=== design 1 ===
### config.mk
export PLATFORM = sky130hd
export DESIGN_NAME = instr_encoder_loader
export DESIGN_NICKNAME = d
export VERILOG_FILES = /design/src/rtl/instr_encoder_loader.sv
export SDC_FILE = /design/constraint.sdc
export NUM_CORES = 1
export LEC_CHECK = 0
export ABC_CLOCK_PERIOD_IN_PS = 1900
export CORE_AREA = 2 2 103 105
export DETAILED_ROUTE_END_ITERATION = 16
export DIE_AREA = 0 0 105 107
export GPL_TIMING_DRIVEN = 0
export PLACE_DENSITY_LB_ADDON = 0.2
export RECOVER_POWER = 50
export SLEW_MARGIN = 0
export SYNTH_ARGS = -nofsm -noshare
export SYNTH_HDL_FRONTEND = slang
export SYNTH_SLANG_ARGS = --single-unit
### constraint.sdc
create_clock -name clk -period 1.9 [get_ports clk]
set_input_delay 0.19 -clock clk [delete_from_list [all_inputs] [get_ports clk]]
set_output_delay 0.19 -clock clk [all_outputs]
set_load 0.05 [all_outputs]
### src/rtl/instr_encoder_loader.sv
// Program loader: packs symbolic MIPS instruction requests into 32-bit words and writes them to imem.
// Optional macro ENC_ILLEGAL_TRAP_EN: R-type words with unsupported funct are dropped and flag err.
//   state   | meaning
//   IDLE    | ready for a request
//   ENCODE  | captured fields being packed into the write-data register
//   WRITE   | imem_we strobe, pointer advances at the end of the cycle
//   FULL    | DEPTH words written; leaves only on reset or clear
module instr_encoder_loader #(
    parameter int ADDR_W    = 8,
    parameter int DEPTH     = 256,
    parameter int BASE_ADDR = 0
) (
    input  logic              clk,
    input  logic              reset,
    input  logic              clear,
    input  logic              in_valid,
    output logic              in_ready,
    input  logic [2:0]        kind,
    input  logic [4:0]        rs,
    input  logic [4:0]        rt,
    input  logic [4:0]        rd,
    input  logic [4:0]        shamt,
    input  logic [5:0]        funct,
    input  logic [15:0]       imm,
    input  logic [25:0]       target,
    output logic              imem_we,
    output logic [ADDR_W-1:0] imem_addr,
    output logic [31:0]       imem_wdata,
    output logic [ADDR_W:0]   count,
    output logic              full,
    output logic              err
);

    typedef enum logic [1:0] {S_IDLE, S_ENCODE, S_WRITE, S_FULL} state_t;

    localparam logic [ADDR_W:0]   DEPTH_C = (ADDR_W + 1)'(DEPTH);
    localparam logic [ADDR_W-1:0] BASE_C  = ADDR_W'(BASE_ADDR);

    state_t        state_q, state_d;
    logic [ADDR_W:0] ptr_q, ptr_d, ptr_inc;
    logic [31:0]   wdata_q, wdata_d, enc_word;
    logic          err_q, err_d;
    logic          illegal;
    logic          accept;

    logic [2:0]    kind_q;
    logic [4:0]    rs_q, rt_q, rd_q, shamt_q;
    logic [5:0]    funct_q;
    logic [15:0]   imm_q;
    logic [25:0]   target_q;

    assign in_ready = (state_q == S_IDLE) & ~clear & ~reset;
    assign accept   = in_valid & in_ready;
    assign ptr_inc  = ptr_q + 1'b1;

    always_comb begin
        enc_word = 32'h0;
        case (kind_q)
            3'd0:    enc_word = {6'b000000, rs_q, rt_q, rd_q, shamt_q, funct_q};
            3'd1:    enc_word = {6'b100011, rs_q, rt_q, imm_q};
            3'd2:    enc_word = {6'b101011, rs_q, rt_q, imm_q};
            3'd3:    enc_word = {6'b001000, rs_q, rt_q, imm_q};
            3'd4:    enc_word = {6'b001100, rs_q, rt_q, imm_q};
            3'd5:    enc_word = {6'b001101, rs_q, rt_q, imm_q};
            3'd6:    enc_word = {6'b000100, rs_q, rt_q, imm_q};
            default: enc_word = {6'b000010, target_q};
        endcase
    end

`ifdef ENC_ILLEGAL_TRAP_EN
    // Only add/sub/and/or/xor/nor are accepted as R-type function codes.
    assign illegal = (kind_q == 3'd0) &&
                     !(funct_q inside {6'h20, 6'h22, 6'h24, 6'h25, 6'h26, 6'h27});
`else
    assign illegal = 1'b0;
`endif

    always_comb begin
        state_d = state_q;
        ptr_d   = ptr_q;
        wdata_d = wdata_q;
        err_d   = err_q;
        case (state_q)
            S_IDLE: begin
                if (accept) state_d = S_ENCODE;
            end
            S_ENCODE: begin
                if (illegal) begin
                    err_d   = 1'b1;
                    state_d = S_IDLE;
                end else begin
                    wdata_d = enc_word;
                    state_d = S_WRITE;
                end
            end
            S_WRITE: begin
                ptr_d   = ptr_inc;
                state_d = (ptr_inc == DEPTH_C) ? S_FULL : S_IDLE;
            end
            default: state_d = S_FULL;
        endcase
        // clear abandons any in-flight word but keeps the sticky error
        if (clear) begin
            state_d = S_IDLE;
            ptr_d   = '0;
            wdata_d = wdata_q;
            err_d   = err_q;
        end
    end

    always_ff @(posedge clk) begin
        if (reset) begin
            state_q  <= S_IDLE;
            ptr_q    <= '0;
            wdata_q  <= 32'h0;
            err_q    <= 1'b0;
            kind_q   <= 3'd0;
            rs_q     <= 5'd0;
            rt_q     <= 5'd0;
            rd_q     <= 5'd0;
            shamt_q  <= 5'd0;
            funct_q  <= 6'd0;
            imm_q    <= 16'd0;
            target_q <= 26'd0;
        end else begin
            state_q <= state_d;
            ptr_q   <= ptr_d;
            wdata_q <= wdata_d;
            err_q   <= err_d;
            if (accept) begin
                kind_q   <= kind;
                rs_q     <= rs;
                rt_q     <= rt;
                rd_q     <= rd;
                shamt_q  <= shamt;
                funct_q  <= funct;
                imm_q    <= imm;
                target_q <= target;
            end
        end
    end

    assign imem_we    = (state_q == S_WRITE) & ~clear & ~reset;
    assign imem_addr  = BASE_C + ptr_q[ADDR_W-1:0];
    assign imem_wdata = wdata_q;
    assign count      = ptr_q;
    assign full       = (ptr_q == DEPTH_C);
    assign err        = err_q;

endmodule
=== design 2 ===
### src/rtl/instr_dispatch.sv
// In-order instruction dispatcher: a circular FIFO of raw instructions whose head is decoded
// and routed to either the regular or the weight port; NOP entries are dropped at the head.
module instr_dispatch #(
   parameter int BUFFER_ADDR_WIDTH = 24,
   parameter int ACC_ADDR_WIDTH    = 16,
   parameter int LENGTH_WIDTH      = 32,
   parameter int OPCODE_WIDTH      = 8,
   parameter int FIFO_DEPTH        = 8,
   localparam int IW = BUFFER_ADDR_WIDTH + ACC_ADDR_WIDTH + LENGTH_WIDTH + OPCODE_WIDTH,
   localparam int CW = $clog2(FIFO_DEPTH + 1)
) (
   input  logic                                      clk,
   input  logic                                      rst_n,
   input  logic                                      in_valid,
   output logic                                      in_ready,
   input  logic [IW-1:0]                             in_bits,
   input  logic                                      flush,
   output logic                                      instr_valid,
   input  logic                                      instr_ready,
   output logic [BUFFER_ADDR_WIDTH-1:0]              instr_buffer_addr,
   output logic [ACC_ADDR_WIDTH-1:0]                 instr_acc_addr,
   output logic [LENGTH_WIDTH-1:0]                   instr_length,
   output logic [OPCODE_WIDTH-1:0]                   instr_opcode,
   output logic                                      weight_valid,
   input  logic                                      weight_ready,
   output logic [BUFFER_ADDR_WIDTH+ACC_ADDR_WIDTH-1:0] weight_addr,
   output logic [LENGTH_WIDTH-1:0]                   weight_length,
   output logic [OPCODE_WIDTH-1:0]                   weight_opcode,
   output logic [CW-1:0]                             count,
   output logic                                      empty,
   output logic                                      full
);

   localparam int PW = (FIFO_DEPTH > 1) ? $clog2(FIFO_DEPTH) : 1;
   localparam logic [CW-1:0] DEPTH_C = CW'(FIFO_DEPTH);

   logic [IW-1:0] mem_q [FIFO_DEPTH];
   logic [PW-1:0] rd_ptr_q, rd_ptr_d;
   logic [PW-1:0] wr_ptr_q, wr_ptr_d;
   logic [CW-1:0] count_q, count_d;

   logic [IW-1:0]                head;
   logic [BUFFER_ADDR_WIDTH-1:0] head_buffer_addr;
   logic [ACC_ADDR_WIDTH-1:0]    head_acc_addr;
   logic [LENGTH_WIDTH-1:0]      head_length;
   logic [OPCODE_WIDTH-1:0]      head_opcode;
   logic                         head_nop, head_weight, head_regular;
   logic                         push, pop;

   // Handshakes: a transfer happens on a cycle where valid && ready are both high; valid never
   // depends on ready, and the head payload stays stable while its valid waits for ready.
   assign head             = mem_q[rd_ptr_q];
   assign head_buffer_addr = head[IW-1 -: BUFFER_ADDR_WIDTH];
   assign head_acc_addr    = head[IW-BUFFER_ADDR_WIDTH-1 -: ACC_ADDR_WIDTH];
   assign head_length      = head[OPCODE_WIDTH +: LENGTH_WIDTH];
   assign head_opcode      = head[OPCODE_WIDTH-1:0];

   assign head_nop     = (head_opcode == '0);
   assign head_weight  = head_opcode[OPCODE_WIDTH-1];
   assign head_regular = !head_nop && !head_weight;

   assign empty    = (count_q == '0);
   assign full     = (count_q == DEPTH_C);
   assign count    = count_q;
   assign in_ready = !full;

   assign instr_valid  = !empty && head_regular;
   assign weight_valid = !empty && head_weight;

   assign instr_buffer_addr = head_buffer_addr;
   assign instr_acc_addr    = head_acc_addr;
   assign instr_length      = head_length;
   assign instr_opcode      = head_opcode;
   assign weight_addr       = {head_buffer_addr, head_acc_addr};
   assign weight_length     = head_length;
   assign weight_opcode     = head_opcode;

   // NOPs retire on their own so they never reach either port; flush suppresses both sides.
   assign push = in_valid && !full && !flush;
   assign pop  = !flush && !empty &&
                 (head_nop || (head_weight && weight_ready) || (head_regular && instr_ready));

   always_comb begin
      rd_ptr_d = rd_ptr_q;
      wr_ptr_d = wr_ptr_q;
      count_d  = count_q;
      if (flush) begin
         rd_ptr_d = '0;
         wr_ptr_d = '0;
         count_d  = '0;
      end else begin
         if (push) wr_ptr_d = wr_ptr_q + 1'b1;
         if (pop)  rd_ptr_d = rd_ptr_q + 1'b1;
         case ({push, pop})
            2'b10:   count_d = count_q + 1'b1;
            2'b01:   count_d = count_q - 1'b1;
            default: count_d = count_q;
         endcase
      end
   end

   always_ff @(posedge clk or negedge rst_n) begin
      if (!rst_n) begin
         rd_ptr_q <= '0;
         wr_ptr_q <= '0;
         count_q  <= '0;
      end else begin
         rd_ptr_q <= rd_ptr_d;
         wr_ptr_q <= wr_ptr_d;
         count_q  <= count_d;
      end
   end

   // Storage is not reset; occupancy alone decides what is valid.
   always_ff @(posedge clk) begin
      if (push) mem_q[wr_ptr_q] <= in_bits;
   end

endmodule

### config.mk
export PLATFORM = sky130hd
export DESIGN_NAME = instr_dispatch
export DESIGN_NICKNAME = d
export VERILOG_FILES = /design/src/rtl/instr_dispatch.sv
export SDC_FILE = /design/constraint.sdc
export NUM_CORES = 1
export LEC_CHECK = 0
export ABC_AREA = 1
export CAP_MARGIN = 0
export CORE_MARGIN = 2
export CORE_UTILIZATION = 30
export CTS_CLUSTER_SIZE = 25
export DETAILED_ROUTE_END_ITERATION = 7
export PLACE_DENSITY = 0.52
export SYNTH_ARGS = -nofsm -noshare
export SYNTH_HDL_FRONTEND = slang
export SYNTH_SLANG_ARGS = --single-unit
### constraint.sdc
create_clock -name clk -period 5.65 [get_ports clk]
set_clock_uncertainty 0.1 [all_clocks]
set_input_delay 1.13 -clock clk [delete_from_list [all_inputs] [get_ports clk]]
set_output_delay 1.13 -clock clk [all_outputs]
set_load 0.01 [all_outputs]
=== design 3 ===
[src/rtl/hilo_muldiv_unit.sv]
// Iterative mult/multu/div/divu engine owning HI/LO, plus mthi/mtlo moves.
// Mult/div results land 34 edges after start; start is ignored while busy.
module hilo_muldiv_unit #(
  parameter int WIDTH = 32
) (
  input  logic             clk,
  input  logic             rst,
  input  logic             start,
  input  logic [2:0]       op,
  input  logic [WIDTH-1:0] rs_val,
  input  logic [WIDTH-1:0] rt_val,
  output logic [WIDTH-1:0] hi,
  output logic [WIDTH-1:0] lo,
  output logic             busy,
  output logic             done
);

  typedef enum logic [1:0] {IDLE, PREP, ITER, FIX} state_t;

  state_t               state_q, state_d;
  logic [5:0]           cnt_q, cnt_d;
  logic                 busy_q, busy_d;
  logic                 done_q, done_d;
  logic [WIDTH-1:0]     hi_q, hi_d;
  logic [WIDTH-1:0]     lo_q, lo_d;
  logic [1:0]           op_q, op_d;        // {is_div, is_unsigned}
  logic [WIDTH-1:0]     a_q, a_d;
  logic [WIDTH-1:0]     b_q, b_d;
  logic [2*WIDTH-1:0]   acc_q, acc_d;
  logic [WIDTH:0]       rem_q, rem_d;
  logic                 neg_q, neg_d;
  logic                 rneg_q, rneg_d;

  logic                 is_signed;
  logic [WIDTH-1:0]     mag_a, mag_b;
  logic [WIDTH:0]       mul_sum;
  logic [WIDTH+1:0]     div_shift, div_trial;
  logic [2*WIDTH-1:0]   prod;
  logic [WIDTH-1:0]     quo, rmd;

  assign is_signed = ~op_q[0];
  assign mag_a     = (is_signed && a_q[WIDTH-1]) ? -a_q : a_q;
  assign mag_b     = (is_signed && b_q[WIDTH-1]) ? -b_q : b_q;
  assign mul_sum   = acc_q[0] ? ({1'b0, acc_q[2*WIDTH-1:WIDTH]} + {1'b0, b_q})
                              : {1'b0, acc_q[2*WIDTH-1:WIDTH]};
  // Partial remainder never exceeds the divisor, so the 34-bit trial cannot wrap.
  assign div_shift = {rem_q, acc_q[WIDTH-1]};
  assign div_trial = div_shift - {2'b00, b_q};
  assign prod      = neg_q ? -acc_q : acc_q;
  assign quo       = neg_q ? -acc_q[WIDTH-1:0] : acc_q[WIDTH-1:0];
  assign rmd       = rneg_q ? -rem_q[WIDTH-1:0] : rem_q[WIDTH-1:0];

  always_comb begin
    state_d = state_q;
    cnt_d   = cnt_q;
    busy_d  = busy_q;
    done_d  = 1'b0;
    hi_d    = hi_q;
    lo_d    = lo_q;
    op_d    = op_q;
    a_d     = a_q;
    b_d     = b_q;
    acc_d   = acc_q;
    rem_d   = rem_q;
    neg_d   = neg_q;
    rneg_d  = rneg_q;
    unique case (state_q)
      IDLE: begin
        if (start) begin
          case (op)
            3'b000, 3'b001, 3'b010, 3'b011: begin
              op_d    = op[1:0];
              a_d     = rs_val;
              b_d     = rt_val;
              busy_d  = 1'b1;
              state_d = PREP;
            end
            3'b100:  hi_d = rs_val;
            3'b101:  lo_d = rs_val;
            default: ;
          endcase
        end
      end
      PREP: begin
        // a_q keeps the raw dividend for the divide-by-zero result.
        b_d     = mag_b;
        acc_d   = {{WIDTH{1'b0}}, mag_a};
        rem_d   = '0;
        neg_d   = is_signed & (a_q[WIDTH-1] ^ b_q[WIDTH-1]);
        rneg_d  = is_signed & a_q[WIDTH-1];
        cnt_d   = '0;
        state_d = ITER;
      end
      ITER: begin
        if (op_q[1]) begin
          if (!div_trial[WIDTH+1]) begin
            rem_d = div_trial[WIDTH:0];
            acc_d = {acc_q[2*WIDTH-1:WIDTH], acc_q[WIDTH-2:0], 1'b1};
          end else begin
            rem_d = div_shift[WIDTH:0];
            acc_d = {acc_q[2*WIDTH-1:WIDTH], acc_q[WIDTH-2:0], 1'b0};
          end
        end else begin
          acc_d = {mul_sum, acc_q[WIDTH-1:1]};
        end
        cnt_d = cnt_q + 6'd1;
        if (cnt_q == 6'd31) state_d = FIX;
      end
      FIX: begin
        if (!op_q[1]) begin
          hi_d = prod[2*WIDTH-1:WIDTH];
          lo_d = prod[WIDTH-1:0];
        end else if (b_q == '0) begin
          hi_d = a_q;
          lo_d = '1;
        end else begin
          hi_d = rmd;
          lo_d = quo;
        end
        busy_d  = 1'b0;
        done_d  = 1'b1;
        state_d = IDLE;
      end
      default: state_d = IDLE;
    endcase
  end

  always_ff @(posedge clk) begin
    if (rst) begin
      state_q <= IDLE;
      cnt_q   <= '0;
      busy_q  <= 1'b0;
      done_q  <= 1'b0;
      hi_q    <= '0;
      lo_q    <= '0;
      op_q    <= '0;
      a_q     <= '0;
      b_q     <= '0;
      acc_q   <= '0;
      rem_q   <= '0;
      neg_q   <= 1'b0;
      rneg_q  <= 1'b0;
    end else begin
      state_q <= state_d;
      cnt_q   <= cnt_d;
      busy_q  <= busy_d;
      done_q  <= done_d;
      hi_q    <= hi_d;
      lo_q    <= lo_d;
      op_q    <= op_d;
      a_q     <= a_d;
      b_q     <= b_d;
      acc_q   <= acc_d;
      rem_q   <= rem_d;
      neg_q   <= neg_d;
      rneg_q  <= rneg_d;
    end
  end

  assign hi   = hi_q;
  assign lo   = lo_q;
  assign busy = busy_q;
  assign done = done_q;

endmodule

[config.mk]
export PLATFORM = sky130hd
export DESIGN_NAME = hilo_muldiv_unit
export DESIGN_NICKNAME = d
export VERILOG_FILES = /design/src/rtl/hilo_muldiv_unit.sv
export SDC_FILE = /design/constraint.sdc
export NUM_CORES = 1
export LEC_CHECK = 0
export CAP_MARGIN = 10
export CORE_MARGIN = 2
export CORE_UTILIZATION = 40
export DETAILED_ROUTE_END_ITERATION = 12
export HOLD_SLACK_MARGIN = 0.02
export PLACE_DENSITY = 0.67
export SLEW_MARGIN = 20
export SYNTH_ARGS = -nofsm -noshare
export SYNTH_HDL_FRONTEND = slang
export SYNTH_SLANG_ARGS = --single-unit
[constraint.sdc]
create_clock -name clk -period 3.4 [get_ports clk]
set_input_delay 0.34 -clock clk [delete_from_list [all_inputs] [get_ports clk]]
set_output_delay 0.34 -clock clk [all_outputs]
set_load 0.01 [all_outputs]
=== design 4 ===
--- config.mk ---
export PLATFORM = sky130hd
export DESIGN_NAME = hwpf_recency_filter
export DESIGN_NICKNAME = d
export VERILOG_FILES = /design/src/rtl/drac_pkg.sv /design/src/rtl/hwpf_pkg.sv /design/src/rtl/hwpf_cand_fifo.sv /design/src/rtl/hwpf_recency_filter.sv
export SDC_FILE = /design/constraint.sdc
export NUM_CORES = 2
export LEC_CHECK = 0
export CORE_UTILIZATION = 40
export CTS_BUF_LIST = sky130_fd_sc_hd__clkbuf_4
export CTS_CLUSTER_SIZE = 8
export DETAILED_ROUTE_END_ITERATION = 10
export PLACE_DENSITY = 0.64
export SKIP_LAST_GASP = 1
export SLEW_MARGIN = 20
export SYNTH_ARGS = -nofsm -noshare
export SYNTH_HDL_FRONTEND = slang
export SYNTH_SLANG_ARGS = --single-unit
--- constraint.sdc ---
create_clock -name clk_i -period 13.5 [get_ports clk_i]
set_input_delay 2.7 -clock clk_i [delete_from_list [all_inputs] [get_ports clk_i]]
set_output_delay 2.7 -clock clk_i [all_outputs]
set_load 0.03 [all_outputs]
--- src/rtl/drac_pkg.sv ---
// rtl/drac_pkg.sv - core-wide byte-address type used as the default prefetcher address
package drac_pkg;
  typedef logic [39:0] addr_t;
endpackage

--- src/rtl/hwpf_pkg.sv ---
// rtl/hwpf_pkg.sv - shared line-tag, queue-entry and candidate types plus line alignment
package hwpf_pkg;
  typedef drac_pkg::addr_t line_tag_t;

  typedef struct packed {
    logic      valid;
    line_tag_t tag;
  } rq_entry_t;

  typedef struct packed {
    line_tag_t addr;
  } pf_cand_t;

  function automatic line_tag_t line_align(input line_tag_t addr, input int line_bytes);
    line_tag_t mask;
    mask = line_tag_t'(line_bytes - 1);
    return addr & ~mask;
  endfunction
endpackage

--- src/rtl/hwpf_cand_fifo.sv ---
// rtl/hwpf_cand_fifo.sv - multi-push candidate FIFO; lanes that find no room are dropped, lowest lane first wins
module hwpf_cand_fifo
  import hwpf_pkg::*;
#(
  parameter int DEPTH = 4,
  parameter int LANES = 2
) (
  input  logic                  clk,
  input  logic                  rst,
  input  logic                  clear,
  input  logic [LANES-1:0]      push_valid,
  input  pf_cand_t [LANES-1:0]  push_data,
  output logic [LANES-1:0]      push_drop,
  output logic                  pop_valid,
  output pf_cand_t              pop_data,
  input  logic                  pop_ready
);
  localparam int PW = (DEPTH > 1) ? $clog2(DEPTH) : 1;
  localparam int CW = $clog2(DEPTH + 1);

  pf_cand_t       mem [DEPTH];
  logic [PW-1:0]  rd_ptr;
  logic [PW-1:0]  wr_ptr;
  logic [CW-1:0]  count;
  logic [CW-1:0]  free;
  logic [CW-1:0]  n_push;
  logic [LANES-1:0] accept;
  logic [PW-1:0]  slot [LANES];
  logic           pop;

  assign pop_valid = (count != '0);
  assign pop       = pop_valid && pop_ready;
  // Gate the head so the output reads zero while empty, including after reset.
  assign pop_data  = pop_valid ? mem[rd_ptr] : '0;

  always_comb begin
    free      = CW'(DEPTH) - count + CW'(pop);
    n_push    = '0;
    accept    = '0;
    push_drop = '0;
    for (int l = 0; l < LANES; l++) begin
      slot[l] = wr_ptr + PW'(n_push);
      if (push_valid[l]) begin
        if (n_push < free) begin
          accept[l] = 1'b1;
          n_push    = n_push + CW'(1);
        end else begin
          push_drop[l] = 1'b1;
        end
      end
    end
  end

  always_ff @(posedge clk) begin
    if (rst || clear) begin
      rd_ptr <= '0;
      wr_ptr <= '0;
      count  <= '0;
    end else begin
      if (pop) rd_ptr <= rd_ptr + PW'(1);
      wr_ptr <= wr_ptr + PW'(n_push);
      count  <= count - CW'(pop) + n_push;
    end
  end

  always_ff @(posedge clk) begin
    for (int l = 0; l < LANES; l++) begin
      if (!rst && !clear && accept[l]) mem[slot[l]] <= push_data[l];
    end
  end
endmodule

--- src/rtl/hwpf_recency_filter.sv ---
// rtl/hwpf_recency_filter.sv - LRU recency filter emitting next-line prefetch candidates on misses
// Optional statistics counters: HWPF_RECENCY_STATS_EN
module hwpf_recency_filter
  import hwpf_pkg::*;
#(
  parameter int  LINE_BYTES = 64,
  parameter int  DEPTH      = 8,
  parameter int  INSERTS    = 2,
  parameter int  PF_DEPTH   = 4,
  parameter type cpu_addr_t = drac_pkg::addr_t
) (
  input  logic                        clk_i,
  input  logic                        rst_i,
  input  logic                        flush_i,
  input  logic                        lock_i,
  input  logic [INSERTS-1:0]          req_valid_i,
  input  cpu_addr_t [INSERTS-1:0]     req_addr_i,
  output logic [INSERTS-1:0]          resp_valid_o,
  output logic [INSERTS-1:0]          resp_hit_o,
  output logic                        pf_valid_o,
  output cpu_addr_t                   pf_addr_o,
  input  logic                        pf_ready_i
`ifdef HWPF_RECENCY_STATS_EN
  ,
  output logic [31:0]                 stat_hit_o,
  output logic [31:0]                 stat_miss_o,
  output logic [31:0]                 stat_drop_o
`endif
);
  localparam line_tag_t MAX_LINE = line_align(~line_tag_t'(0), LINE_BYTES);

  rq_entry_t            q     [DEPTH];
  rq_entry_t            q_nxt [DEPTH];
  logic [INSERTS-1:0]   take;
  logic [INSERTS-1:0]   hit;
  logic [INSERTS-1:0]   cand_valid;
  logic [INSERTS-1:0]   cand_drop;
  pf_cand_t [INSERTS-1:0] cand;
  pf_cand_t             head;
  line_tag_t            line;
  int                   pos;

  assign take = (flush_i || lock_i) ? '0 : req_valid_i;

  // Lanes are applied in order to a working copy so each lane sees the lower lanes' moves.
  always_comb begin
    q_nxt      = q;
    hit        = '0;
    cand_valid = '0;
    cand       = '0;
    line       = '0;
    pos        = 0;
    for (int i = 0; i < INSERTS; i++) begin
      if (take[i]) begin
        line = line_align(line_tag_t'(req_addr_i[i]), LINE_BYTES);
        pos  = DEPTH - 1;
        for (int j = DEPTH - 1; j >= 0; j--) begin
          if (q_nxt[j].valid && q_nxt[j].tag == line) begin
            hit[i] = 1'b1;
            pos    = j;
          end
        end
        // A miss uses pos = LRU, so the whole queue shifts and the LRU falls off.
        for (int j = DEPTH - 1; j > 0; j--) begin
          if (j <= pos) q_nxt[j] = q_nxt[j-1];
        end
        q_nxt[0] = '{valid: 1'b1, tag: line};
        if (!hit[i] && line != MAX_LINE) begin
          cand_valid[i] = 1'b1;
          cand[i].addr  = line + line_tag_t'(LINE_BYTES);
        end
      end
    end
  end

  always_ff @(posedge clk_i) begin
    if (rst_i) begin
      for (int j = 0; j < DEPTH; j++) q[j] <= '0;
      resp_valid_o <= '0;
      resp_hit_o   <= '0;
    end else if (flush_i) begin
      for (int j = 0; j < DEPTH; j++) q[j].valid <= 1'b0;
      resp_valid_o <= '0;
      resp_hit_o   <= '0;
    end else begin
      q            <= q_nxt;
      resp_valid_o <= take;
      resp_hit_o   <= hit;
    end
  end

  hwpf_cand_fifo #(
    .DEPTH (PF_DEPTH),
    .LANES (INSERTS)
  ) u_cand_fifo (
    .clk        (clk_i),
    .rst        (rst_i),
    .clear      (flush_i),
    .push_valid (cand_valid),
    .push_data  (cand),
    .push_drop  (cand_drop),
    .pop_valid  (pf_valid_o),
    .pop_data   (head),
    .pop_ready  (pf_ready_i)
  );

  assign pf_addr_o = cpu_addr_t'(head.addr);

`ifdef HWPF_RECENCY_STATS_EN
  function automatic logic [31:0] sat_add(input logic [31:0] acc, input logic [INSERTS-1:0] lanes);
    logic [32:0] sum;
    sum = {1'b0, acc} + 33'($countones(lanes));
    return sum[32] ? 32'hFFFF_FFFF : sum[31:0];
  endfunction

  always_ff @(posedge clk_i) begin
    if (rst_i) begin
      stat_hit_o  <= '0;
      stat_miss_o <= '0;
      stat_drop_o <= '0;
    end else begin
      stat_hit_o  <= sat_add(stat_hit_o, take & hit);
      stat_miss_o <= sat_add(stat_miss_o, take & ~hit);
      stat_drop_o <= sat_add(stat_drop_o, cand_drop);
    end
  end
`else
  logic unused_drop;
  assign unused_drop = ^cand_drop;
`endif
endmodule

=== design 5 ===
**config.mk**
```make
export PLATFORM = sky130hd
export DESIGN_NAME = instr_fetch_unit
export DESIGN_NICKNAME = d
export VERILOG_FILES = /design/src/rtl/instr_fetch_unit.sv
export SDC_FILE = /design/constraint.sdc
export NUM_CORES = 1
export LEC_CHECK = 0
export CORE_MARGIN = 1.5
export CORE_UTILIZATION = 34
export CTS_CLUSTER_SIZE = 28
export DETAILED_ROUTE_END_ITERATION = 6
export GPL_TIMING_DRIVEN = 0
export PLACE_DENSITY_LB_ADDON = 0.1
export SLEW_MARGIN = 10
export SYNTH_ARGS = -nofsm -noshare
export SYNTH_HDL_FRONTEND = slang
export SYNTH_SLANG_ARGS = --single-unit
```
**constraint.sdc**
```tcl
create_clock -name clk -period 6.02 [get_ports clk]
set_input_delay 1.505 -clock clk [delete_from_list [all_inputs] [get_ports clk]]
set_output_delay 1.505 -clock clk [all_outputs]
set_load 0.02 [all_outputs]
```
**src/rtl/instr_fetch_unit.sv**
```systemverilog
// Instruction fetch stage for the DLX control unit.
// Holds the PC, runs a req/rvalid handshake with instruction memory,
// keeps the fetched word in the IR until the control unit takes it,
// and accepts PC redirects from taken branches and jumps.
module instr_fetch_unit #(
  parameter int                   ADDR_SIZE    = 32,
  parameter int                   INSTR_SIZE   = 32,
  parameter int                   OP_CODE_SIZE = 6,
  parameter int                   FUNC_SIZE    = 11,
  parameter logic [ADDR_SIZE-1:0] RESET_PC     = '0
) (
  input  logic                    clk,
  input  logic                    rst,
  input  logic                    fetch_en,
  output logic                    imem_req,
  output logic [ADDR_SIZE-1:0]    imem_addr,
  input  logic                    imem_rvalid,
  input  logic [INSTR_SIZE-1:0]   imem_rdata,
  output logic                    ir_valid,
  input  logic                    cu_ready,
  output logic [OP_CODE_SIZE-1:0] opcode,
  output logic [FUNC_SIZE-1:0]    func,
  output logic [INSTR_SIZE-1:0]   ir,
  output logic [ADDR_SIZE-1:0]    npc,
  input  logic                    redirect,
  input  logic [ADDR_SIZE-1:0]    redirect_pc
);

  typedef enum logic [1:0] {
    IDLE,
    FETCH,
    HOLD
  } state_t;

  localparam logic [ADDR_SIZE-1:0] PC_STEP   = ADDR_SIZE'(4);
  localparam logic [ADDR_SIZE-1:0] RESET_NPC = RESET_PC + PC_STEP;
  localparam logic [ADDR_SIZE-1:0] WORD_MASK = ~ADDR_SIZE'(3);

  state_t                  state;
  state_t                  next_state;
  logic [ADDR_SIZE-1:0]    pc;
  logic [ADDR_SIZE-1:0]    pc_plus4;
  logic [ADDR_SIZE-1:0]    npc_q;
  logic [INSTR_SIZE-1:0]   ir_q;
  logic                    accept_word;

  // PC arithmetic wraps naturally at the address width.
  assign pc_plus4    = pc + PC_STEP;
  // A returned word is only taken in FETCH and only when no redirect discards it.
  assign accept_word = (state == FETCH) && imem_rvalid && !redirect;

  // State register; reset wins over everything, including a fetch in flight.
  always_ff @(posedge clk) begin
    if (rst) begin
      state <= IDLE;
    end else begin
      state <= next_state;
    end
  end

  // Next-state logic: a redirect restarts fetching (or idles) and drops any held IR.
  always_comb begin
    next_state = state;
    case (state)
      IDLE: begin
        if (fetch_en) begin
          next_state = FETCH;
        end
      end
      FETCH: begin
        if (redirect) begin
          next_state = FETCH;
        end else if (imem_rvalid) begin
          next_state = HOLD;
        end
      end
      HOLD: begin
        if (redirect || cu_ready) begin
          next_state = fetch_en ? FETCH : IDLE;
        end
      end
      default: next_state = IDLE;
    endcase
  end

  // Output decode: request only while fetching, IR valid only while holding.
  always_comb begin
    imem_req = 1'b0;
    ir_valid = 1'b0;
    case (state)
      FETCH:   imem_req = 1'b1;
      HOLD:    ir_valid = 1'b1;
      default: begin
        imem_req = 1'b0;
        ir_valid = 1'b0;
      end
    endcase
  end

  // PC / IR / NPC registers; redirect target is forced word-aligned.
  always_ff @(posedge clk) begin
    if (rst) begin
      pc    <= RESET_PC;
      ir_q  <= '0;
      npc_q <= RESET_NPC;
    end else if (redirect) begin
      pc <= redirect_pc & WORD_MASK;
    end else if (accept_word) begin
      ir_q  <= imem_rdata;
      pc    <= pc_plus4;
      npc_q <= pc_plus4;
    end
  end

  assign imem_addr = pc;
  assign ir        = ir_q;
  assign npc       = npc_q;
  assign opcode    = ir_q[INSTR_SIZE-1 -: OP_CODE_SIZE];
  assign func      = ir_q[FUNC_SIZE-1:0];

endmodule
```
Design 2, clock network drawn from the DEF:
Bar = 100 µm.
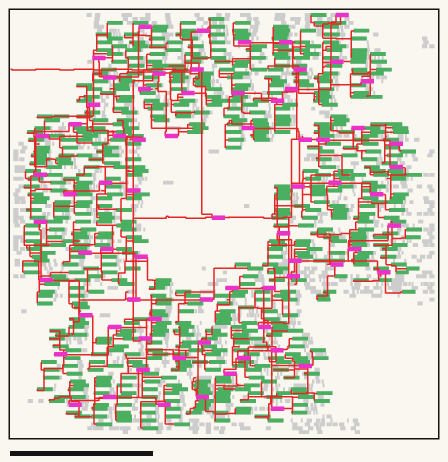
Key: magenta = clock-net drivers [count 71]; green = flip-flops [count 650]; red = clock wires [length 8,050 µm]
There are 72 routed clock nets.

==> impl_results.html, design 2 <==
<h3>Run summary</h3>
<table>
<tr><th>Metric</th><th>Value</th></tr>
<tr><th colspan="2">Outcome</th></tr>
<tr><td>Result of the run</td><td>finished, final reports clean</td></tr>
<tr><th colspan="2">Job</th></tr>
<tr><td>Maximum Capacitance Violations</td><td>0</td></tr>
<tr><th colspan="2">Critical path</th></tr>
<tr><td>Worst path cell trace</td><td>buf_4 &gt; o21ai_0 &gt; o22ai_1 &gt; nor2_1 &gt; a31oi_1 &gt; clkdlybuf4s50_1</td></tr>
<tr><th colspan="2">Detailed routing</th></tr>
<tr><td>Residual DRC count</td><td>0</td></tr>
<tr><td>Routed metal-1 wire length</td><td>29,310 µm</td></tr>
<tr><td>Routed length on met3</td><td>3078 µm</td></tr>
<tr><td>Met2 routed WL</td><td>31,710 µm</td></tr>
<tr><th colspan="2">Power</th></tr>
<tr><td>Lkg Pwr</td><td>10.57 nW</td></tr>
<tr><td>Sequential-cell power consumption</td><td>5.50 mW</td></tr>
<tr><td>Reported combinational group power</td><td>5.24 mW</td></tr>
<tr><th colspan="2">Clocking</th></tr>
<tr><td>Post-CTS setup buffer count</td><td>0</td></tr>
<tr><td>Clk ins delay skew pair</td><td>0.61 ns</td></tr>
<tr><th colspan="2">Timing</th></tr>
<tr><td>Fin Setup TNS</td><td>0 ns</td></tr>
<tr><td>Number of failing hold endpoints at the final stage</td><td>0</td></tr>
<tr><td>Setup repair after global routing missed its margin</td><td>false</td></tr>
<tr><th colspan="2">GRT</th></tr>
<tr><td>Global-route wire length before repair</td><td>97,860 µm</td></tr>
<tr><th colspan="2">Cells and area</th></tr>
<tr><td>Utilization of the core after routing</td><td>36.63%</td></tr>
<tr><th colspan="2">Synthesis</th></tr>
<tr><td>Post-synth mux share</td><td>0%</td></tr>
</table>
==> design 2: cell type report <==
type,count,area [µm²]
antenna,1,2.502
clock buffer,89,1844
clock inverter,39,386.6
fill,8199,54720
inverter,63,254.0
multi-input combinational,1143,5263
sequential,650,19480
tap,1155,1445
timing repair buffer,288,2960
==> design 2: cell usage after synthesis, drive strengths merged <==
cell      n
ha        4
inv      62
nand3    48
nand4     1
nor4      1
fa        1
nor2    519
edfxtp  640
o22ai    72
nand2   124
xor2      2
clkbuf   84
dfrtp    10
a31oi    72
buf     119
a21oi     3
o21ai   296
clkinv    1
==> design 2: worst max path at each step <==
stage	cells after the start	start	to	slack [ns]
2_1_floorplan	4	in_valid	mem_q[0][0]	0.18
3_3_place_gp	6	rd_ptr_q[0]	instr_length[15]	1.30
3_5_place_dp	6	rd_ptr_q[0]	weight_length[15]	1.37
4_1_cts	6	rd_ptr_q[0]	weight_length[15]	0.70
5_1_grt	6	rd_ptr_q[0]	weight_length[15]	0.58
6_report	6	rd_ptr_q[0]	weight_length[15]	0.86
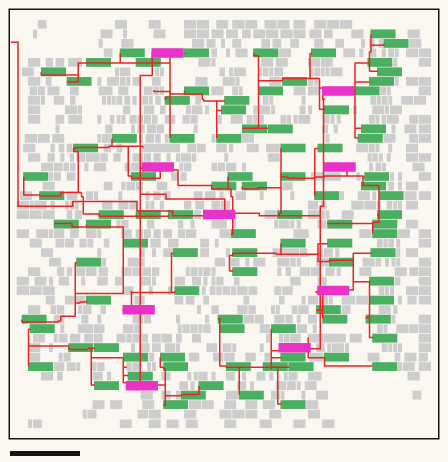
Design 5: clock network drawn from the DEF
Bar = 20 µm.
Key: magenta = clock-net drivers [count 9]; green = flip-flops [count 94]; red = clock wires [length 1,310 µm]
Position of the flops: all over the die.

==> impl_results.html, design 5 <==
<h3>Run summary</h3>
<table>
<tr><th>Metric</th><th>Value</th></tr>
<tr><th colspan="2">Cells and area</th></tr>
<tr><td>Clock buffer and inverter area fraction after layout</td><td>4.489%</td></tr>
<tr><td>Filler cells</td><td>1,370</td></tr>
<tr><td>Area occupied by registers</td><td>0.001882 mm²</td></tr>
<tr><td>Area of all placed cells without fillers</td><td>0.007191 mm²</td></tr>
<tr><th colspan="2">Clocking</th></tr>
<tr><td>Number of clock buffers inserted by TritonCTS</td><td>9</td></tr>
<tr><td>Clock transition at path regs</td><td>0.07 ns</td></tr>
<tr><th colspan="2">Timing</th></tr>
<tr><td>Worst slew margin</td><td>44.78%</td></tr>
<tr><td>Time the worst path needs with I/O delays and setup</td><td>3.987 ns</td></tr>
<tr><td>Top achievable clock speed</td><td>250.8 MHz</td></tr>
<tr><th colspan="2">Critical path</th></tr>
<tr><td>CP max-delay cell</td><td>clkbuf_1</td></tr>
<tr><th colspan="2">Synthesis</th></tr>
<tr><td>Syn Area/Cell</td><td>8.016 µm²</td></tr>
<tr><td>Register area share after synthesis</td><td>38.80%</td></tr>
<tr><th colspan="2">Min path</th></tr>
<tr><td>Hold path start</td><td>ir[15]</td></tr>
<tr><th colspan="2">Outcome</th></tr>
<tr><td>Result of the run</td><td>finished, final reports clean</td></tr>
<tr><th colspan="2">Die</th></tr>
<tr><td>Vertical die dimension</td><td>122.4 µm</td></tr>
</table>
## design 5: logic make-up after synthesis
logic type | after synthesis | share of synthesized area [%]
adders and majority gates | 1 | 0.2580
buffers and inverters | 81 | 9.778
and+or+nand+nor | 275 | 28.56
AOI/OAI and AO/OA | 133 | 18.91
xor gates and xnor gates | 20 | 3.612
DFF | 94 | 38.80
other | 1 | 0.07733
## design 5: metal layers
metal | vias up | global-route usage [%] | wire length (µm)
met4 | 0 | 11.26 | 549
met5 | - | 0 | 0
met3 | 40 | 4.368 | 1502
li1 | 2572 | - | -
met1 | 2477 | 29.80 | 7346
met2 | 262 | 37.50 | 8092
## design 5: per-stage QoR
stage               setup WS [ns]  hold WS [ns]  std cells  power [mW]
floorplan                   3.194        0.4650        608      0.8381
global placement            1.688        0.4437        966      0.9868
detailed placement          1.702        0.4463        966      0.9909
CTS                         2.061        0.4557        982       1.620
global route                1.842        0.4740        982       1.675
finish                      2.033        0.4570        982       1.608
## design 5: registers in the layout, summed over array words and instances (netlist names)
signal / count
imem_addr: 30
ir: 32
npc: 30
state: 2
## design 5: critical path: cells and delay by family
kind	cells	cell delay, ns
compound gates	1	0.14
simple gates	2	0.40
buf+inv	4	2.22
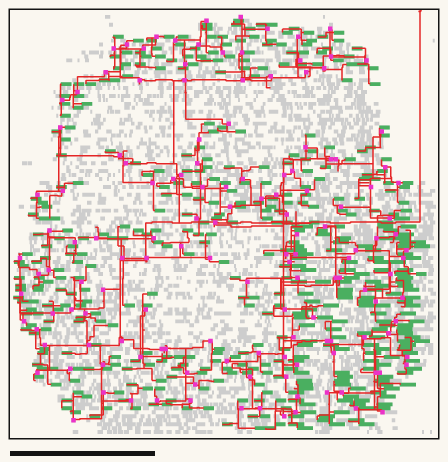
Design 4: clock network drawn from the DEF
Bar = 100 µm.
Key: magenta = clock-net drivers [count 142]; green = flip-flops [count 477]; red = clock wires [length 7,920 µm]
Position of the flops: all over the die. There are 143 routed clock nets.

==> impl_results.html, design 4 <==
<h3>Run summary</h3>
<table>
<tr><th>Metric</th><th>Value</th></tr>
<tr><th colspan="2">Critical path</th></tr>
<tr><td>Crit path capture</td><td>u_cand_fifo.mem[0][13]</td></tr>
<tr><td>Required time at the endpoint of the critical path</td><td>14.17 ns</td></tr>
<tr><td>Cell depth of the worst setup path</td><td>19</td></tr>
<tr><td>Worst endpoint data arrival time</td><td>10.18 ns</td></tr>
<tr><th colspan="2">Clocking</th></tr>
<tr><td>Cts-stage hold buffer count</td><td>0</td></tr>
<tr><td>Cell at the root of the clock tree</td><td>clkbuf_4</td></tr>
<tr><th colspan="2">Cells and area</th></tr>
<tr><td>Area growth syn-to-layout</td><td>11.25%</td></tr>
<tr><td>Flip-flop count of the largest register after layout</td><td>328</td></tr>
<tr><th colspan="2">GRT</th></tr>
<tr><td>GRT Overall Usage</td><td>41.60%</td></tr>
<tr><th colspan="2">Placement</th></tr>
<tr><td>Tally of buffers added on design ports</td><td>113</td></tr>
<tr><th colspan="2">Die</th></tr>
<tr><td>Die width</td><td>294.4 µm</td></tr>
<tr><td>Core region area</td><td>0.08409 mm²</td></tr>
<tr><th colspan="2">Timing</th></tr>
<tr><td>Least-Margin Pin Slew</td><td>1.201 ns</td></tr>
<tr><td>Worst slew margin</td><td>19.22%</td></tr>
<tr><td>Setup slack of the critical path after layout</td><td>3.986 ns</td></tr>
<tr><th colspan="2">Synthesis</th></tr>
<tr><td>Number of cells in Yosys stat</td><td>3,997</td></tr>
<tr><td>Synth unique cells</td><td>99</td></tr>
<tr><td>Post-synthesis xor/xnor area fraction</td><td>12.88%</td></tr>
<tr><td>Share of flip-flops with an asynchronous set or reset after synthesis</td><td>0%</td></tr>
<tr><td>Count of synthesis-stage warnings from yosys</td><td>0</td></tr>
<tr><th colspan="2">Outcome</th></tr>
<tr><td>Result of the run</td><td>finished, final reports clean</td></tr>
</table>
## design 4: power groups by stage
stage,registers [mW],clock network [mW],logic [mW]
floorplan,1.62,0,0.585
global placement,1.69,0,0.899
detailed placement,1.69,0,0.902
CTS,1.66,1.47,0.907
global route,1.67,1.55,0.981
finish,1.68,1.46,0.948
## design 4: area by class of cell
type                    instances  area [µm²]
repair buffers                243        2102
diodes                          3       7.507
well taps                    1134        1419
multi-input cells            3047       21330
clock buffers                 204        1531
fillers                      8444       46030
flip-flops and latches        477       10910
inverters                     123       462.9
clock inverters                43       287.8
## design 4: cells in the mapped netlist (111+ instances only)
library cell / count / area, µm²
nand4_1: 124 / 775.7
mux2i_1: 280 / 2803
nand2_1: 247 / 927.1
nor3_1: 143 / 715.7
inv_1: 111 / 416.7
dfxtp_1: 341 / 6827
edfxtp_1: 136 / 4084
a21oi_1: 118 / 590.6
clkbuf_1: 221 / 829.6
nor2_1: 389 / 1460
a211oi_1: 201 / 1509
xnor2_1: 317 / 2776
xor2_1: 186 / 1629
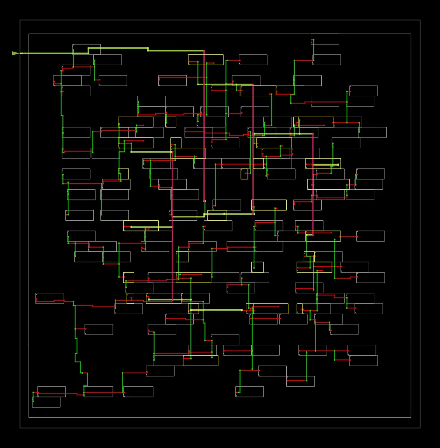
Design 1: clock routing
Max Clock Skew: 0.009560 ns
Clock group: 2.85 mW

==> impl_results.html, design 1 <==
<h3>Run summary</h3>
<table>
<tr><th>Metric</th><th>Value</th></tr>
<tr><th colspan="2">Critical path</th></tr>
<tr><td>Worst-case reg-to-reg path depth</td><td>6</td></tr>
<tr><td>Crit path capture</td><td>full</td></tr>
<tr><td>Capture instance of the worst register-to-register path</td><td>imem_wdata[10]</td></tr>
<tr><th colspan="2">Detailed routing</th></tr>
<tr><td>Routed length on met3</td><td>832 µm</td></tr>
<tr><td>Initial drt markers</td><td>218</td></tr>
<tr><td>Residual DRC count</td><td>0</td></tr>
<tr><th colspan="2">Power</th></tr>
<tr><td>Part of the power in registers</td><td>42.3%</td></tr>
<tr><th colspan="2">GRT</th></tr>
<tr><td>Met3 track utilization from global routing</td><td>5.593%</td></tr>
<tr><td>Most utilized layer in the global route result</td><td>met2</td></tr>
<tr><th colspan="2">Outcome</th></tr>
<tr><td>Violated checks</td><td>setup timing</td></tr>
<tr><td>Result of the run</td><td>complete, but fails checks</td></tr>
<tr><th colspan="2">Timing</th></tr>
<tr><td>Final setup fails</td><td>3</td></tr>
<tr><td>Setup slack of the critical path after layout</td><td>-0.1825 ns</td></tr>
<tr><th colspan="2">Clocking</th></tr>
<tr><td>Maximum count of clock buffers along a single path</td><td>2</td></tr>
<tr><th colspan="2">Placement</th></tr>
<tr><td>Routability cong.</td><td>0.8246</td></tr>
<tr><th colspan="2">Cells and area</th></tr>
<tr><td>Final antenna diode count</td><td>0</td></tr>
</table>
-- design 1: timing repair --
item / CTS / global route
pin swaps: 0 / 2
setup endpoints to repair: 17 / 14
resized: 38 / 29
buffers inserted: 0 / 3
-- design 1: kinds of logic (layout without fill, tap and decap cells) --
group | after synthesis | after routing
other | 1 | 2
adder cells (fa/ha/maj) | 3 | 3
flip-flops | 113 | 113
AND/OR/NAND/NOR | 223 | 223
XOR/XNOR | 12 | 12
AND-OR/OR-AND | 146 | 146
multiplexers | 27 | 27
buffers and inverters | 63 | 222
-- design 1: through the flow --
step / instances / setup slack (ns)
floorplan: 589 / 0.01544
global placement: 849 / -0.3154
detailed placement: 849 / -0.3378
CTS: 881 / -0.1845
global route: 884 / -0.2217
finish: 884 / -0.1825
-- design 1: worst max-delay path, cell delays in order, from the launching register on --
cell	delay, ns
dfxtp_2	0.32
buf_6	0.11
or4_4	0.51
nor4_4	0.23
buf_6	0.19
-- design 1: registers in the layout, indices dropped and copies added, names as in the netlist, 5 cells and up --
name / flops
count: 9
funct_q: 6
imem_wdata: 31
imm_q: 16
rd_q: 5
rs_q: 5
rt_q: 5
shamt_q: 5
target_q: 26
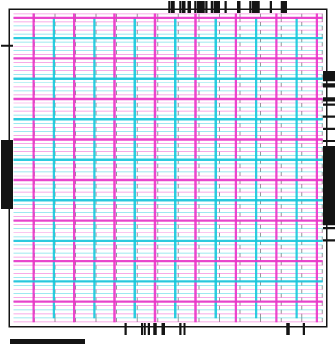
Design 3: PDN straps and rails
Bar = 50 µm. Pins as bars on the die edge. Tap cells in grey.
Key: magenta = VSS; cyan = VDD
77 met1 rails follow the rows. 585 tap cells. 136 signal pins sit on the boundary. The core has 76 rows. 15 straps on met4.
die width: 212 µm
core region area: 0.04289 mm²
vertical die dimension: 212 µm

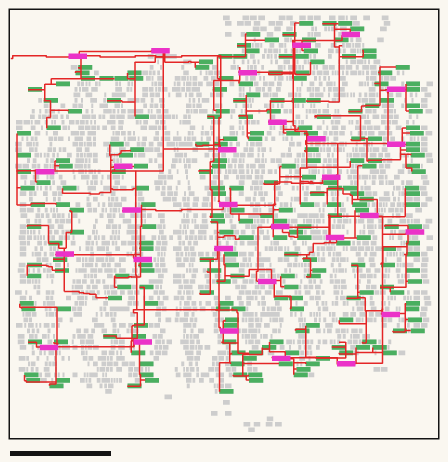
Design 3: clock network drawn from the DEF
Bar = 50 µm.
Key: magenta = clock-net drivers [count 29]; green = flip-flops [count 239]; red = clock wires [length 3,690 µm]
There are 30 routed clock nets. Position of the flops: all over the die.
Clock group: 3.06 mW
proportion of power drawn by the clock network: 20.6%
clk ins delay skew pair: 0.59 ns
Max Clock Skew: 0.01695 ns

==> impl_results.html, design 3 <==
<h3>Run summary</h3>
<table>
<tr><th>Metric</th><th>Value</th></tr>
<tr><th colspan="2">Detailed routing</th></tr>
<tr><td>Average wire per standard cell</td><td>20.87 µm</td></tr>
<tr><td>First-pass detailed-route iteration total</td><td>6</td></tr>
<tr><td>Initial drt markers</td><td>1,902</td></tr>
<tr><th colspan="2">Die</th></tr>
<tr><td>Top Ports</td><td>136</td></tr>
<tr><th colspan="2">Clocking</th></tr>
<tr><td>Clock sinks</td><td>239</td></tr>
<tr><td>Cell at the root of the clock tree</td><td>clkbuf_16</td></tr>
<tr><th colspan="2">Cells and area</th></tr>
<tr><td>Commonest cells after routing, fill and taps aside</td><td>nand2_1 (251), nor2_1 (236), dfxtp_1 (236), a21oi_1 (214), o21ai_0 (135)</td></tr>
<tr><td>Most common logic cell in the routed design</td><td>nand2_1</td></tr>
<tr><td>Area occupied by registers</td><td>0.004788 mm²</td></tr>
<tr><th colspan="2">Timing</th></tr>
<tr><td>Slew Limit Fails</td><td>0</td></tr>
<tr><th colspan="2">Job</th></tr>
<tr><td>Stage-log warning count</td><td>29</td></tr>
<tr><th colspan="2">Outcome</th></tr>
<tr><td>Result of the run</td><td>finished, final reports clean</td></tr>
<tr><th colspan="2">GRT</th></tr>
<tr><td>Global-route wire length before repair</td><td>95,530 µm</td></tr>
<tr><th colspan="2">Synthesis</th></tr>
<tr><td>Count of synthesis-stage warnings from yosys</td><td>0</td></tr>
<tr><th colspan="2">Power</th></tr>
<tr><td>Power Internal</td><td>8.060 mW</td></tr>
</table>
-- design 3: metrics by stage --
stage               hold WS [ns]  total power [mW]  std cells  worst slack [ns]
detailed placement        0.4421             11.51       2950            0.1051
CTS                       0.1534             14.60       2999           0.04730
global placement          0.4413             11.41       2950           0.07526
floorplan                 0.4550             8.954       2278            0.2026
finish                    0.1945             14.87       3006            0.1254
global route              0.1841             15.78       3006           0.01098
-- design 3: registers in the layout, summed over array words and instances (netlist names) --
register / count
op_q: 2
rem_q: 33
b_q: 32
state_q: 2
acc_q: 64
hi: 32
done: 1
neg_q: 1
busy: 1
cnt_q: 6
rneg_q: 1
a_q: 32
lo: 32
-- design 3: cells by family after synthesis --
| logic type | after synthesis | synth area share, % |
|---|---|---|
| AND-OR/OR-AND | 741 | 28.01 |
| XOR/XNOR | 177 | 8.958 |
| adder cells (fa/ha/maj) | 75 | 5.509 |
| buffers and inverters | 216 | 4.830 |
| flip-flops | 239 | 27.65 |
| multiplexers | 93 | 5.437 |
| AND/OR/NAND/NOR | 737 | 19.61 |

=== design 6 ===
Design 6, M3 wires:
Bar = 10 µm.
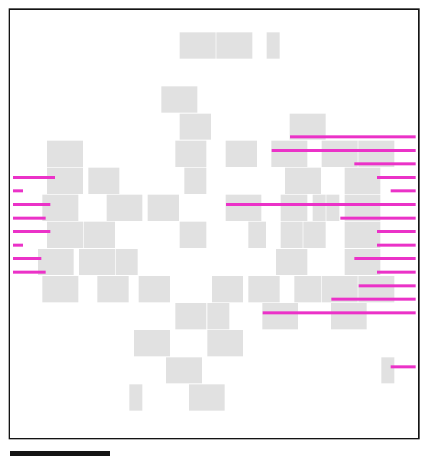

<file path="src/rtl/pipeline_ctrl.sv">
// Hazard/stall controller for the five-stage RV32IM pipeline: per-stage hold/flush from busywait, redirect, divide and load-use.
// Optional multi-cycle divide sequencer enabled by defining PIPELINE_CTRL_DIV_EN.
module pipeline_ctrl #(
  parameter int DIV_CYCLES = 32
) (
  input  logic       i_clk,
  input  logic       i_reset,
  input  logic       i_imem_busywait,
  input  logic       i_dmem_busywait,
  input  logic [4:0] i_id_rs1,
  input  logic [4:0] i_id_rs2,
  input  logic       i_id_uses_rs1,
  input  logic       i_id_uses_rs2,
  input  logic [4:0] i_ex_rd,
  input  logic       i_ex_memread,
  input  logic       i_ex_redirect,
  input  logic       i_ex_div_start,
  output logic       o_pc_hold,
  output logic       o_if_id_hold,
  output logic       o_id_ex_hold,
  output logic       o_ex_mem_hold,
  output logic       o_mem_wb_hold,
  output logic       o_if_id_flush,
  output logic       o_id_ex_flush,
  output logic       o_ex_mem_flush,
  output logic       o_div_busy,
  output logic       o_div_done
);

  logic w_gstall;
  logic w_load_use;
  logic w_div_hold;
  logic w_div_busy;
  logic w_div_done;

  assign w_gstall = i_imem_busywait | i_dmem_busywait;

  assign w_load_use = i_ex_memread && (i_ex_rd != 5'd0) &&
                      ((i_id_uses_rs1 && (i_id_rs1 == i_ex_rd)) ||
                       (i_id_uses_rs2 && (i_id_rs2 == i_ex_rd)));

`ifdef PIPELINE_CTRL_DIV_EN
  typedef enum logic {
    S_IDLE,
    S_BUSY
  } div_state_t;

  div_state_t r_state;
  logic [5:0] r_cnt;

  // A memory stall freezes the divider exactly like every other stage; redirect beats a start.
  always_ff @(posedge i_clk) begin
    if (i_reset) begin
      r_state <= S_IDLE;
      r_cnt   <= 6'd0;
    end else if (!w_gstall) begin
      case (r_state)
        S_IDLE: begin
          if (i_ex_div_start && !i_ex_redirect) begin
            r_state <= S_BUSY;
            r_cnt   <= 6'(DIV_CYCLES - 2);
          end
        end
        S_BUSY: begin
          if (r_cnt != 6'd0) begin
            r_cnt <= r_cnt - 6'd1;
          end else begin
            r_state <= S_IDLE;
          end
        end
        default: r_state <= S_IDLE;
      endcase
    end
  end

  assign w_div_busy = (r_state == S_BUSY);
  assign w_div_hold = ((r_state == S_IDLE) && i_ex_div_start && !i_ex_redirect) ||
                      ((r_state == S_BUSY) && (r_cnt != 6'd0));
  assign w_div_done = (r_state == S_BUSY) && (r_cnt == 6'd0) && !w_gstall;
`else
  logic w_unused;

  assign w_unused   = i_ex_div_start | (DIV_CYCLES < 2);
  assign w_div_busy = 1'b0;
  assign w_div_hold = 1'b0;
  assign w_div_done = 1'b0;
`endif

  // Single priority chain: reset, global stall, redirect, divide, load-use.
  always_comb begin
    o_pc_hold      = 1'b0;
    o_if_id_hold   = 1'b0;
    o_id_ex_hold   = 1'b0;
    o_ex_mem_hold  = 1'b0;
    o_mem_wb_hold  = 1'b0;
    o_if_id_flush  = 1'b0;
    o_id_ex_flush  = 1'b0;
    o_ex_mem_flush = 1'b0;
    if (i_reset) begin
      o_pc_hold = 1'b0;
    end else if (w_gstall) begin
      o_pc_hold     = 1'b1;
      o_if_id_hold  = 1'b1;
      o_id_ex_hold  = 1'b1;
      o_ex_mem_hold = 1'b1;
      o_mem_wb_hold = 1'b1;
    end else if (i_ex_redirect) begin
      o_if_id_flush = 1'b1;
      o_id_ex_flush = 1'b1;
    end else if (w_div_hold) begin
      o_pc_hold      = 1'b1;
      o_if_id_hold   = 1'b1;
      o_id_ex_hold   = 1'b1;
      o_ex_mem_flush = 1'b1;
    end else if (w_load_use) begin
      o_pc_hold     = 1'b1;
      o_if_id_hold  = 1'b1;
      o_id_ex_flush = 1'b1;
    end
  end

  assign o_div_busy = !i_reset && w_div_busy;
  assign o_div_done = !i_reset && w_div_done;

endmodule

</file>
<file path="config.mk">
export PLATFORM = sky130hd
export DESIGN_NAME = pipeline_ctrl
export DESIGN_NICKNAME = d
export VERILOG_FILES = /design/src/rtl/pipeline_ctrl.sv
export SDC_FILE = /design/constraint.sdc
export NUM_CORES = 1
export LEC_CHECK = 0
export ABC_AREA = 0
export CAP_MARGIN = 30
export CORE_AREA = 2 2 39 41
export DETAILED_ROUTE_END_ITERATION = 10
export DIE_AREA = 0 0 41 43
export GPL_ROUTABILITY_DRIVEN = 0
export SETUP_SLACK_MARGIN = 0.15
export SLEW_MARGIN = 20
export SYNTH_ARGS = -nofsm -noshare
export SYNTH_HDL_FRONTEND = slang
export SYNTH_SLANG_ARGS = --single-unit
</file>
<file path="constraint.sdc">
create_clock -name vclk -period 4.7
set_input_delay 0.94 -clock vclk [all_inputs]
set_output_delay 0.94 -clock vclk [all_outputs]
set_load 0.05 [all_outputs]
</file>
=== design 7 ===
`src/rtl/hydra_ingress_pkg.sv`:
```
// Shared types and widths for the hydra ingress framer: routing header,
// descriptor and egress state encoding.
package hydra_ingress_pkg;
   localparam int LEN_W  = 9;
   localparam int PRIO_W = 3;
   localparam int DEST_W = 4;
   localparam int DATA_W = 16;
   localparam int CNT_W  = 16;

   typedef struct packed {
      logic [LEN_W-1:0]  len;
      logic [PRIO_W-1:0] prio;
      logic [DEST_W-1:0] dest;
   } hdr_t;

   typedef hdr_t desc_t;

   typedef enum logic [2:0] {IDLE, SOP, HDR, DATA, EOP} eg_state_t;

   function automatic hdr_t mk_hdr(input logic [LEN_W-1:0]  len,
                                   input logic [PRIO_W-1:0] prio,
                                   input logic [DEST_W-1:0] dest);
      hdr_t h;
      h.len  = len;
      h.prio = prio;
      h.dest = dest;
      return h;
   endfunction
endpackage

```
`src/rtl/hydra_ingress_framer_if.sv`:
```
// Source stream plus switch write port of one framer; slave is the framer
// view, master is the environment (source + switch) view.
interface hydra_ingress_framer_if;
   logic                                 s_valid;
   logic                                 s_ready;
   logic [hydra_ingress_pkg::DATA_W-1:0] s_data;
   logic                                 s_last;
   logic [hydra_ingress_pkg::DEST_W-1:0] s_dest;
   logic [hydra_ingress_pkg::PRIO_W-1:0] s_prio;
   logic                                 pause;
   logic                                 wr_sop;
   logic                                 wr_vld;
   logic [hydra_ingress_pkg::DATA_W-1:0] wr_data;
   logic                                 wr_eop;

   modport slave (
      input  s_valid, s_data, s_last, s_dest, s_prio, pause,
      output s_ready, wr_sop, wr_vld, wr_data, wr_eop
   );

   modport master (
      output s_valid, s_data, s_last, s_dest, s_prio, pause,
      input  s_ready, wr_sop, wr_vld, wr_data, wr_eop
   );
endinterface

```
`src/rtl/hydra_sync_fifo.sv`:
```
// Single-clock FIFO with first-word-fall-through output and count-based
// full/empty flags; pushes while full and pops while empty are ignored.
module hydra_sync_fifo #(
   parameter int WIDTH = 16,
   parameter int DEPTH = 4
) (
   input  logic             clk,
   input  logic             rst,
   input  logic             push,
   input  logic [WIDTH-1:0] din,
   input  logic             pop,
   output logic [WIDTH-1:0] dout,
   output logic             full,
   output logic             empty
);
   localparam int AW = (DEPTH > 1) ? $clog2(DEPTH) : 1;
   localparam int CW = $clog2(DEPTH + 1);
   localparam logic [AW-1:0] LAST     = AW'(DEPTH - 1);
   localparam logic [CW-1:0] FULL_CNT = CW'(DEPTH);

   logic [WIDTH-1:0] mem [DEPTH];
   logic [AW-1:0]    wp, rp;
   logic [CW-1:0]    cnt;
   logic             do_push, do_pop;

   assign full    = (cnt == FULL_CNT);
   assign empty   = (cnt == '0);
   assign do_push = push && !full;
   assign do_pop  = pop && !empty;
   assign dout    = mem[rp];

   always_ff @(posedge clk)
      if (do_push) mem[wp] <= din;

   always_ff @(posedge clk or posedge rst) begin
      if (rst) begin
         wp  <= '0;
         rp  <= '0;
         cnt <= '0;
      end else begin
         if (do_push) wp <= (wp == LAST) ? '0 : wp + 1'b1;
         if (do_pop)  rp <= (rp == LAST) ? '0 : rp + 1'b1;
         cnt <= cnt + CW'(do_push) - CW'(do_pop);
      end
   end
endmodule

```
`src/rtl/hydra_ingress_framer.sv`:
```
// Store-and-forward framer: buffers each source packet, then replays it to the
// switch as SOP, routing header, payload, EOP. Oversized packets are dropped.
module hydra_ingress_framer
   import hydra_ingress_pkg::*;
#(
   parameter int DEPTH      = 64,
   parameter int MAX_LEN    = 64,
   parameter int DESC_DEPTH = 4
) (
   input  logic                  clk,
   input  logic                  rst,
   hydra_ingress_framer_if.slave bus,
   output logic [CNT_W-1:0]      drop_cnt
);
   localparam int AW = $clog2(DEPTH);
   localparam int OW = AW + 1;
   localparam logic [LEN_W-1:0] MAX_L    = LEN_W'(MAX_LEN);
   localparam logic [OW-1:0]    FULL_OCC = OW'(DEPTH);

   logic [DATA_W-1:0] mem [DEPTH];
   logic [AW-1:0]     wptr, pkt_start, rptr;
   logic [OW-1:0]     occ;
   logic [LEN_W-1:0]  cur_len;
   logic [PRIO_W-1:0] prio_q;
   logic [DEST_W-1:0] dest_q;
   logic              dropping;

   desc_t desc_in, desc_out;
   logic  desc_push, desc_pop, desc_full, desc_empty;

   logic ready, xfer, first, at_max, overflow, wr_en, rd_en, drop_evt;

   // ---------------- ingress ----------------
   assign first  = (cur_len == '0);
   assign at_max = !dropping && (cur_len == MAX_L);
   // A packet already holding MAX_LEN words must still see ready, otherwise a
   // MAX_LEN-sized packet filling the whole buffer could never reach its drop.
   assign ready  = !rst && (dropping || at_max || (occ < FULL_OCC && !desc_full));
   assign bus.s_ready = ready;

   assign xfer      = bus.s_valid && ready;
   assign overflow  = xfer && at_max;
   assign wr_en     = xfer && !dropping && !at_max;
   assign desc_push = wr_en && bus.s_last;
   assign drop_evt  = xfer && bus.s_last && (dropping || overflow);
   assign desc_in   = mk_hdr(cur_len + 1'b1,
                             first ? bus.s_prio : prio_q,
                             first ? bus.s_dest : dest_q);

   always_ff @(posedge clk)
      if (wr_en) mem[wptr] <= bus.s_data;

   always_ff @(posedge clk or posedge rst) begin
      if (rst) begin
         wptr      <= '0;
         pkt_start <= '0;
         cur_len   <= '0;
         prio_q    <= '0;
         dest_q    <= '0;
         dropping  <= 1'b0;
         drop_cnt  <= '0;
      end else begin
         if (wr_en) begin
            wptr <= wptr + 1'b1;
            if (first) begin
               prio_q <= bus.s_prio;
               dest_q <= bus.s_dest;
            end
            if (bus.s_last) begin
               pkt_start <= wptr + 1'b1;
               cur_len   <= '0;
            end else begin
               cur_len <= cur_len + 1'b1;
            end
         end
         // Rewind discards everything written for this packet so far.
         if (overflow) begin
            wptr     <= pkt_start;
            cur_len  <= '0;
            dropping <= !bus.s_last;
         end
         if (dropping && xfer && bus.s_last) dropping <= 1'b0;
         if (drop_evt && drop_cnt != '1) drop_cnt <= drop_cnt + 1'b1;
      end
   end

   // Occupancy counts every buffered word, committed or not.
   always_ff @(posedge clk or posedge rst) begin
      if (rst) occ <= '0;
      else     occ <= occ + OW'(wr_en) - OW'(rd_en) - (overflow ? OW'(cur_len) : '0);
   end

   hydra_sync_fifo #(
      .WIDTH ($bits(desc_t)),
      .DEPTH (DESC_DEPTH)
   ) u_desc_fifo (
      .clk   (clk),
      .rst   (rst),
      .push  (desc_push),
      .din   (desc_in),
      .pop   (desc_pop),
      .dout  (desc_out),
      .full  (desc_full),
      .empty (desc_empty)
   );

   // ---------------- egress ----------------
   eg_state_t         state, state_nxt;
   logic [LEN_W-1:0]  tx_len, rd_cnt;
   logic              sop_q, vld_q, eop_q;
   logic [DATA_W-1:0] data_q;

   always_comb begin
      state_nxt = state;
      desc_pop  = 1'b0;
      rd_en     = 1'b0;
      unique case (state)
         IDLE: if (!desc_empty && !bus.pause) state_nxt = SOP;
         SOP: begin
            desc_pop  = 1'b1;
            state_nxt = HDR;
         end
         // First payload word is fetched while the header is on the bus.
         HDR: begin
            rd_en     = 1'b1;
            state_nxt = DATA;
         end
         DATA: begin
            if (rd_cnt == tx_len) state_nxt = EOP;
            else                  rd_en     = 1'b1;
         end
         EOP:     state_nxt = IDLE;
         default: state_nxt = IDLE;
      endcase
   end

   always_ff @(posedge clk or posedge rst) begin
      if (rst) begin
         state  <= IDLE;
         tx_len <= '0;
         rd_cnt <= '0;
         rptr   <= '0;
         sop_q  <= 1'b0;
         vld_q  <= 1'b0;
         eop_q  <= 1'b0;
         data_q <= '0;
      end else begin
         state  <= state_nxt;
         sop_q  <= (state_nxt == SOP);
         vld_q  <= (state_nxt == HDR) || (state_nxt == DATA);
         eop_q  <= (state_nxt == EOP);
         data_q <= '0;
         if (state == SOP) begin
            tx_len <= desc_out.len;
            rd_cnt <= '0;
            data_q <= desc_out;
         end
         if (rd_en) begin
            data_q <= mem[rptr];
            rptr   <= rptr + 1'b1;
            rd_cnt <= rd_cnt + 1'b1;
         end
      end
   end

   assign bus.wr_sop  = sop_q;
   assign bus.wr_vld  = vld_q;
   assign bus.wr_eop  = eop_q;
   assign bus.wr_data = data_q;
endmodule
```
`src/flat_wrapper.sv`:
```
// flat-port wrapper written by rule: the top's interface ports become plain ports
module hydra_ingress_framer_flat import hydra_ingress_pkg::*;
#(
   parameter int DEPTH      = 64,
   parameter int MAX_LEN    = 64,
   parameter int DESC_DEPTH = 4
)
  (clk, rst, drop_cnt, bus_s_valid, bus_s_data, bus_s_last, bus_s_dest, bus_s_prio, bus_pause, bus_s_ready, bus_wr_sop, bus_wr_vld, bus_wr_data, bus_wr_eop);
  hydra_ingress_framer_if bus_i ();
  input  logic clk;
  input  logic rst;
  output logic [CNT_W-1:0] drop_cnt;
  input wire logic [$bits(bus_i.s_valid)-1:0] bus_s_valid;
  input wire logic [$bits(bus_i.s_data)-1:0] bus_s_data;
  input wire logic [$bits(bus_i.s_last)-1:0] bus_s_last;
  input wire logic [$bits(bus_i.s_dest)-1:0] bus_s_dest;
  input wire logic [$bits(bus_i.s_prio)-1:0] bus_s_prio;
  input wire logic [$bits(bus_i.pause)-1:0] bus_pause;
  output wire logic [$bits(bus_i.s_ready)-1:0] bus_s_ready;
  output wire logic [$bits(bus_i.wr_sop)-1:0] bus_wr_sop;
  output wire logic [$bits(bus_i.wr_vld)-1:0] bus_wr_vld;
  output wire logic [$bits(bus_i.wr_data)-1:0] bus_wr_data;
  output wire logic [$bits(bus_i.wr_eop)-1:0] bus_wr_eop;
  assign bus_i.s_valid = bus_s_valid;
  assign bus_i.s_data = bus_s_data;
  assign bus_i.s_last = bus_s_last;
  assign bus_i.s_dest = bus_s_dest;
  assign bus_i.s_prio = bus_s_prio;
  assign bus_i.pause = bus_pause;
  assign bus_s_ready = bus_i.s_ready;
  assign bus_wr_sop = bus_i.wr_sop;
  assign bus_wr_vld = bus_i.wr_vld;
  assign bus_wr_data = bus_i.wr_data;
  assign bus_wr_eop = bus_i.wr_eop;
  hydra_ingress_framer #(.DEPTH(DEPTH), .MAX_LEN(MAX_LEN), .DESC_DEPTH(DESC_DEPTH)) u_core (.clk(clk), .rst(rst), .bus(bus_i), .drop_cnt(drop_cnt));
endmodule
```
`config.mk`:
```
export PLATFORM = sky130hd
export DESIGN_NAME = hydra_ingress_framer_flat
export DESIGN_NICKNAME = d
export VERILOG_FILES = /design/src/rtl/hydra_ingress_pkg.sv /design/src/rtl/hydra_ingress_framer_if.sv /design/src/rtl/hydra_sync_fifo.sv /design/src/rtl/hydra_ingress_framer.sv /design/src/flat_wrapper.sv
export SDC_FILE = /design/constraint.sdc
export NUM_CORES = 1
export LEC_CHECK = 0
export CAP_MARGIN = 0
export CORE_UTILIZATION = 30
export CTS_CLUSTER_DIAMETER = 40
export DETAILED_ROUTE_END_ITERATION = 7
export DONT_BUFFER_PORTS = 1
export GPL_TIMING_DRIVEN = 1
export PLACE_DENSITY = 0.41
export SETUP_SLACK_MARGIN = 0.02
export SLEW_MARGIN = 30
export SYNTH_ARGS = -nofsm -noshare
export SYNTH_HDL_FRONTEND = slang
export SYNTH_HIERARCHICAL = 1
export SYNTH_SLANG_ARGS = --single-unit
```
`constraint.sdc`:
```
create_clock -name clk -period 4.8 [get_ports clk]
set_input_delay 0.96 -clock clk [delete_from_list [all_inputs] [get_ports clk]]
set_output_delay 0.96 -clock clk [all_outputs]
set_load 0.005 [all_outputs]
```
=== design 8 ===
$ cat config.mk
export PLATFORM = sky130hd
export DESIGN_NAME = fetch_stage
export DESIGN_NICKNAME = d
export VERILOG_FILES = /design/src/rtl/fetch_stage.sv
export SDC_FILE = /design/constraint.sdc
export NUM_CORES = 1
export LEC_CHECK = 0
export CAP_MARGIN = 20
export CORE_MARGIN = 1.5
export CORE_UTILIZATION = 32
export DETAILED_ROUTE_END_ITERATION = 10
export SLEW_MARGIN = 20
export SYNTH_ARGS = -nofsm -noshare
export SYNTH_HDL_FRONTEND = slang
export SYNTH_SLANG_ARGS = --single-unit
$ cat constraint.sdc
create_clock -name CLK -period 3.7 [get_ports CLK]
set_input_delay 1.11 -clock CLK [delete_from_list [all_inputs] [get_ports CLK]]
set_output_delay 1.11 -clock CLK [all_outputs]
set_load 0.03 [all_outputs]
$ cat src/rtl/fetch_stage.sv
// Instruction-fetch front end: owns the fetch PC and buffers up to two fetched
// instructions for decode behind a valid/ready handshake. Optional macro: FETCH_FAULT_EN.
module fetch_stage #(
  parameter logic [31:0] RESET_PC   = 32'h0000_0000,
  parameter logic [31:0] IMEM_LIMIT = 32'h0000_01FC
) (
  input  logic        CLK,
  input  logic        Reset,
  output logic [31:0] PC,
  input  logic [31:0] Instr,
  input  logic        BranchTaken,
  input  logic [31:0] BranchTarget,
  output logic [31:0] InstrD,
  output logic [31:0] PCD,
  output logic [31:0] PCPlus8D,
  output logic        ValidD,
  input  logic        ReadyD,
  output logic        FetchFault
);

  localparam int unsigned XLEN  = 32;
  localparam int unsigned CNT_W = 2;

  typedef struct packed {
    logic [XLEN-1:0] instr;
    logic [XLEN-1:0] pc;
  } fetch_entry_t;

  // The fault range check compares word addresses, so the limit must be word aligned.
  if (IMEM_LIMIT[1:0] != 2'b00) begin : g_limit_check
    $error("IMEM_LIMIT must be word aligned");
  end

  logic [CNT_W-1:0] count_q, count_d;
  logic [XLEN-1:0]  pc_q, pc_d;
  fetch_entry_t     head_q, head_d;
  fetch_entry_t     tail_q, tail_d;
  fetch_entry_t     new_entry;
  logic [XLEN-1:0]  target_aligned;
  logic             pop, room, fetch_ok, push;
  logic             out_of_range, fault_hold;
  logic             unused_tgt_bits;

  assign unused_tgt_bits = ^BranchTarget[1:0];
  assign target_aligned  = {BranchTarget[XLEN-1:2], 2'b00};
  assign new_entry       = '{instr: Instr, pc: pc_q};

`ifdef FETCH_FAULT_EN
  logic fault_q, fault_d;
  assign out_of_range = (pc_q > IMEM_LIMIT);
  assign fault_hold   = fault_q;
  assign FetchFault   = fault_q;
`else
  assign out_of_range = 1'b0;
  assign fault_hold   = 1'b0;
  assign FetchFault   = 1'b0;
`endif

  // Handshake and buffer next-state; head_q is always the oldest entry.
  always_comb begin
    count_d  = count_q;
    pc_d     = pc_q;
    head_d   = head_q;
    tail_d   = tail_q;
    pop      = (count_q != CNT_W'(0)) & ReadyD;
    room     = (count_q < CNT_W'(2)) | pop;
    fetch_ok = ~BranchTaken & ~fault_hold & room;
    push     = fetch_ok & ~out_of_range;
`ifdef FETCH_FAULT_EN
    fault_d  = fault_q;
`endif

    if (BranchTaken) begin
      // Redirect discards everything, including an entry handshaked this cycle.
      count_d = CNT_W'(0);
      pc_d    = target_aligned;
`ifdef FETCH_FAULT_EN
      fault_d = fault_q & (target_aligned > IMEM_LIMIT);
`endif
    end else begin
`ifdef FETCH_FAULT_EN
      if (fetch_ok && out_of_range) fault_d = 1'b1;
`endif
      if (push) pc_d = pc_q + XLEN'(4);
      case ({push, pop})
        2'b10: begin
          count_d = count_q + CNT_W'(1);
          if (count_q == CNT_W'(0)) head_d = new_entry;
          else                      tail_d = new_entry;
        end
        2'b01: begin
          count_d = count_q - CNT_W'(1);
          if (count_q == CNT_W'(2)) head_d = tail_q;
        end
        2'b11: begin
          if (count_q == CNT_W'(1)) begin
            head_d = new_entry;
          end else begin
            head_d = tail_q;
            tail_d = new_entry;
          end
        end
        default: ;
      endcase
    end
  end

  always_ff @(posedge CLK) begin
    if (Reset) begin
      count_q <= CNT_W'(0);
      pc_q    <= RESET_PC;
      head_q  <= '0;
      tail_q  <= '0;
`ifdef FETCH_FAULT_EN
      fault_q <= 1'b0;
`endif
    end else begin
      count_q <= count_d;
      pc_q    <= pc_d;
      head_q  <= head_d;
      tail_q  <= tail_d;
`ifdef FETCH_FAULT_EN
      fault_q <= fault_d;
`endif
    end
  end

  assign PC       = pc_q;
  assign ValidD   = (count_q != CNT_W'(0));
  assign InstrD   = head_q.instr;
  assign PCD      = head_q.pc;
  assign PCPlus8D = head_q.pc + XLEN'(8);

endmodule

=== design 9 ===
`config.mk`:
```
export PLATFORM = sky130hd
export DESIGN_NAME = serial_mode_scheduler
export DESIGN_NICKNAME = d
export VERILOG_FILES = /design/src/rtl/serial_mode_scheduler.sv
export SDC_FILE = /design/constraint.sdc
export NUM_CORES = 1
export LEC_CHECK = 0
export CAP_MARGIN = 20
export CORE_ASPECT_RATIO = 1.1
export CORE_MARGIN = 2
export CORE_UTILIZATION = 49
export DETAILED_ROUTE_END_ITERATION = 10
export GPL_TIMING_DRIVEN = 0
export PLACE_DENSITY = 0.76
export SYNTH_ARGS = -nofsm -noshare
export SYNTH_HDL_FRONTEND = slang
export SYNTH_SLANG_ARGS = --single-unit
```
`constraint.sdc`:
```
create_clock -name clk -period 12.1 [get_ports clk]
set_input_delay 3.025 -clock clk [delete_from_list [all_inputs] [get_ports clk]]
set_output_delay 3.025 -clock clk [all_outputs]
set_load 0.005 [all_outputs]
```
`src/rtl/serial_mode_scheduler.sv`:
```
// Sweeps a 2-D window of output positions across a feature map for the serial
// convolution engine and writes each result into a linear result buffer.
module serial_mode_scheduler #(
   parameter int ADDR_W  = 8,
   parameter int DATA_W  = 8,
   parameter int DIM_W   = 4,
   parameter int TIMEOUT = 255
) (
   input  logic              clk,
   input  logic              rst,
   input  logic              start,
   input  logic              abort,
   input  logic [ADDR_W-1:0] cfg_base,
   input  logic [DIM_W-1:0]  cfg_fm_w,
   input  logic [DIM_W-1:0]  cfg_out_w,
   input  logic [DIM_W-1:0]  cfg_out_h,
   output logic              eng_en,
   output logic [ADDR_W-1:0] eng_baseaddr,
   input  logic              eng_done,
   input  logic [DATA_W-1:0] eng_out,
   output logic              wr_en,
   output logic [ADDR_W-1:0] wr_addr,
   output logic [DATA_W-1:0] wr_data,
   output logic              busy,
   output logic              done_o,
   output logic              err_timeout
);
   localparam int PW = ADDR_W + 2*DIM_W + 1;

   typedef enum logic [1:0] {S_IDLE, S_RUN, S_WRITE, S_DONE} state_t;

   state_t            state_q, state_d;
   logic [ADDR_W-1:0] base_q, base_d;
   logic [DIM_W-1:0]  fm_w_q, fm_w_d;
   logic [DIM_W-1:0]  out_w_q, out_w_d;
   logic [DIM_W-1:0]  out_h_q, out_h_d;
   logic [DIM_W-1:0]  row_q, row_d;
   logic [DIM_W-1:0]  col_q, col_d;
   logic [7:0]        cnt_q, cnt_d;
   logic              err_q, err_d;
   logic [ADDR_W-1:0] baseaddr_q, baseaddr_d;
   logic [ADDR_W-1:0] wr_addr_q, wr_addr_d;
   logic [DATA_W-1:0] wr_data_q, wr_data_d;

   logic [DIM_W-1:0]  row_nxt, col_nxt;
   logic              last_pos;
   logic [8:0]        cnt_inc;

   // base + r*pitch + c at full width, wrapped into the address space
   function automatic logic [ADDR_W-1:0] lin_addr(input logic [ADDR_W-1:0] b,
                                                  input logic [DIM_W-1:0] r,
                                                  input logic [DIM_W-1:0] c,
                                                  input logic [DIM_W-1:0] pitch);
      return ADDR_W'(PW'(b) + PW'(r) * PW'(pitch) + PW'(c));
   endfunction

   always_comb begin
      last_pos = (row_q == out_h_q - DIM_W'(1)) && (col_q == out_w_q - DIM_W'(1));
      if (col_q == out_w_q - DIM_W'(1)) begin
         col_nxt = '0;
         row_nxt = row_q + DIM_W'(1);
      end else begin
         col_nxt = col_q + DIM_W'(1);
         row_nxt = row_q;
      end
      cnt_inc = {1'b0, cnt_q} + 9'd1;
   end

   always_comb begin
      state_d    = state_q;
      base_d     = base_q;
      fm_w_d     = fm_w_q;
      out_w_d    = out_w_q;
      out_h_d    = out_h_q;
      row_d      = row_q;
      col_d      = col_q;
      cnt_d      = cnt_q;
      err_d      = err_q;
      baseaddr_d = baseaddr_q;
      wr_addr_d  = wr_addr_q;
      wr_data_d  = wr_data_q;
      case (state_q)
         S_IDLE: begin
            if (start) begin
               base_d  = cfg_base;
               fm_w_d  = cfg_fm_w;
               out_w_d = cfg_out_w;
               out_h_d = cfg_out_h;
               row_d   = '0;
               col_d   = '0;
               cnt_d   = '0;
               err_d   = 1'b0;
               if (cfg_out_w == '0 || cfg_out_h == '0) begin
                  state_d = S_DONE;
               end else begin
                  baseaddr_d = cfg_base;
                  state_d    = S_RUN;
               end
            end
         end
         S_RUN: begin
            if (abort) begin
               cnt_d   = '0;
               state_d = S_IDLE;
            end else if (eng_done) begin
               // a done arriving on the timeout cycle still counts as success
               wr_data_d = eng_out;
               wr_addr_d = lin_addr('0, row_q, col_q, out_w_q);
               cnt_d     = '0;
               state_d   = S_WRITE;
            end else if (cnt_inc == 9'(TIMEOUT)) begin
               err_d   = 1'b1;
               cnt_d   = '0;
               state_d = S_DONE;
            end else begin
               cnt_d = cnt_inc[7:0];
            end
         end
         S_WRITE: begin
            row_d = row_nxt;
            col_d = col_nxt;
            if (abort) begin
               state_d = S_IDLE;
            end else if (last_pos) begin
               state_d = S_DONE;
            end else begin
               baseaddr_d = lin_addr(base_q, row_nxt, col_nxt, fm_w_q);
               state_d    = S_RUN;
            end
         end
         S_DONE: begin
            state_d = S_IDLE;
         end
         default: state_d = S_IDLE;
      endcase
   end

   always_ff @(posedge clk or negedge rst) begin
      if (!rst) begin
         state_q    <= S_IDLE;
         base_q     <= '0;
         fm_w_q     <= '0;
         out_w_q    <= '0;
         out_h_q    <= '0;
         row_q      <= '0;
         col_q      <= '0;
         cnt_q      <= '0;
         err_q      <= 1'b0;
         baseaddr_q <= '0;
         wr_addr_q  <= '0;
         wr_data_q  <= '0;
      end else begin
         state_q    <= state_d;
         base_q     <= base_d;
         fm_w_q     <= fm_w_d;
         out_w_q    <= out_w_d;
         out_h_q    <= out_h_d;
         row_q      <= row_d;
         col_q      <= col_d;
         cnt_q      <= cnt_d;
         err_q      <= err_d;
         baseaddr_q <= baseaddr_d;
         wr_addr_q  <= wr_addr_d;
         wr_data_q  <= wr_data_d;
      end
   end

   // an abort landing on the DONE cycle suppresses the completion pulse
   assign eng_en       = (state_q == S_RUN);
   assign wr_en        = (state_q == S_WRITE);
   assign busy         = (state_q != S_IDLE);
   assign done_o       = (state_q == S_DONE) && !abort;
   assign eng_baseaddr = baseaddr_q;
   assign wr_addr      = wr_addr_q;
   assign wr_data      = wr_data_q;
   assign err_timeout  = err_q;

endmodule

```

==> layout pictures side by side <==
Clock routing.
image #1
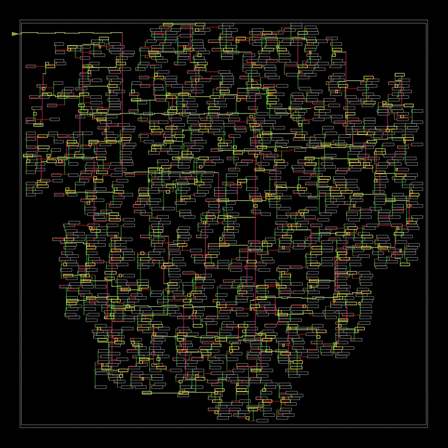
image #2
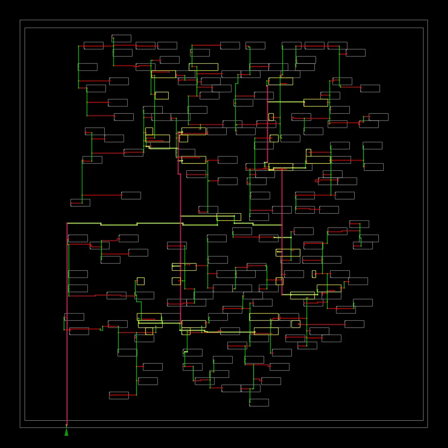
image #3
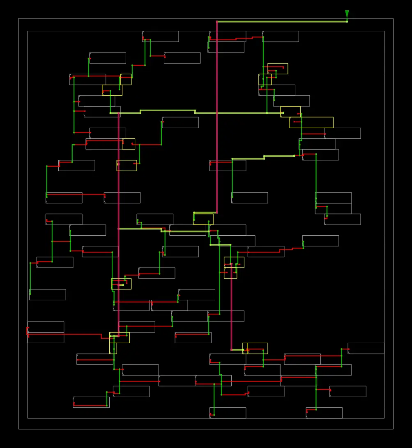
- image #3 = design 9
- image #2 = design 8
- image #1 = design 7
The one with the fewest clock buffers is image #3.

Design 6, PDN straps and rails:
Bar = 10 µm. Pins as bars on the die edge. Tap cells in grey.
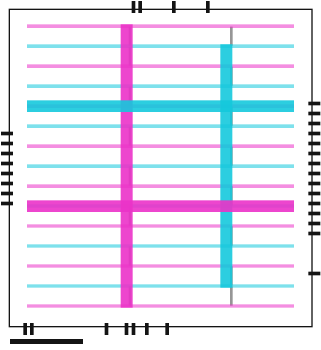
Key: cyan = VDD; magenta = VSS
2 straps on met4. 2 straps on met5. 15 met1 rails follow the rows.
maximum vdd ir drop: 0.03126 mV
vertical die dimension: 43 µm
core region area: 0.001384 mm²

Notes on 'M3 wires' of design 6 above:
The layer holds 20% of the routed length. The longest straight run is 18.7 µm. 23 nets have wire on it. The layer carries 132 µm of wire. The wires run mostly horizontal.
number of vias in the routed layout: 301
final wirelength: 652 µm
met3 track utilization from global routing: 1.571%

==> impl_results.html, design 6 <==
<h3>Run summary</h3>
<table>
<tr><th>Metric</th><th>Value</th></tr>
<tr><th colspan="2">Outcome</th></tr>
<tr><td>Result of the run</td><td>finished, final reports clean</td></tr>
<tr><th colspan="2">Critical path</th></tr>
<tr><td>Kind of capture point of the worst setup path</td><td>output pin</td></tr>
<tr><td>Crit path capture</td><td>o_if_id_hold</td></tr>
<tr><th colspan="2">Detailed routing</th></tr>
<tr><td>Detailed-route vias per instance</td><td>4.239</td></tr>
<tr><th colspan="2">Timing</th></tr>
<tr><td>Final setup fails</td><td>0</td></tr>
<tr><th colspan="2">GRT</th></tr>
<tr><td>Initial antenna violation count</td><td>0</td></tr>
<tr><td>GR Util met2</td><td>13.44%</td></tr>
<tr><td>Global-route wire length before repair</td><td>1000 µm</td></tr>
<tr><th colspan="2">Placement</th></tr>
<tr><td>Post-placement setup slack</td><td>0.6360 ns</td></tr>
<tr><td>Total cell area at the placement stage</td><td>493.0 µm²</td></tr>
<tr><th colspan="2">Die</th></tr>
<tr><td>Die width</td><td>41 µm</td></tr>
<tr><td>Count of standard-cell rows</td><td>14</td></tr>
<tr><th colspan="2">Power</th></tr>
<tr><td>Power Internal</td><td>0.02723 mW</td></tr>
<tr><td>Clock group</td><td>0 mW</td></tr>
<tr><th colspan="2">Synthesis</th></tr>
<tr><td>Gate count after technology mapping</td><td>30</td></tr>
</table>
[design 6: synthesized netlist by cell type (all sizes together)]
| cell | n |
|---|---|
| buf | 6 |
| a32oi | 1 |
| or4 | 2 |
| o21ai | 1 |
| o21bai | 1 |
| o22ai | 1 |
| and2 | 1 |
| nor2 | 2 |
| nor4 | 2 |
| nor4b | 1 |
| conb | 1 |
| or3 | 1 |
| xnor2 | 2 |
| xor2 | 8 |
[design 6: layout make-up]
| class | count | area (µm²) | share of cell area, % |
|---|---|---|---|
| multi-input combinational | 26 | 182.7 | 37.06 |
| tap | 16 | 20.02 | 4.061 |
| timing repair buffer | 29 | 290.3 | 58.88 |
[design 6: logic make-up (layout without fill, tap and decap cells)]
family / Yosys count / in the layout / synth area share (%)
other: 1 / 3 / 1.703
buffers and inverters: 6 / 29 / 20.45
XOR/XNOR: 10 / 10 / 39.78
AND/OR/NAND/NOR: 9 / 9 / 25.57
AND-OR/OR-AND: 4 / 4 / 12.50
[design 6: critical path, delay by kind of cell]
family / cells / cell delay, ns
buf+inv: 2 / 1.29
xor+xnor: 1 / 0.18
simple gates: 1 / 0.31
compound gates: 2 / 0.36
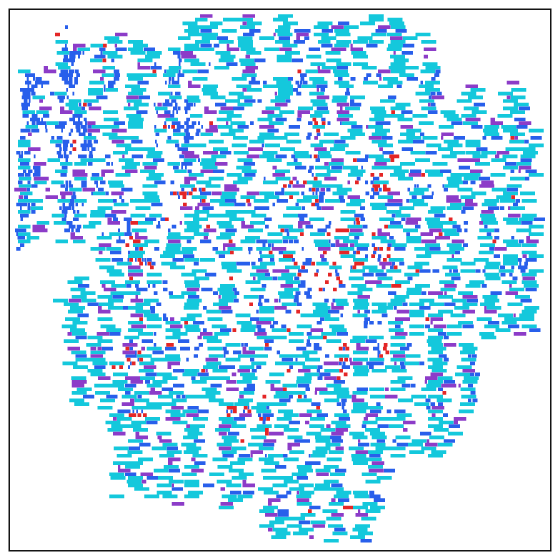
Design 7: cells coloured by class
Key: purple = clock drivers and dummy loads [cells 375]; cyan = registers [cells 1,193]; blue = remaining logic cells [cells 1,053]; red = remaining buffers and delay cells [cells 160]

==> impl_results.html, design 7 <==
<h3>Run summary</h3>
<table>
<tr><th>Metric</th><th>Value</th></tr>
<tr><th colspan="2">Outcome</th></tr>
<tr><td>Result of the run</td><td>finished, final reports clean</td></tr>
<tr><th colspan="2">GRT</th></tr>
<tr><td>GR Util met1</td><td>24.28%</td></tr>
<tr><th colspan="2">Cells and area</th></tr>
<tr><td>Area growth syn-to-layout</td><td>21.93%</td></tr>
<tr><td>Sequential share of cell area</td><td>61.72%</td></tr>
<tr><td>Area occupied by registers</td><td>0.03531 mm²</td></tr>
<tr><th colspan="2">Power</th></tr>
<tr><td>Top power group</td><td>clock</td></tr>
<tr><td>Clock group</td><td>14.7 mW</td></tr>
<tr><th colspan="2">Critical path</th></tr>
<tr><td>Launching point of the worst reg2reg path</td><td>u_core/cur_len[0]</td></tr>
<tr><td>CP max-delay cell</td><td>nor4b_2</td></tr>
<tr><td>Worst path cell trace</td><td>inv_1 &gt; ha_1 &gt; nor4b_2 &gt; and3_1 &gt; buf_4 &gt; nand3_1 &gt; fa_1 &gt; inv_1 &gt; fa_1 &gt; inv_1 &gt; ha_1 &gt; inv_1 &gt; fa_1 &gt; inv_1 &gt; a21o_1 &gt; a21oi_1 &gt; xnor2_1</td></tr>
<tr><th colspan="2">Synthesis</th></tr>
<tr><td>Count of flip-flops with a built-in enable after synthesis</td><td>1,088</td></tr>
<tr><th colspan="2">Timing</th></tr>
<tr><td>Tcrit/Tclk final</td><td>82.00%</td></tr>
<tr><td>Setup slack of the critical path after layout</td><td>0.8642 ns</td></tr>
<tr><th colspan="2">Die</th></tr>
<tr><td>Count of standard-cell rows</td><td>144</td></tr>
</table>
[design 7: Yosys cell counts (12+ instances only)]
cell / number
o221ai_1: 26
clkbuf_1: 51
nand2_1: 105
o22ai_1: 26
ha_1: 26
nand3_1: 35
a22o_1: 28
a21oi_1: 28
mux2i_1: 124
mux2_2: 22
inv_1: 40
nor2_1: 90
a22oi_1: 29
buf_2: 39
nand4_1: 12
buf_6: 18
xor2_1: 14
dfrtp_1: 105
o21ai_0: 20
edfxtp_1: 1088
mux4_2: 220
a2111oi_0: 23
xnor2_1: 37
and3_1: 12
[design 7: cells in the final DEF, fill, tap and decap left out, types with 29 or more instances in the layout]
cell type,instances
edfxtp_1,1088
buf_4,151
dfrtp_1,101
mux2i_1,124
nor2_2,29
a22oi_1,29
inv_1,38
clkinv_4,29
nand2_1,105
clkinvlp_4,33
nor2_1,60
nand3_1,34
xnor2_1,37
mux4_2,220
clkbuf_16,199
[design 7: cell families after synthesis]
| group | synth area share (%) |
|---|---|
| simple gates | 3.112 |
| fa+ha+maj | 0.8640 |
| other cells | 0.007993 |
| xor+xnor | 0.9520 |
| mux | 13.80 |
| compound gates | 4.040 |
| buf+inv | 1.992 |
| flops | 75.23 |
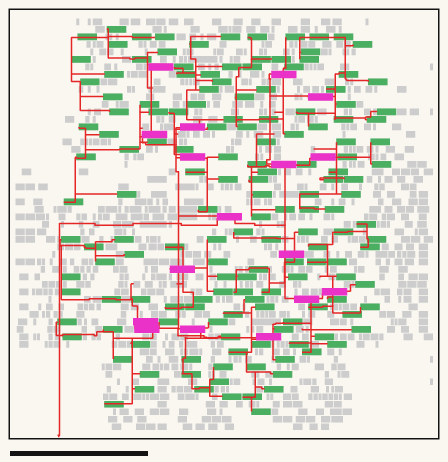
Design 8: clock network drawn from the DEF
Bar = 50 µm.
Key: green = flip-flops [count 156]; magenta = clock-net drivers [count 17]; red = clock wires [length 2,040 µm]
There are 18 routed clock nets.

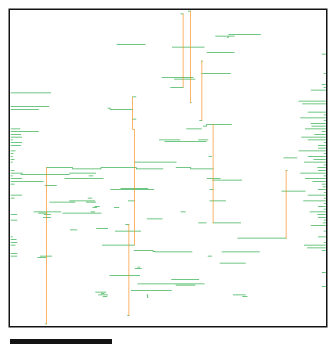
Design 8: signal wires by layer
Bar = 50 µm. Only two layers are drawn.
Key: orange = M4 [wire length 387 µm]; green = M3 [wire length 1,230 µm]

==> impl_results.html, design 8 <==
<h3>Run summary</h3>
<table>
<tr><th>Metric</th><th>Value</th></tr>
<tr><th colspan="2">Synthesis</th></tr>
<tr><td>Post-synth mux share</td><td>0.1517%</td></tr>
<tr><td>Count of flip-flops with a built-in enable after synthesis</td><td>0</td></tr>
<tr><td>Share of synthesized cell area in full adder, half adder and majority cells</td><td>1.686%</td></tr>
<tr><td>Simple-gate share of the synthesized area</td><td>21.80%</td></tr>
<tr><td>Register area share after synthesis</td><td>42.08%</td></tr>
<tr><td>Share of flip-flops with an asynchronous set or reset after synthesis</td><td>0%</td></tr>
<tr><td>Gate count after technology mapping</td><td>921</td></tr>
<tr><th colspan="2">Power</th></tr>
<tr><td>Total power after layout</td><td>4.823 mW</td></tr>
<tr><th colspan="2">Cells and area</th></tr>
<tr><td>Area of all placed cells without fillers</td><td>0.01030 mm²</td></tr>
<tr><td>Filler cells</td><td>2,244</td></tr>
<tr><th colspan="2">Min path</th></tr>
<tr><td>Worst min-delay path endpoint</td><td>tail_q[32]</td></tr>
<tr><th colspan="2">Timing</th></tr>
<tr><td>Max Clock Skew</td><td>0.009491 ns</td></tr>
<tr><th colspan="2">Job</th></tr>
<tr><td>Stage-log warning count</td><td>35</td></tr>
<tr><th colspan="2">Die</th></tr>
<tr><td>Core region area</td><td>0.02271 mm²</td></tr>
<tr><th colspan="2">Critical path</th></tr>
<tr><td>Cell depth of the worst setup path</td><td>5</td></tr>
<tr><th colspan="2">Outcome</th></tr>
<tr><td>Result of the run</td><td>finished, final reports clean</td></tr>
</table>
==> design 8: where the power goes <==
| part | internal (mW) | switching, mW | leakage, nW | total (mW) |
|---|---|---|---|---|
| registers | 1.81 | 0.133 | 1.28 | 1.94 |
| logic | 0.477 | 0.663 | 2.09 | 1.14 |
| clock network | 1.01 | 0.727 | 0.276 | 1.74 |
==> design 8: what timing repair did <==
item / in CTS / in global routing
gates resized: 16 / 4
setup buffers: 0 / 0
endpoints found under the setup margin: 15 / 4
pin swaps: 0 / 0
hold buffers: 0 / 0
==> design 8: metrics by stage <==
stage | setup TNS [ns] | instances | hold slack [ns]
final | 0 | 1383 | 0.4523
after global routing | 0 | 1383 | 0.4634
after detailed placement | 0 | 1351 | 0.4462
after CTS | 0 | 1383 | 0.4549
after global placement | 0 | 1351 | 0.4410
after floorplan | -2.401 | 927 | 0.4360
==> design 8: area by class of cell <==
cell class | count | area share (%)
sequential | 156 | 30.32
clock inverter | 13 | 1.397
timing repair buffer | 225 | 21.58
tap | 285 | 3.463
inverter | 19 | 0.6925
clock buffer | 19 | 4.301
multi-input combinational | 666 | 38.25
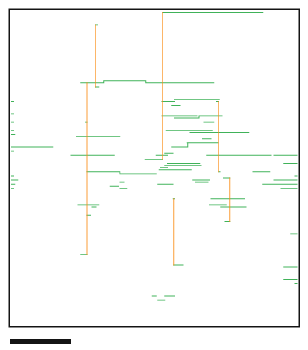
Design 9: signal wires by layer
Bar = 20 µm. Only two layers are drawn.
Key: orange = M4 [wire length 184 µm]; green = M3 [wire length 456 µm]

==> impl_results.html, design 9 <==
<h3>Run summary</h3>
<table>
<tr><th>Metric</th><th>Value</th></tr>
<tr><th colspan="2">Synthesis</th></tr>
<tr><td>Share of synthesized cell area in full adder, half adder and majority cells</td><td>19.06%</td></tr>
<tr><td>Post-synth mux share</td><td>2.735%</td></tr>
<tr><th colspan="2">Timing</th></tr>
<tr><td>Top achievable clock speed</td><td>145.2 MHz</td></tr>
<tr><td>Number of failing hold endpoints at the final stage</td><td>0</td></tr>
<tr><th colspan="2">Cells and area</th></tr>
<tr><td>Final net count</td><td>648</td></tr>
<tr><td>Final antenna diode count</td><td>0</td></tr>
<tr><td>Most common logic cell in the routed design</td><td>nand2_1</td></tr>
<tr><td>Number of non-filler instances in the completed layout</td><td>679</td></tr>
<tr><th colspan="2">Clocking</th></tr>
<tr><td>Clock transition at path regs</td><td>0.08 ns</td></tr>
<tr><td>Cts-stage hold buffer count</td><td>0</td></tr>
<tr><th colspan="2">Placement</th></tr>
<tr><td>Instance count after placement with tap cells included</td><td>663</td></tr>
<tr><th colspan="2">Min path</th></tr>
<tr><td>Worst min-delay path endpoint</td><td>wr_data[3]</td></tr>
<tr><th colspan="2">Critical path</th></tr>
<tr><td>Worst endpoint data arrival time</td><td>3.86 ns</td></tr>
<tr><th colspan="2">Detailed routing</th></tr>
<tr><td>Routed metal-1 wire length</td><td>4534 µm</td></tr>
<tr><th colspan="2">Outcome</th></tr>
<tr><td>Result of the run</td><td>finished, final reports clean</td></tr>
</table>
## design 9: critical path: stages
cell and delay [ns]:
clkbuf_1 0.16, nor2_1 0.16, clkdlybuf4s50_1 0.52
## design 9: Yosys cell counts, drive strengths merged (8+ instances only)
library cell,count,area share (%)
dfrtp,63,36
clkbuf,19,1.6
xor2,11,2.2
inv,47,4.0
nor2b,9,1.3
nand2b,8,1.1
o21ai,26,2.9
a21oi,9,1.0
and2,16,2.3
nand2,119,10
fa,21,9.5
mux2,9,2.3
nor2,9,0.76
ha,34,9.6
xnor2,14,2.8
## design 9: through the flow
step	cell area [µm²]	hold WS [ns]	worst slack, ns	util (%)	power [mW]
5_1_grt	5375	0.5059	5.123	60.88	1.210
4_1_cts	5375	0.4863	5.206	60.88	1.114
3_3_place_gp	5181	0.4596	5.200	58.69	0.8947
6_report	5375	0.4843	5.213	60.88	1.108
2_1_floorplan	4438	0.4652	5.770	-	0.7072
3_5_place_dp	5179	0.4659	5.218	58.66	0.9166
## design 9: power breakdown
group / internal [mW] / total (mW) / switching, mW
registers: 0.290 / 0.357 / 0.0676
clock network: 0.0966 / 0.189 / 0.0927
logic: 0.266 / 0.561 / 0.295

=== design 10 ===
Design 10, clock routing:
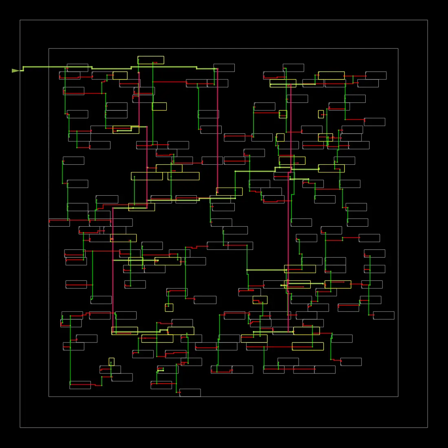

==> config.mk <==
export PLATFORM = sky130hd
export DESIGN_NAME = lsu_mem_sequencer
export DESIGN_NICKNAME = d
export VERILOG_FILES = /design/src/rtl/lsu_mem_sequencer.sv
export SDC_FILE = /design/constraint.sdc
export NUM_CORES = 1
export LEC_CHECK = 0
export ABC_CLOCK_PERIOD_IN_PS = 3050
export CAP_MARGIN = 5
export CORE_MARGIN = 10
export CORE_UTILIZATION = 48
export CTS_CLUSTER_DIAMETER = 100
export DETAILED_ROUTE_END_ITERATION = 8
export GPL_ROUTABILITY_DRIVEN = 0
export GPL_TIMING_DRIVEN = 0
export PLACE_DENSITY_LB_ADDON = 0.3
export SETUP_SLACK_MARGIN = 0.2
export SKIP_LAST_GASP = 1
export SLEW_MARGIN = 10
export SYNTH_ARGS = -nofsm -noshare
export SYNTH_HDL_FRONTEND = slang
export SYNTH_SLANG_ARGS = --single-unit
==> constraint.sdc <==
create_clock -name clk -period 3.05 [get_ports clk]
set_input_delay 0.7625 -clock clk [delete_from_list [all_inputs] [get_ports clk]]
set_output_delay 0.7625 -clock clk [all_outputs]
set_load 0.005 [all_outputs]
==> src/rtl/lsu_mem_sequencer.sv <==
// RV32 load/store sequencer onto a byte-banked data port (sw/sb/lw/lbu).
// Define MISALIGN_SPLIT_EN to split misaligned h/w accesses into byte ops.
module lsu_mem_sequencer (
   input  logic        clk,
   input  logic        rst,
   input  logic        req_valid,
   output logic        req_ready,
   input  logic        req_store,
   input  logic [2:0]  req_funct3,
   input  logic [31:0] req_addr,
   input  logic [31:0] req_wdata,
   output logic        resp_valid,
   output logic        resp_err,
   output logic [31:0] resp_rdata,
   output logic [31:0] mem_addr,
   output logic [31:0] mem_wdata,
   output logic        mem_sw,
   output logic        mem_sb,
   output logic        mem_lw,
   output logic        mem_lbu,
   input  logic [31:0] mem_rdata
);

   typedef enum logic [1:0] {IDLE, BUSY, RESP} state_t;

   state_t      state;
   logic        store_q;
   logic        word_q;
   logic [2:0]  f3_q;
   logic [31:0] addr_q;
   logic [31:0] wdata_q;
   logic [31:0] buf_q;
   logic [1:0]  idx_q;
   logic [1:0]  last_q;

   logic        illegal;
   logic        misal;
   logic        req_err;
   logic        req_word;
   logic [1:0]  req_last;

   logic        busy_op;
   logic        last_op;
   logic [31:0] op_addr;
   logic [7:0]  st_byte;
   logic [31:0] merged;
   logic [31:0] ext_data;

   assign req_ready = (state == IDLE) && !rst;

   always_comb begin
      illegal  = 1'b0;
      misal    = 1'b0;
      req_last = 2'd0;
      req_word = 1'b0;
      unique case (req_funct3)
         3'b000, 3'b001, 3'b010: illegal = 1'b0;
         3'b100, 3'b101:         illegal = req_store;
         default:                illegal = 1'b1;
      endcase
      // memory has no halfword strobe, so every h/hu is two byte ops
      unique case (req_funct3[1:0])
         2'b01: begin
            misal    = req_addr[0];
            req_last = 2'd1;
         end
         2'b10: begin
            misal    = |req_addr[1:0];
            req_last = misal ? 2'd3 : 2'd0;
            req_word = !misal;
         end
         default: ;
      endcase
`ifdef MISALIGN_SPLIT_EN
      req_err = illegal;
`else
      req_err = illegal || misal;
`endif
   end

   assign busy_op = (state == BUSY) && !rst;
   assign last_op = idx_q == last_q;
   assign op_addr = addr_q + {30'd0, idx_q};
   assign st_byte = wdata_q[{idx_q, 3'b000} +: 8];

   assign mem_sw  = busy_op && store_q && word_q;
   assign mem_sb  = busy_op && store_q && !word_q;
   assign mem_lw  = busy_op && !store_q && word_q;
   assign mem_lbu = busy_op && !store_q && !word_q;

   assign mem_addr  = busy_op ? op_addr : 32'd0;
   assign mem_wdata = !(busy_op && store_q) ? 32'd0 :
                      word_q ? wdata_q : {24'd0, st_byte};

   always_comb begin
      merged = buf_q;
      if (word_q)
         merged = mem_rdata;
      else
         merged[{idx_q, 3'b000} +: 8] = mem_rdata[7:0];
      ext_data = merged;
      unique case (f3_q[1:0])
         2'b00: ext_data = {{24{merged[7] & ~f3_q[2]}}, merged[7:0]};
         2'b01: ext_data = {{16{merged[15] & ~f3_q[2]}}, merged[15:0]};
         default: ext_data = merged;
      endcase
   end

   always_ff @(posedge clk) begin
      if (rst) begin
         state      <= IDLE;
         resp_valid <= 1'b0;
         resp_err   <= 1'b0;
         resp_rdata <= 32'd0;
         store_q    <= 1'b0;
         word_q     <= 1'b0;
         f3_q       <= 3'd0;
         addr_q     <= 32'd0;
         wdata_q    <= 32'd0;
         buf_q      <= 32'd0;
         idx_q      <= 2'd0;
         last_q     <= 2'd0;
      end else begin
         unique case (state)
            IDLE: begin
               resp_valid <= 1'b0;
               if (req_valid) begin
                  store_q <= req_store;
                  f3_q    <= req_funct3;
                  addr_q  <= req_addr;
                  wdata_q <= req_wdata;
                  word_q  <= req_word;
                  last_q  <= req_last;
                  idx_q   <= 2'd0;
                  buf_q   <= 32'd0;
                  if (req_err) begin
                     state      <= RESP;
                     resp_valid <= 1'b1;
                     resp_err   <= 1'b1;
                     resp_rdata <= 32'd0;
                  end else begin
                     state <= BUSY;
                  end
               end
            end
            BUSY: begin
               if (!store_q)
                  buf_q <= merged;
               if (last_op) begin
                  state      <= RESP;
                  resp_valid <= 1'b1;
                  resp_err   <= 1'b0;
                  resp_rdata <= store_q ? 32'd0 : ext_data;
               end else begin
                  idx_q <= idx_q + 2'd1;
               end
            end
            RESP: begin
               state      <= IDLE;
               resp_valid <= 1'b0;
               idx_q      <= 2'd0;
            end
            default: state <= IDLE;
         endcase
      end
   end

endmodule
=== design 11 ===
### config.mk
export PLATFORM = sky130hd
export DESIGN_NAME = pa_ifu_ibuf_ctrl_flat
export DESIGN_NICKNAME = d
export VERILOG_FILES = /design/src/rtl/pa_ifu_ibuf_ctrl_pkg.sv /design/src/rtl/pa_ifu_ibuf_ctrl_if.sv /design/src/rtl/pa_ifu_ibuf_ptr_dec.sv /design/src/rtl/pa_ifu_ibuf_ctrl.sv /design/src/flat_wrapper.sv
export SDC_FILE = /design/constraint.sdc
export NUM_CORES = 1
export LEC_CHECK = 0
export ABC_CLOCK_PERIOD_IN_PS = 3250
export CAP_MARGIN = 25
export CORE_UTILIZATION = 30
export DETAILED_ROUTE_END_ITERATION = 10
export SLEW_MARGIN = 25
export SYNTH_ARGS = -nofsm -noshare
export SYNTH_HDL_FRONTEND = slang
export SYNTH_SLANG_ARGS = --single-unit
export TNS_END_PERCENT = 10
### constraint.sdc
create_clock -name ibuf_cpuclk -period 3.25 [get_ports ibuf_cpuclk]
set_input_delay 0.65 -clock ibuf_cpuclk [delete_from_list [all_inputs] [get_ports ibuf_cpuclk]]
set_output_delay 0.65 -clock ibuf_cpuclk [all_outputs]
set_load 0.01 [all_outputs]
### src/rtl/pa_ifu_ibuf_ctrl_pkg.sv
// Shared sizing constants and halfword-count helpers for the IFU instruction buffer.
// The entry array and the pointer controller both size themselves from these values.
package pa_ifu_ibuf_ctrl_pkg;

  localparam int IBUF_ENTRY_NUM = 8;
  localparam int IBUF_PTR_W     = $clog2(IBUF_ENTRY_NUM);
  localparam int IBUF_CNT_W     = IBUF_PTR_W + 1;

  // Encoding of fetch_hw_num / pop_hw_num; only ONE and TWO are legal when valid.
  typedef enum logic [1:0] {
    HW_NONE = 2'd0,
    HW_ONE  = 2'd1,
    HW_TWO  = 2'd2,
    HW_ILL  = 2'd3
  } hw_num_e;

  // True when a request asks for both halfword lanes.
  function automatic logic is_two(input logic [1:0] hw_num);
    return hw_num == HW_TWO;
  endfunction

endpackage

### src/rtl/pa_ifu_ibuf_ctrl_if.sv
// Handshake and strobe bundle between fetch/decode and the ibuf pointer controller.
// The master side drives fetch/pop requests and flush; the slave side is the controller.
interface pa_ifu_ibuf_ctrl_if #(
  parameter int ENTRY_NUM = pa_ifu_ibuf_ctrl_pkg::IBUF_ENTRY_NUM,
  parameter int PTR_W     = pa_ifu_ibuf_ctrl_pkg::IBUF_PTR_W,
  parameter int CNT_W     = pa_ifu_ibuf_ctrl_pkg::IBUF_CNT_W
);

  logic                 ibuf_flush_en;
  logic                 fetch_vld;
  logic [1:0]           fetch_hw_num;
  logic                 ibuf_fetch_rdy;
  logic                 pop_vld;
  logic [1:0]           pop_hw_num;
  logic [ENTRY_NUM-1:0] ibuf_entry_create_en;
  logic [ENTRY_NUM-1:0] ibuf_entry_create_data_en;
  logic [ENTRY_NUM-1:0] ibuf_entry_create_sel;
  logic [ENTRY_NUM-1:0] ibuf_entry_retire_en;
  logic [PTR_W-1:0]     ibuf_rptr;
  logic [PTR_W-1:0]     ibuf_wptr;
  logic [CNT_W-1:0]     ibuf_cnt;
  logic                 ibuf_empty;
  logic [1:0]           ibuf_hw_avail;

  modport master (
    output ibuf_flush_en, fetch_vld, fetch_hw_num, pop_vld, pop_hw_num,
    input  ibuf_fetch_rdy, ibuf_entry_create_en, ibuf_entry_create_data_en,
           ibuf_entry_create_sel, ibuf_entry_retire_en, ibuf_rptr, ibuf_wptr,
           ibuf_cnt, ibuf_empty, ibuf_hw_avail
  );

  modport slave (
    input  ibuf_flush_en, fetch_vld, fetch_hw_num, pop_vld, pop_hw_num,
    output ibuf_fetch_rdy, ibuf_entry_create_en, ibuf_entry_create_data_en,
           ibuf_entry_create_sel, ibuf_entry_retire_en, ibuf_rptr, ibuf_wptr,
           ibuf_cnt, ibuf_empty, ibuf_hw_avail
  );

endinterface

### src/rtl/pa_ifu_ibuf_ptr_dec.sv
// Pointer decoder: marks entry ptr (enable0) and entry ptr+1 (enable1) in a one-hot/two-hot
// vector. ptr+1 wraps naturally at PTR_W bits, matching the circular entry array.
module pa_ifu_ibuf_ptr_dec #(
  parameter int ENTRY_NUM = pa_ifu_ibuf_ctrl_pkg::IBUF_ENTRY_NUM,
  parameter int PTR_W     = pa_ifu_ibuf_ctrl_pkg::IBUF_PTR_W
) (
  input  logic [PTR_W-1:0]     ptr,
  input  logic                 enable0,
  input  logic                 enable1,
  output logic [ENTRY_NUM-1:0] vec
);

  logic [PTR_W-1:0] ptr_p1;

  assign ptr_p1 = ptr + PTR_W'(1);

  // Set the strobe bits for the slot at ptr and, when requested, the following slot.
  always_comb begin
    // NOTE: give every always_comb output a default first so no path leaves it unassigned
    // (that would infer a latch); use blocking '=' inside combinational blocks.
    vec = '0;
    if (enable0) vec[ptr]    = 1'b1;
    if (enable1) vec[ptr_p1] = 1'b1;
  end

endmodule

### src/rtl/pa_ifu_ibuf_ctrl.sv
// Pointer/occupancy controller for the IFU halfword instruction buffer.
// Holds rptr/wptr/cnt, qualifies fetch pushes and decode pops, and drives the
// per-entry create/retire strobes plus the halfword-lane select.
module pa_ifu_ibuf_ctrl
  import pa_ifu_ibuf_ctrl_pkg::*;
#(
  parameter int ENTRY_NUM = pa_ifu_ibuf_ctrl_pkg::IBUF_ENTRY_NUM,
  parameter int PTR_W     = pa_ifu_ibuf_ctrl_pkg::IBUF_PTR_W,
  parameter int CNT_W     = pa_ifu_ibuf_ctrl_pkg::IBUF_CNT_W
) (
  input logic                 ibuf_cpuclk,
  input logic                 cpurst_b,
  pa_ifu_ibuf_ctrl_if.slave   bus
);

  logic [PTR_W-1:0]     rptr;
  logic [PTR_W-1:0]     wptr;
  logic [CNT_W-1:0]     cnt;

  logic                 fetch_rdy;
  logic                 push;
  logic                 push_two;
  logic                 pop_any;
  logic                 pop_two;
  logic [1:0]           push_n;
  logic [1:0]           pop_n;
  logic [PTR_W-1:0]     wptr_p1;
  logic [CNT_W-1:0]     cnt_nxt;
  logic [ENTRY_NUM-1:0] create_en;
  logic [ENTRY_NUM-1:0] retire_en;
  logic [ENTRY_NUM-1:0] create_sel;

  // Ready only with at least two free slots, so a 2-halfword offer always fits; this
  // deliberately refuses even a 1-halfword offer when a single slot is free.
  assign fetch_rdy = (cnt <= CNT_W'(ENTRY_NUM - 2));

  // Flush overrides both sides: no push, no pop in the redirect cycle.
  assign push     = bus.fetch_vld & fetch_rdy & ~bus.ibuf_flush_en;
  assign push_two = push & is_two(bus.fetch_hw_num);

  // Pop count is clamped to the current occupancy; same-cycle pushes are not bypassed.
  assign pop_any  = bus.pop_vld & ~bus.ibuf_flush_en & (cnt != '0);
  assign pop_two  = pop_any & is_two(bus.pop_hw_num) & (cnt >= CNT_W'(2));

  assign push_n   = push_two ? 2'd2 : {1'b0, push};
  assign pop_n    = pop_two  ? 2'd2 : {1'b0, pop_any};
  assign cnt_nxt  = cnt + CNT_W'(push_n) - CNT_W'(pop_n);
  assign wptr_p1  = wptr + PTR_W'(1);

  pa_ifu_ibuf_ptr_dec #(
    .ENTRY_NUM (ENTRY_NUM),
    .PTR_W     (PTR_W)
  ) u_create_dec (
    .ptr     (wptr),
    .enable0 (push),
    .enable1 (push_two),
    .vec     (create_en)
  );

  pa_ifu_ibuf_ptr_dec #(
    .ENTRY_NUM (ENTRY_NUM),
    .PTR_W     (PTR_W)
  ) u_retire_dec (
    .ptr     (rptr),
    .enable0 (pop_any),
    .enable1 (pop_two),
    .vec     (retire_en)
  );

  // The second created entry takes the fetch upper halfword; all others read lane 0.
  always_comb begin
    create_sel = '0;
    if (push_two) create_sel[wptr_p1] = 1'b1;
  end

  // Pointer and occupancy state; flush returns to the empty, reset-equivalent state.
  always_ff @(posedge ibuf_cpuclk or negedge cpurst_b) begin
    // NOTE: state registers use non-blocking '<=' so every flop samples pre-edge values.
    if (!cpurst_b) begin
      rptr <= '0;
      wptr <= '0;
      cnt  <= '0;
    end else if (bus.ibuf_flush_en) begin
      rptr <= '0;
      wptr <= '0;
      cnt  <= '0;
    end else begin
      rptr <= rptr + PTR_W'(pop_n);
      wptr <= wptr + PTR_W'(push_n);
      cnt  <= cnt_nxt;
    end
  end

  assign bus.ibuf_fetch_rdy            = fetch_rdy;
  assign bus.ibuf_entry_create_en      = create_en;
  assign bus.ibuf_entry_create_data_en = create_en;
  assign bus.ibuf_entry_create_sel     = create_sel;
  assign bus.ibuf_entry_retire_en      = retire_en;
  assign bus.ibuf_rptr                 = rptr;
  assign bus.ibuf_wptr                 = wptr;
  assign bus.ibuf_cnt                  = cnt;
  assign bus.ibuf_empty                = (cnt == '0);
  assign bus.ibuf_hw_avail             = (cnt >= CNT_W'(2)) ? 2'd2 : cnt[1:0];

  // Protocol checks on the requesters: no pop from an empty buffer, no 0/3 halfword counts.
  a_pop_nonempty : assert property (@(posedge ibuf_cpuclk) disable iff (!cpurst_b)
    bus.pop_vld |-> (cnt != '0));
  a_fetch_hw_legal : assert property (@(posedge ibuf_cpuclk) disable iff (!cpurst_b)
    bus.fetch_vld |-> (bus.fetch_hw_num == HW_ONE || bus.fetch_hw_num == HW_TWO));
  a_pop_hw_legal : assert property (@(posedge ibuf_cpuclk) disable iff (!cpurst_b)
    bus.pop_vld |-> (bus.pop_hw_num == HW_ONE || bus.pop_hw_num == HW_TWO));

endmodule

### src/flat_wrapper.sv
// flat-port wrapper written by rule: the top's interface ports become plain ports
module pa_ifu_ibuf_ctrl_flat import pa_ifu_ibuf_ctrl_pkg::*;
#(
  parameter int ENTRY_NUM = pa_ifu_ibuf_ctrl_pkg::IBUF_ENTRY_NUM,
  parameter int PTR_W     = pa_ifu_ibuf_ctrl_pkg::IBUF_PTR_W,
  parameter int CNT_W     = pa_ifu_ibuf_ctrl_pkg::IBUF_CNT_W
)
  (ibuf_cpuclk, cpurst_b, bus_ibuf_flush_en, bus_fetch_vld, bus_fetch_hw_num, bus_pop_vld, bus_pop_hw_num, bus_ibuf_fetch_rdy, bus_ibuf_entry_create_en, bus_ibuf_entry_create_data_en, bus_ibuf_entry_create_sel, bus_ibuf_entry_retire_en, bus_ibuf_rptr, bus_ibuf_wptr, bus_ibuf_cnt, bus_ibuf_empty, bus_ibuf_hw_avail);
  pa_ifu_ibuf_ctrl_if #(.ENTRY_NUM(ENTRY_NUM), .PTR_W(PTR_W), .CNT_W(CNT_W)) bus_i ();
  input logic ibuf_cpuclk;
  input logic cpurst_b;
  input wire logic [$bits(bus_i.ibuf_flush_en)-1:0] bus_ibuf_flush_en;
  input wire logic [$bits(bus_i.fetch_vld)-1:0] bus_fetch_vld;
  input wire logic [$bits(bus_i.fetch_hw_num)-1:0] bus_fetch_hw_num;
  input wire logic [$bits(bus_i.pop_vld)-1:0] bus_pop_vld;
  input wire logic [$bits(bus_i.pop_hw_num)-1:0] bus_pop_hw_num;
  output wire logic [$bits(bus_i.ibuf_fetch_rdy)-1:0] bus_ibuf_fetch_rdy;
  output wire logic [$bits(bus_i.ibuf_entry_create_en)-1:0] bus_ibuf_entry_create_en;
  output wire logic [$bits(bus_i.ibuf_entry_create_data_en)-1:0] bus_ibuf_entry_create_data_en;
  output wire logic [$bits(bus_i.ibuf_entry_create_sel)-1:0] bus_ibuf_entry_create_sel;
  output wire logic [$bits(bus_i.ibuf_entry_retire_en)-1:0] bus_ibuf_entry_retire_en;
  output wire logic [$bits(bus_i.ibuf_rptr)-1:0] bus_ibuf_rptr;
  output wire logic [$bits(bus_i.ibuf_wptr)-1:0] bus_ibuf_wptr;
  output wire logic [$bits(bus_i.ibuf_cnt)-1:0] bus_ibuf_cnt;
  output wire logic [$bits(bus_i.ibuf_empty)-1:0] bus_ibuf_empty;
  output wire logic [$bits(bus_i.ibuf_hw_avail)-1:0] bus_ibuf_hw_avail;
  assign bus_i.ibuf_flush_en = bus_ibuf_flush_en;
  assign bus_i.fetch_vld = bus_fetch_vld;
  assign bus_i.fetch_hw_num = bus_fetch_hw_num;
  assign bus_i.pop_vld = bus_pop_vld;
  assign bus_i.pop_hw_num = bus_pop_hw_num;
  assign bus_ibuf_fetch_rdy = bus_i.ibuf_fetch_rdy;
  assign bus_ibuf_entry_create_en = bus_i.ibuf_entry_create_en;
  assign bus_ibuf_entry_create_data_en = bus_i.ibuf_entry_create_data_en;
  assign bus_ibuf_entry_create_sel = bus_i.ibuf_entry_create_sel;
  assign bus_ibuf_entry_retire_en = bus_i.ibuf_entry_retire_en;
  assign bus_ibuf_rptr = bus_i.ibuf_rptr;
  assign bus_ibuf_wptr = bus_i.ibuf_wptr;
  assign bus_ibuf_cnt = bus_i.ibuf_cnt;
  assign bus_ibuf_empty = bus_i.ibuf_empty;
  assign bus_ibuf_hw_avail = bus_i.ibuf_hw_avail;
  pa_ifu_ibuf_ctrl #(.ENTRY_NUM(ENTRY_NUM), .PTR_W(PTR_W), .CNT_W(CNT_W)) u_core (.ibuf_cpuclk(ibuf_cpuclk), .cpurst_b(cpurst_b), .bus(bus_i));
endmodule
Design 10, PDN straps and rails:
Bar = 50 µm. Pins as bars on the die edge. Tap cells in grey.
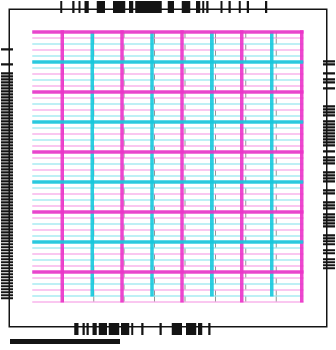
Key: cyan = VDD; magenta = VSS
9 straps on met5. 46 met1 rails follow the rows. The core has 45 rows.
die width: 143.3 µm
maximum vdd ir drop: 0.4081 mV

About 'clock routing' of design 10:
Clock group: 2.40 mW
clock sinks: 141
number of clock buffers inserted by TritonCTS: 17
clk ins delay skew pair: 0.43 ns

==> impl_results.html, design 10 <==
<h3>Run summary</h3>
<table>
<tr><th>Metric</th><th>Value</th></tr>
<tr><th colspan="2">Timing</th></tr>
<tr><td>Setup slack of the critical path after layout</td><td>-0.1371 ns</td></tr>
<tr><td>Final setup fails</td><td>15</td></tr>
<tr><th colspan="2">Power</th></tr>
<tr><td>Total power after layout</td><td>5.403 mW</td></tr>
<tr><th colspan="2">Outcome</th></tr>
<tr><td>Violated checks</td><td>setup timing</td></tr>
<tr><td>Result of the run</td><td>complete, but fails checks</td></tr>
<tr><th colspan="2">Critical path</th></tr>
<tr><td>Worst-case reg-to-reg path depth</td><td>10</td></tr>
<tr><td>Crit-path max cell delay</td><td>0.40 ns</td></tr>
<tr><th colspan="2">Placement</th></tr>
<tr><td>Instance count after placement with tap cells included</td><td>1,305</td></tr>
<tr><td>Post-placement setup slack</td><td>-1.060 ns</td></tr>
<tr><th colspan="2">Cells and area</th></tr>
<tr><td>Number of non-filler instances in the completed layout</td><td>1,379</td></tr>
<tr><th colspan="2">Detailed routing</th></tr>
<tr><td>Routed metal-1 wire length</td><td>11,180 µm</td></tr>
<tr><td>Initial drt markers</td><td>757</td></tr>
<tr><th colspan="2">Clocking</th></tr>
<tr><td>Cts-stage hold buffer count</td><td>0</td></tr>
<tr><td>H-Tree Depth</td><td>4</td></tr>
<tr><th colspan="2">Synthesis</th></tr>
<tr><td>Dominant synthesized flop cell</td><td>dfxtp_1</td></tr>
<tr><td>Number of cells in Yosys stat</td><td>912</td></tr>
<tr><td>Count of flip-flops with a built-in enable after synthesis</td><td>0</td></tr>
</table>
-- design 10: cells by family after synthesis --
| logic type | after synthesis | share of synthesized area, % |
|---|---|---|
| compound gates | 233 | 21.38 |
| xor+xnor | 27 | 3.241 |
| fa+ha+maj | 13 | 2.332 |
| buf+inv | 86 | 4.784 |
| flops | 141 | 38.68 |
| mux | 8 | 2.469 |
| simple gates | 404 | 27.11 |
-- design 10: power breakdown --
| group | total [mW] | switching (mW) | internal, mW |
|---|---|---|---|
| combinational | 0.917 | 0.519 | 0.399 |
| clock | 2.40 | 0.842 | 1.56 |
| sequential | 2.09 | 0.121 | 1.96 |
| total | 5.40 | 1.48 | 3.92 |
-- design 10: registers in the layout, summed over array words and instances (netlist names), 2 cells and up --
name        flops
state           2
idx_q           2
f3_q            3
buf_q          32
addr_q         32
wdata_q        32
resp_rdata     32
last_q          2
-- design 10: layout make-up --
type | count | area share (%)
Buffer | 74 | 4.221
Clock buffer | 22 | 4.506
Clock inverter | 10 | 1.666
Inverter | 12 | 0.4107
Multi-Input combinational cell | 685 | 41.18
Sequential cell | 141 | 25.92
Tap cell | 188 | 2.145
Timing Repair Buffer | 247 | 19.95
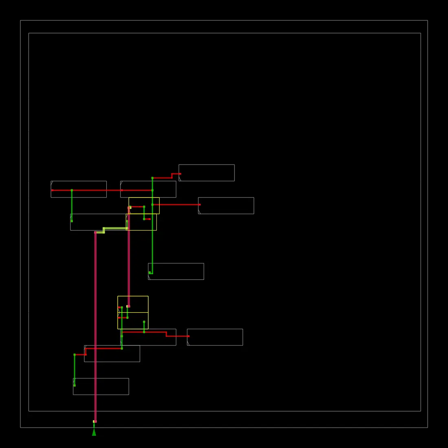
Design 11: clock routing
Clock buffer cells: 4
Max Clock Skew: 0.0009420 ns
clock sinks: 10

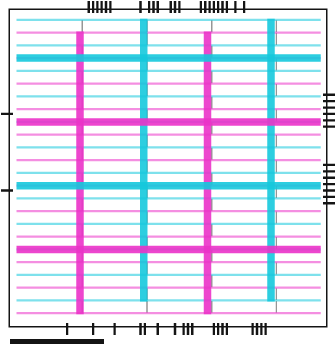
Design 11: PDN straps and rails
Bar = 20 µm. Pins as bars on the die edge. Tap cells in grey.
Key: cyan = VDD; magenta = VSS
4 straps on met5. 50 tap cells. 24 met1 rails follow the rows.

==> impl_results.html, design 11 <==
<h3>Run summary</h3>
<table>
<tr><th>Metric</th><th>Value</th></tr>
<tr><th colspan="2">Power</th></tr>
<tr><td>Total power after layout</td><td>1.002 mW</td></tr>
<tr><th colspan="2">GRT</th></tr>
<tr><td>GR Util met1</td><td>24.19%</td></tr>
<tr><th colspan="2">Cells and area</th></tr>
<tr><td>Flip-flop count of the largest register after layout</td><td>4</td></tr>
<tr><td>Commonest cells after routing, fill and taps aside</td><td>clkdlybuf4s50_1 (27), dlymetal6s2s_1 (20), nor2_1 (19), buf_4 (18), nand2_1 (13)</td></tr>
<tr><th colspan="2">Timing</th></tr>
<tr><td>Worst slew margin</td><td>68.37%</td></tr>
<tr><td>Setup repair after global routing missed its margin</td><td>true</td></tr>
<tr><td>Top achievable clock speed</td><td>313.2 MHz</td></tr>
<tr><th colspan="2">Synthesis</th></tr>
<tr><td>Register area share after synthesis</td><td>19.51%</td></tr>
<tr><td>Simple-gate share of the synthesized area</td><td>33.37%</td></tr>
<tr><td>Cell area after synthesis</td><td>0.001282 mm²</td></tr>
<tr><td>Net count after synthesis</td><td>187</td></tr>
<tr><th colspan="2">Outcome</th></tr>
<tr><td>Result of the run</td><td>finished, final reports clean</td></tr>
<tr><th colspan="2">Critical path</th></tr>
<tr><td>Kind of capture point of the worst setup path</td><td>output pin</td></tr>
<tr><td>Worst-case register-to-register setup slack</td><td>0.28 ns</td></tr>
<tr><td>Buffer-and-inverter tally for the worst setup path</td><td>3</td></tr>
<tr><th colspan="2">Detailed routing</th></tr>
<tr><td>First-pass detailed-route iteration total</td><td>4</td></tr>
<tr><th colspan="2">Clocking</th></tr>
<tr><td>Post-CTS setup buffer count</td><td>0</td></tr>
</table>
==> design 11: cell type report <==
type / instances / share of cell area (%)
Tap cell: 50 / 3.023
Multi-Input combinational cell: 126 / 45.41
Timing Repair Buffer: 72 / 34.64
Clock buffer: 4 / 2.660
Sequential cell: 10 / 12.09
Inverter: 12 / 2.177
==> design 11: through the flow <==
stage | setup TNS [ns] | setup WS [ns]
after floorplan | 0 | 0.4256
after global placement | -0.1370 | -0.02844
after detailed placement | -0.1147 | -0.03492
after CTS | 0 | 0.002523
after global routing | -0.09814 | -0.05429
final | 0 | 0.05705
==> design 11: cell families (layout without fill, tap and decap cells) <==
| logic type | after synthesis | after routing |
|---|---|---|
| adders and majority gates | 15 | 15 |
| AOI/OAI and AO/OA | 27 | 27 |
| DFF | 10 | 10 |
| muxes | 2 | 2 |
| xor gates and xnor gates | 7 | 7 |
| buffers and inverters | 27 | 88 |
| and+or+nand+nor | 75 | 75 |
==> design 11: what timing repair did <==
item / 4_1_cts / 5_1_grt
gates resized: 8 / 24
cloned: 0 / 0
endpoints found under the setup margin: 14 / 23
pin swaps: 0 / 2

==> screenshots <==
Clock network drawn from the DEF.
panel A
Bar = 20 µm.
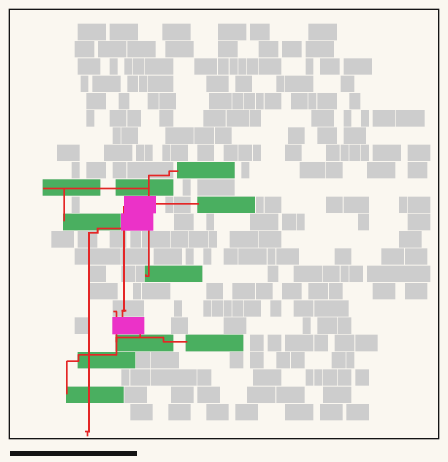
panel B
Bar = 50 µm.
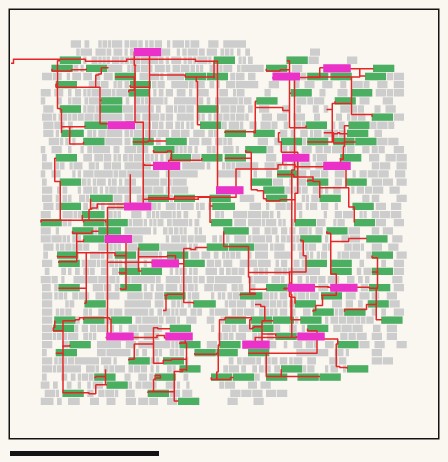
| from | picture |
|---|---|
| design 11 | panel A |
| design 10 | panel B |



## Gallery

Cells coloured by class.
Plate I
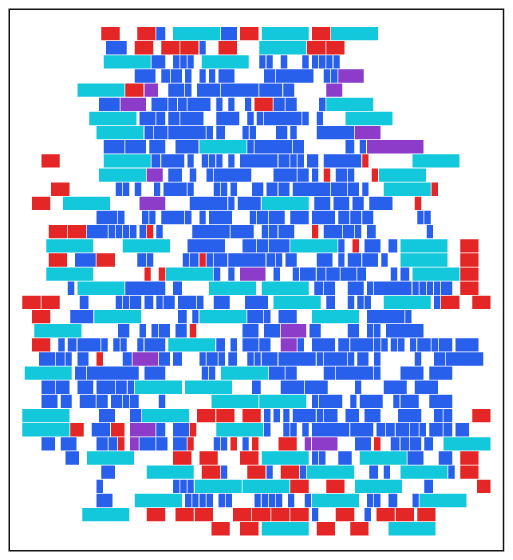
Plate II
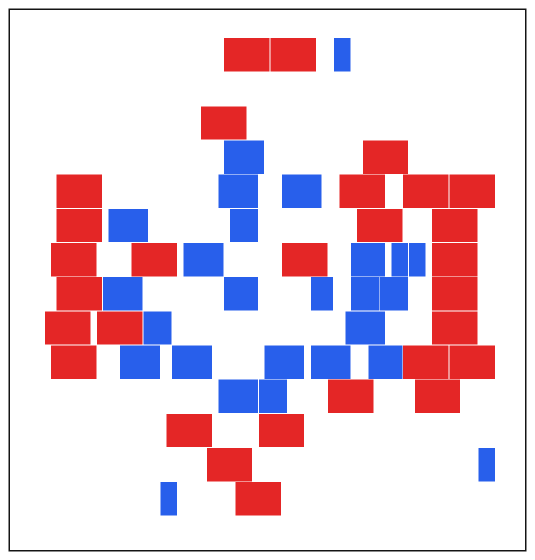
Plate III
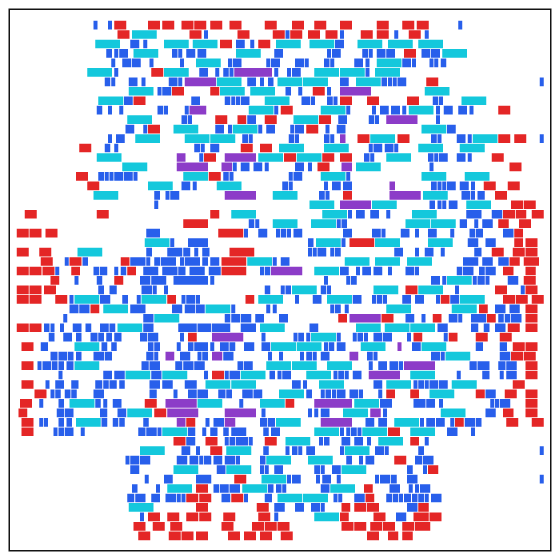
Plate IV
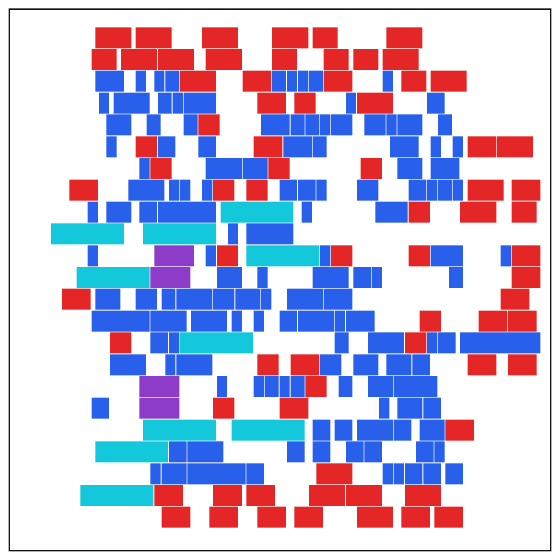
Plate V
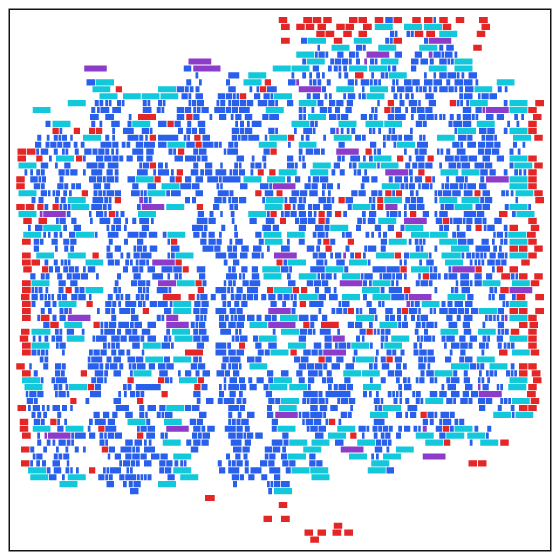
Plate VI
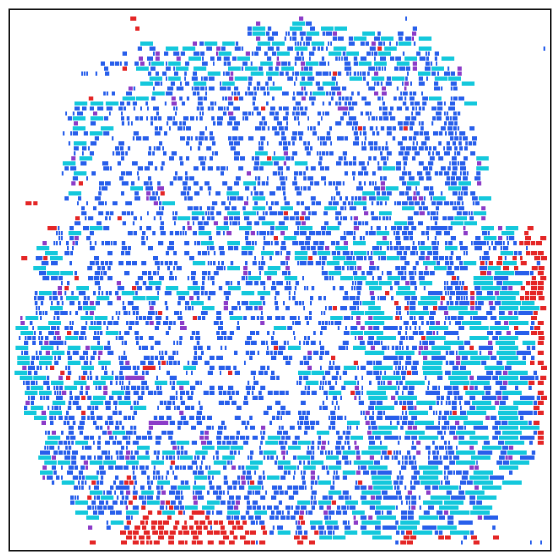
The one with the fewest sequential cells is Plate II.
The one with the most sequential cells is Plate VI.
| picture | from |
|---|---|
| Plate I | design 9 |
| Plate VI | design 4 |
| Plate IV | design 11 |
| Plate II | design 6 |
| Plate III | design 8 |
| Plate V | design 3 |

Key to Plate IV:
Key: blue = remaining logic cells [cells 138]; purple = clock drivers and dummy loads [cells 4]; red = remaining buffers and delay cells [cells 72]; cyan = registers [cells 10]


==> layout pictures side by side <==
Clock routing.
shot_01.png
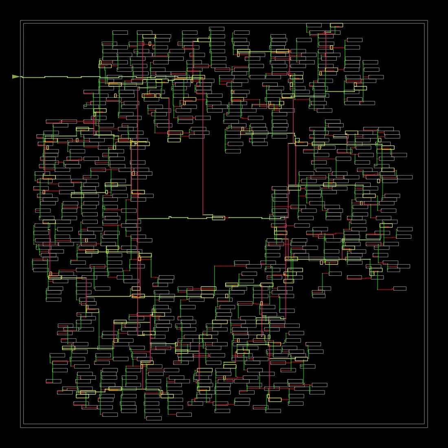
shot_02.png
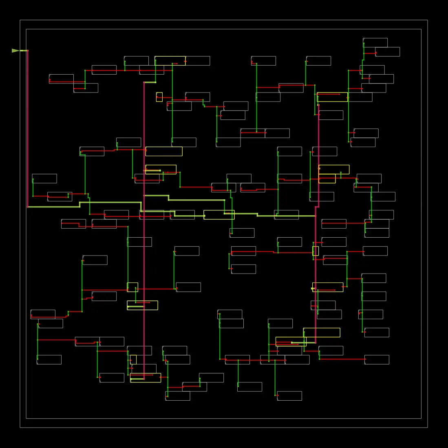
shot_03.png
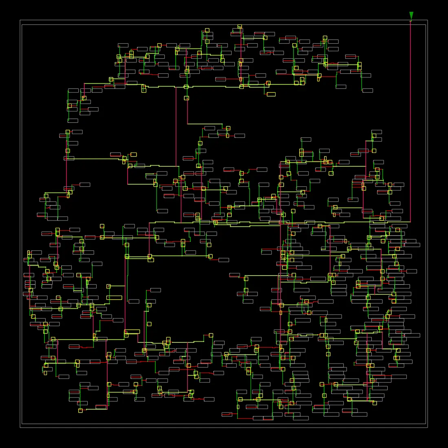
shot_04.png
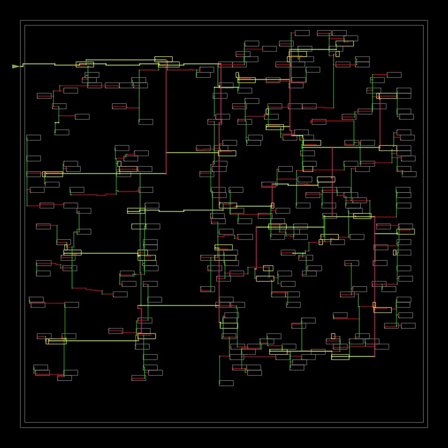
- shot_04.png = design 3
- shot_02.png = design 5
- shot_03.png = design 4
- shot_01.png = design 2

Power and IR drop assume default switching activity.
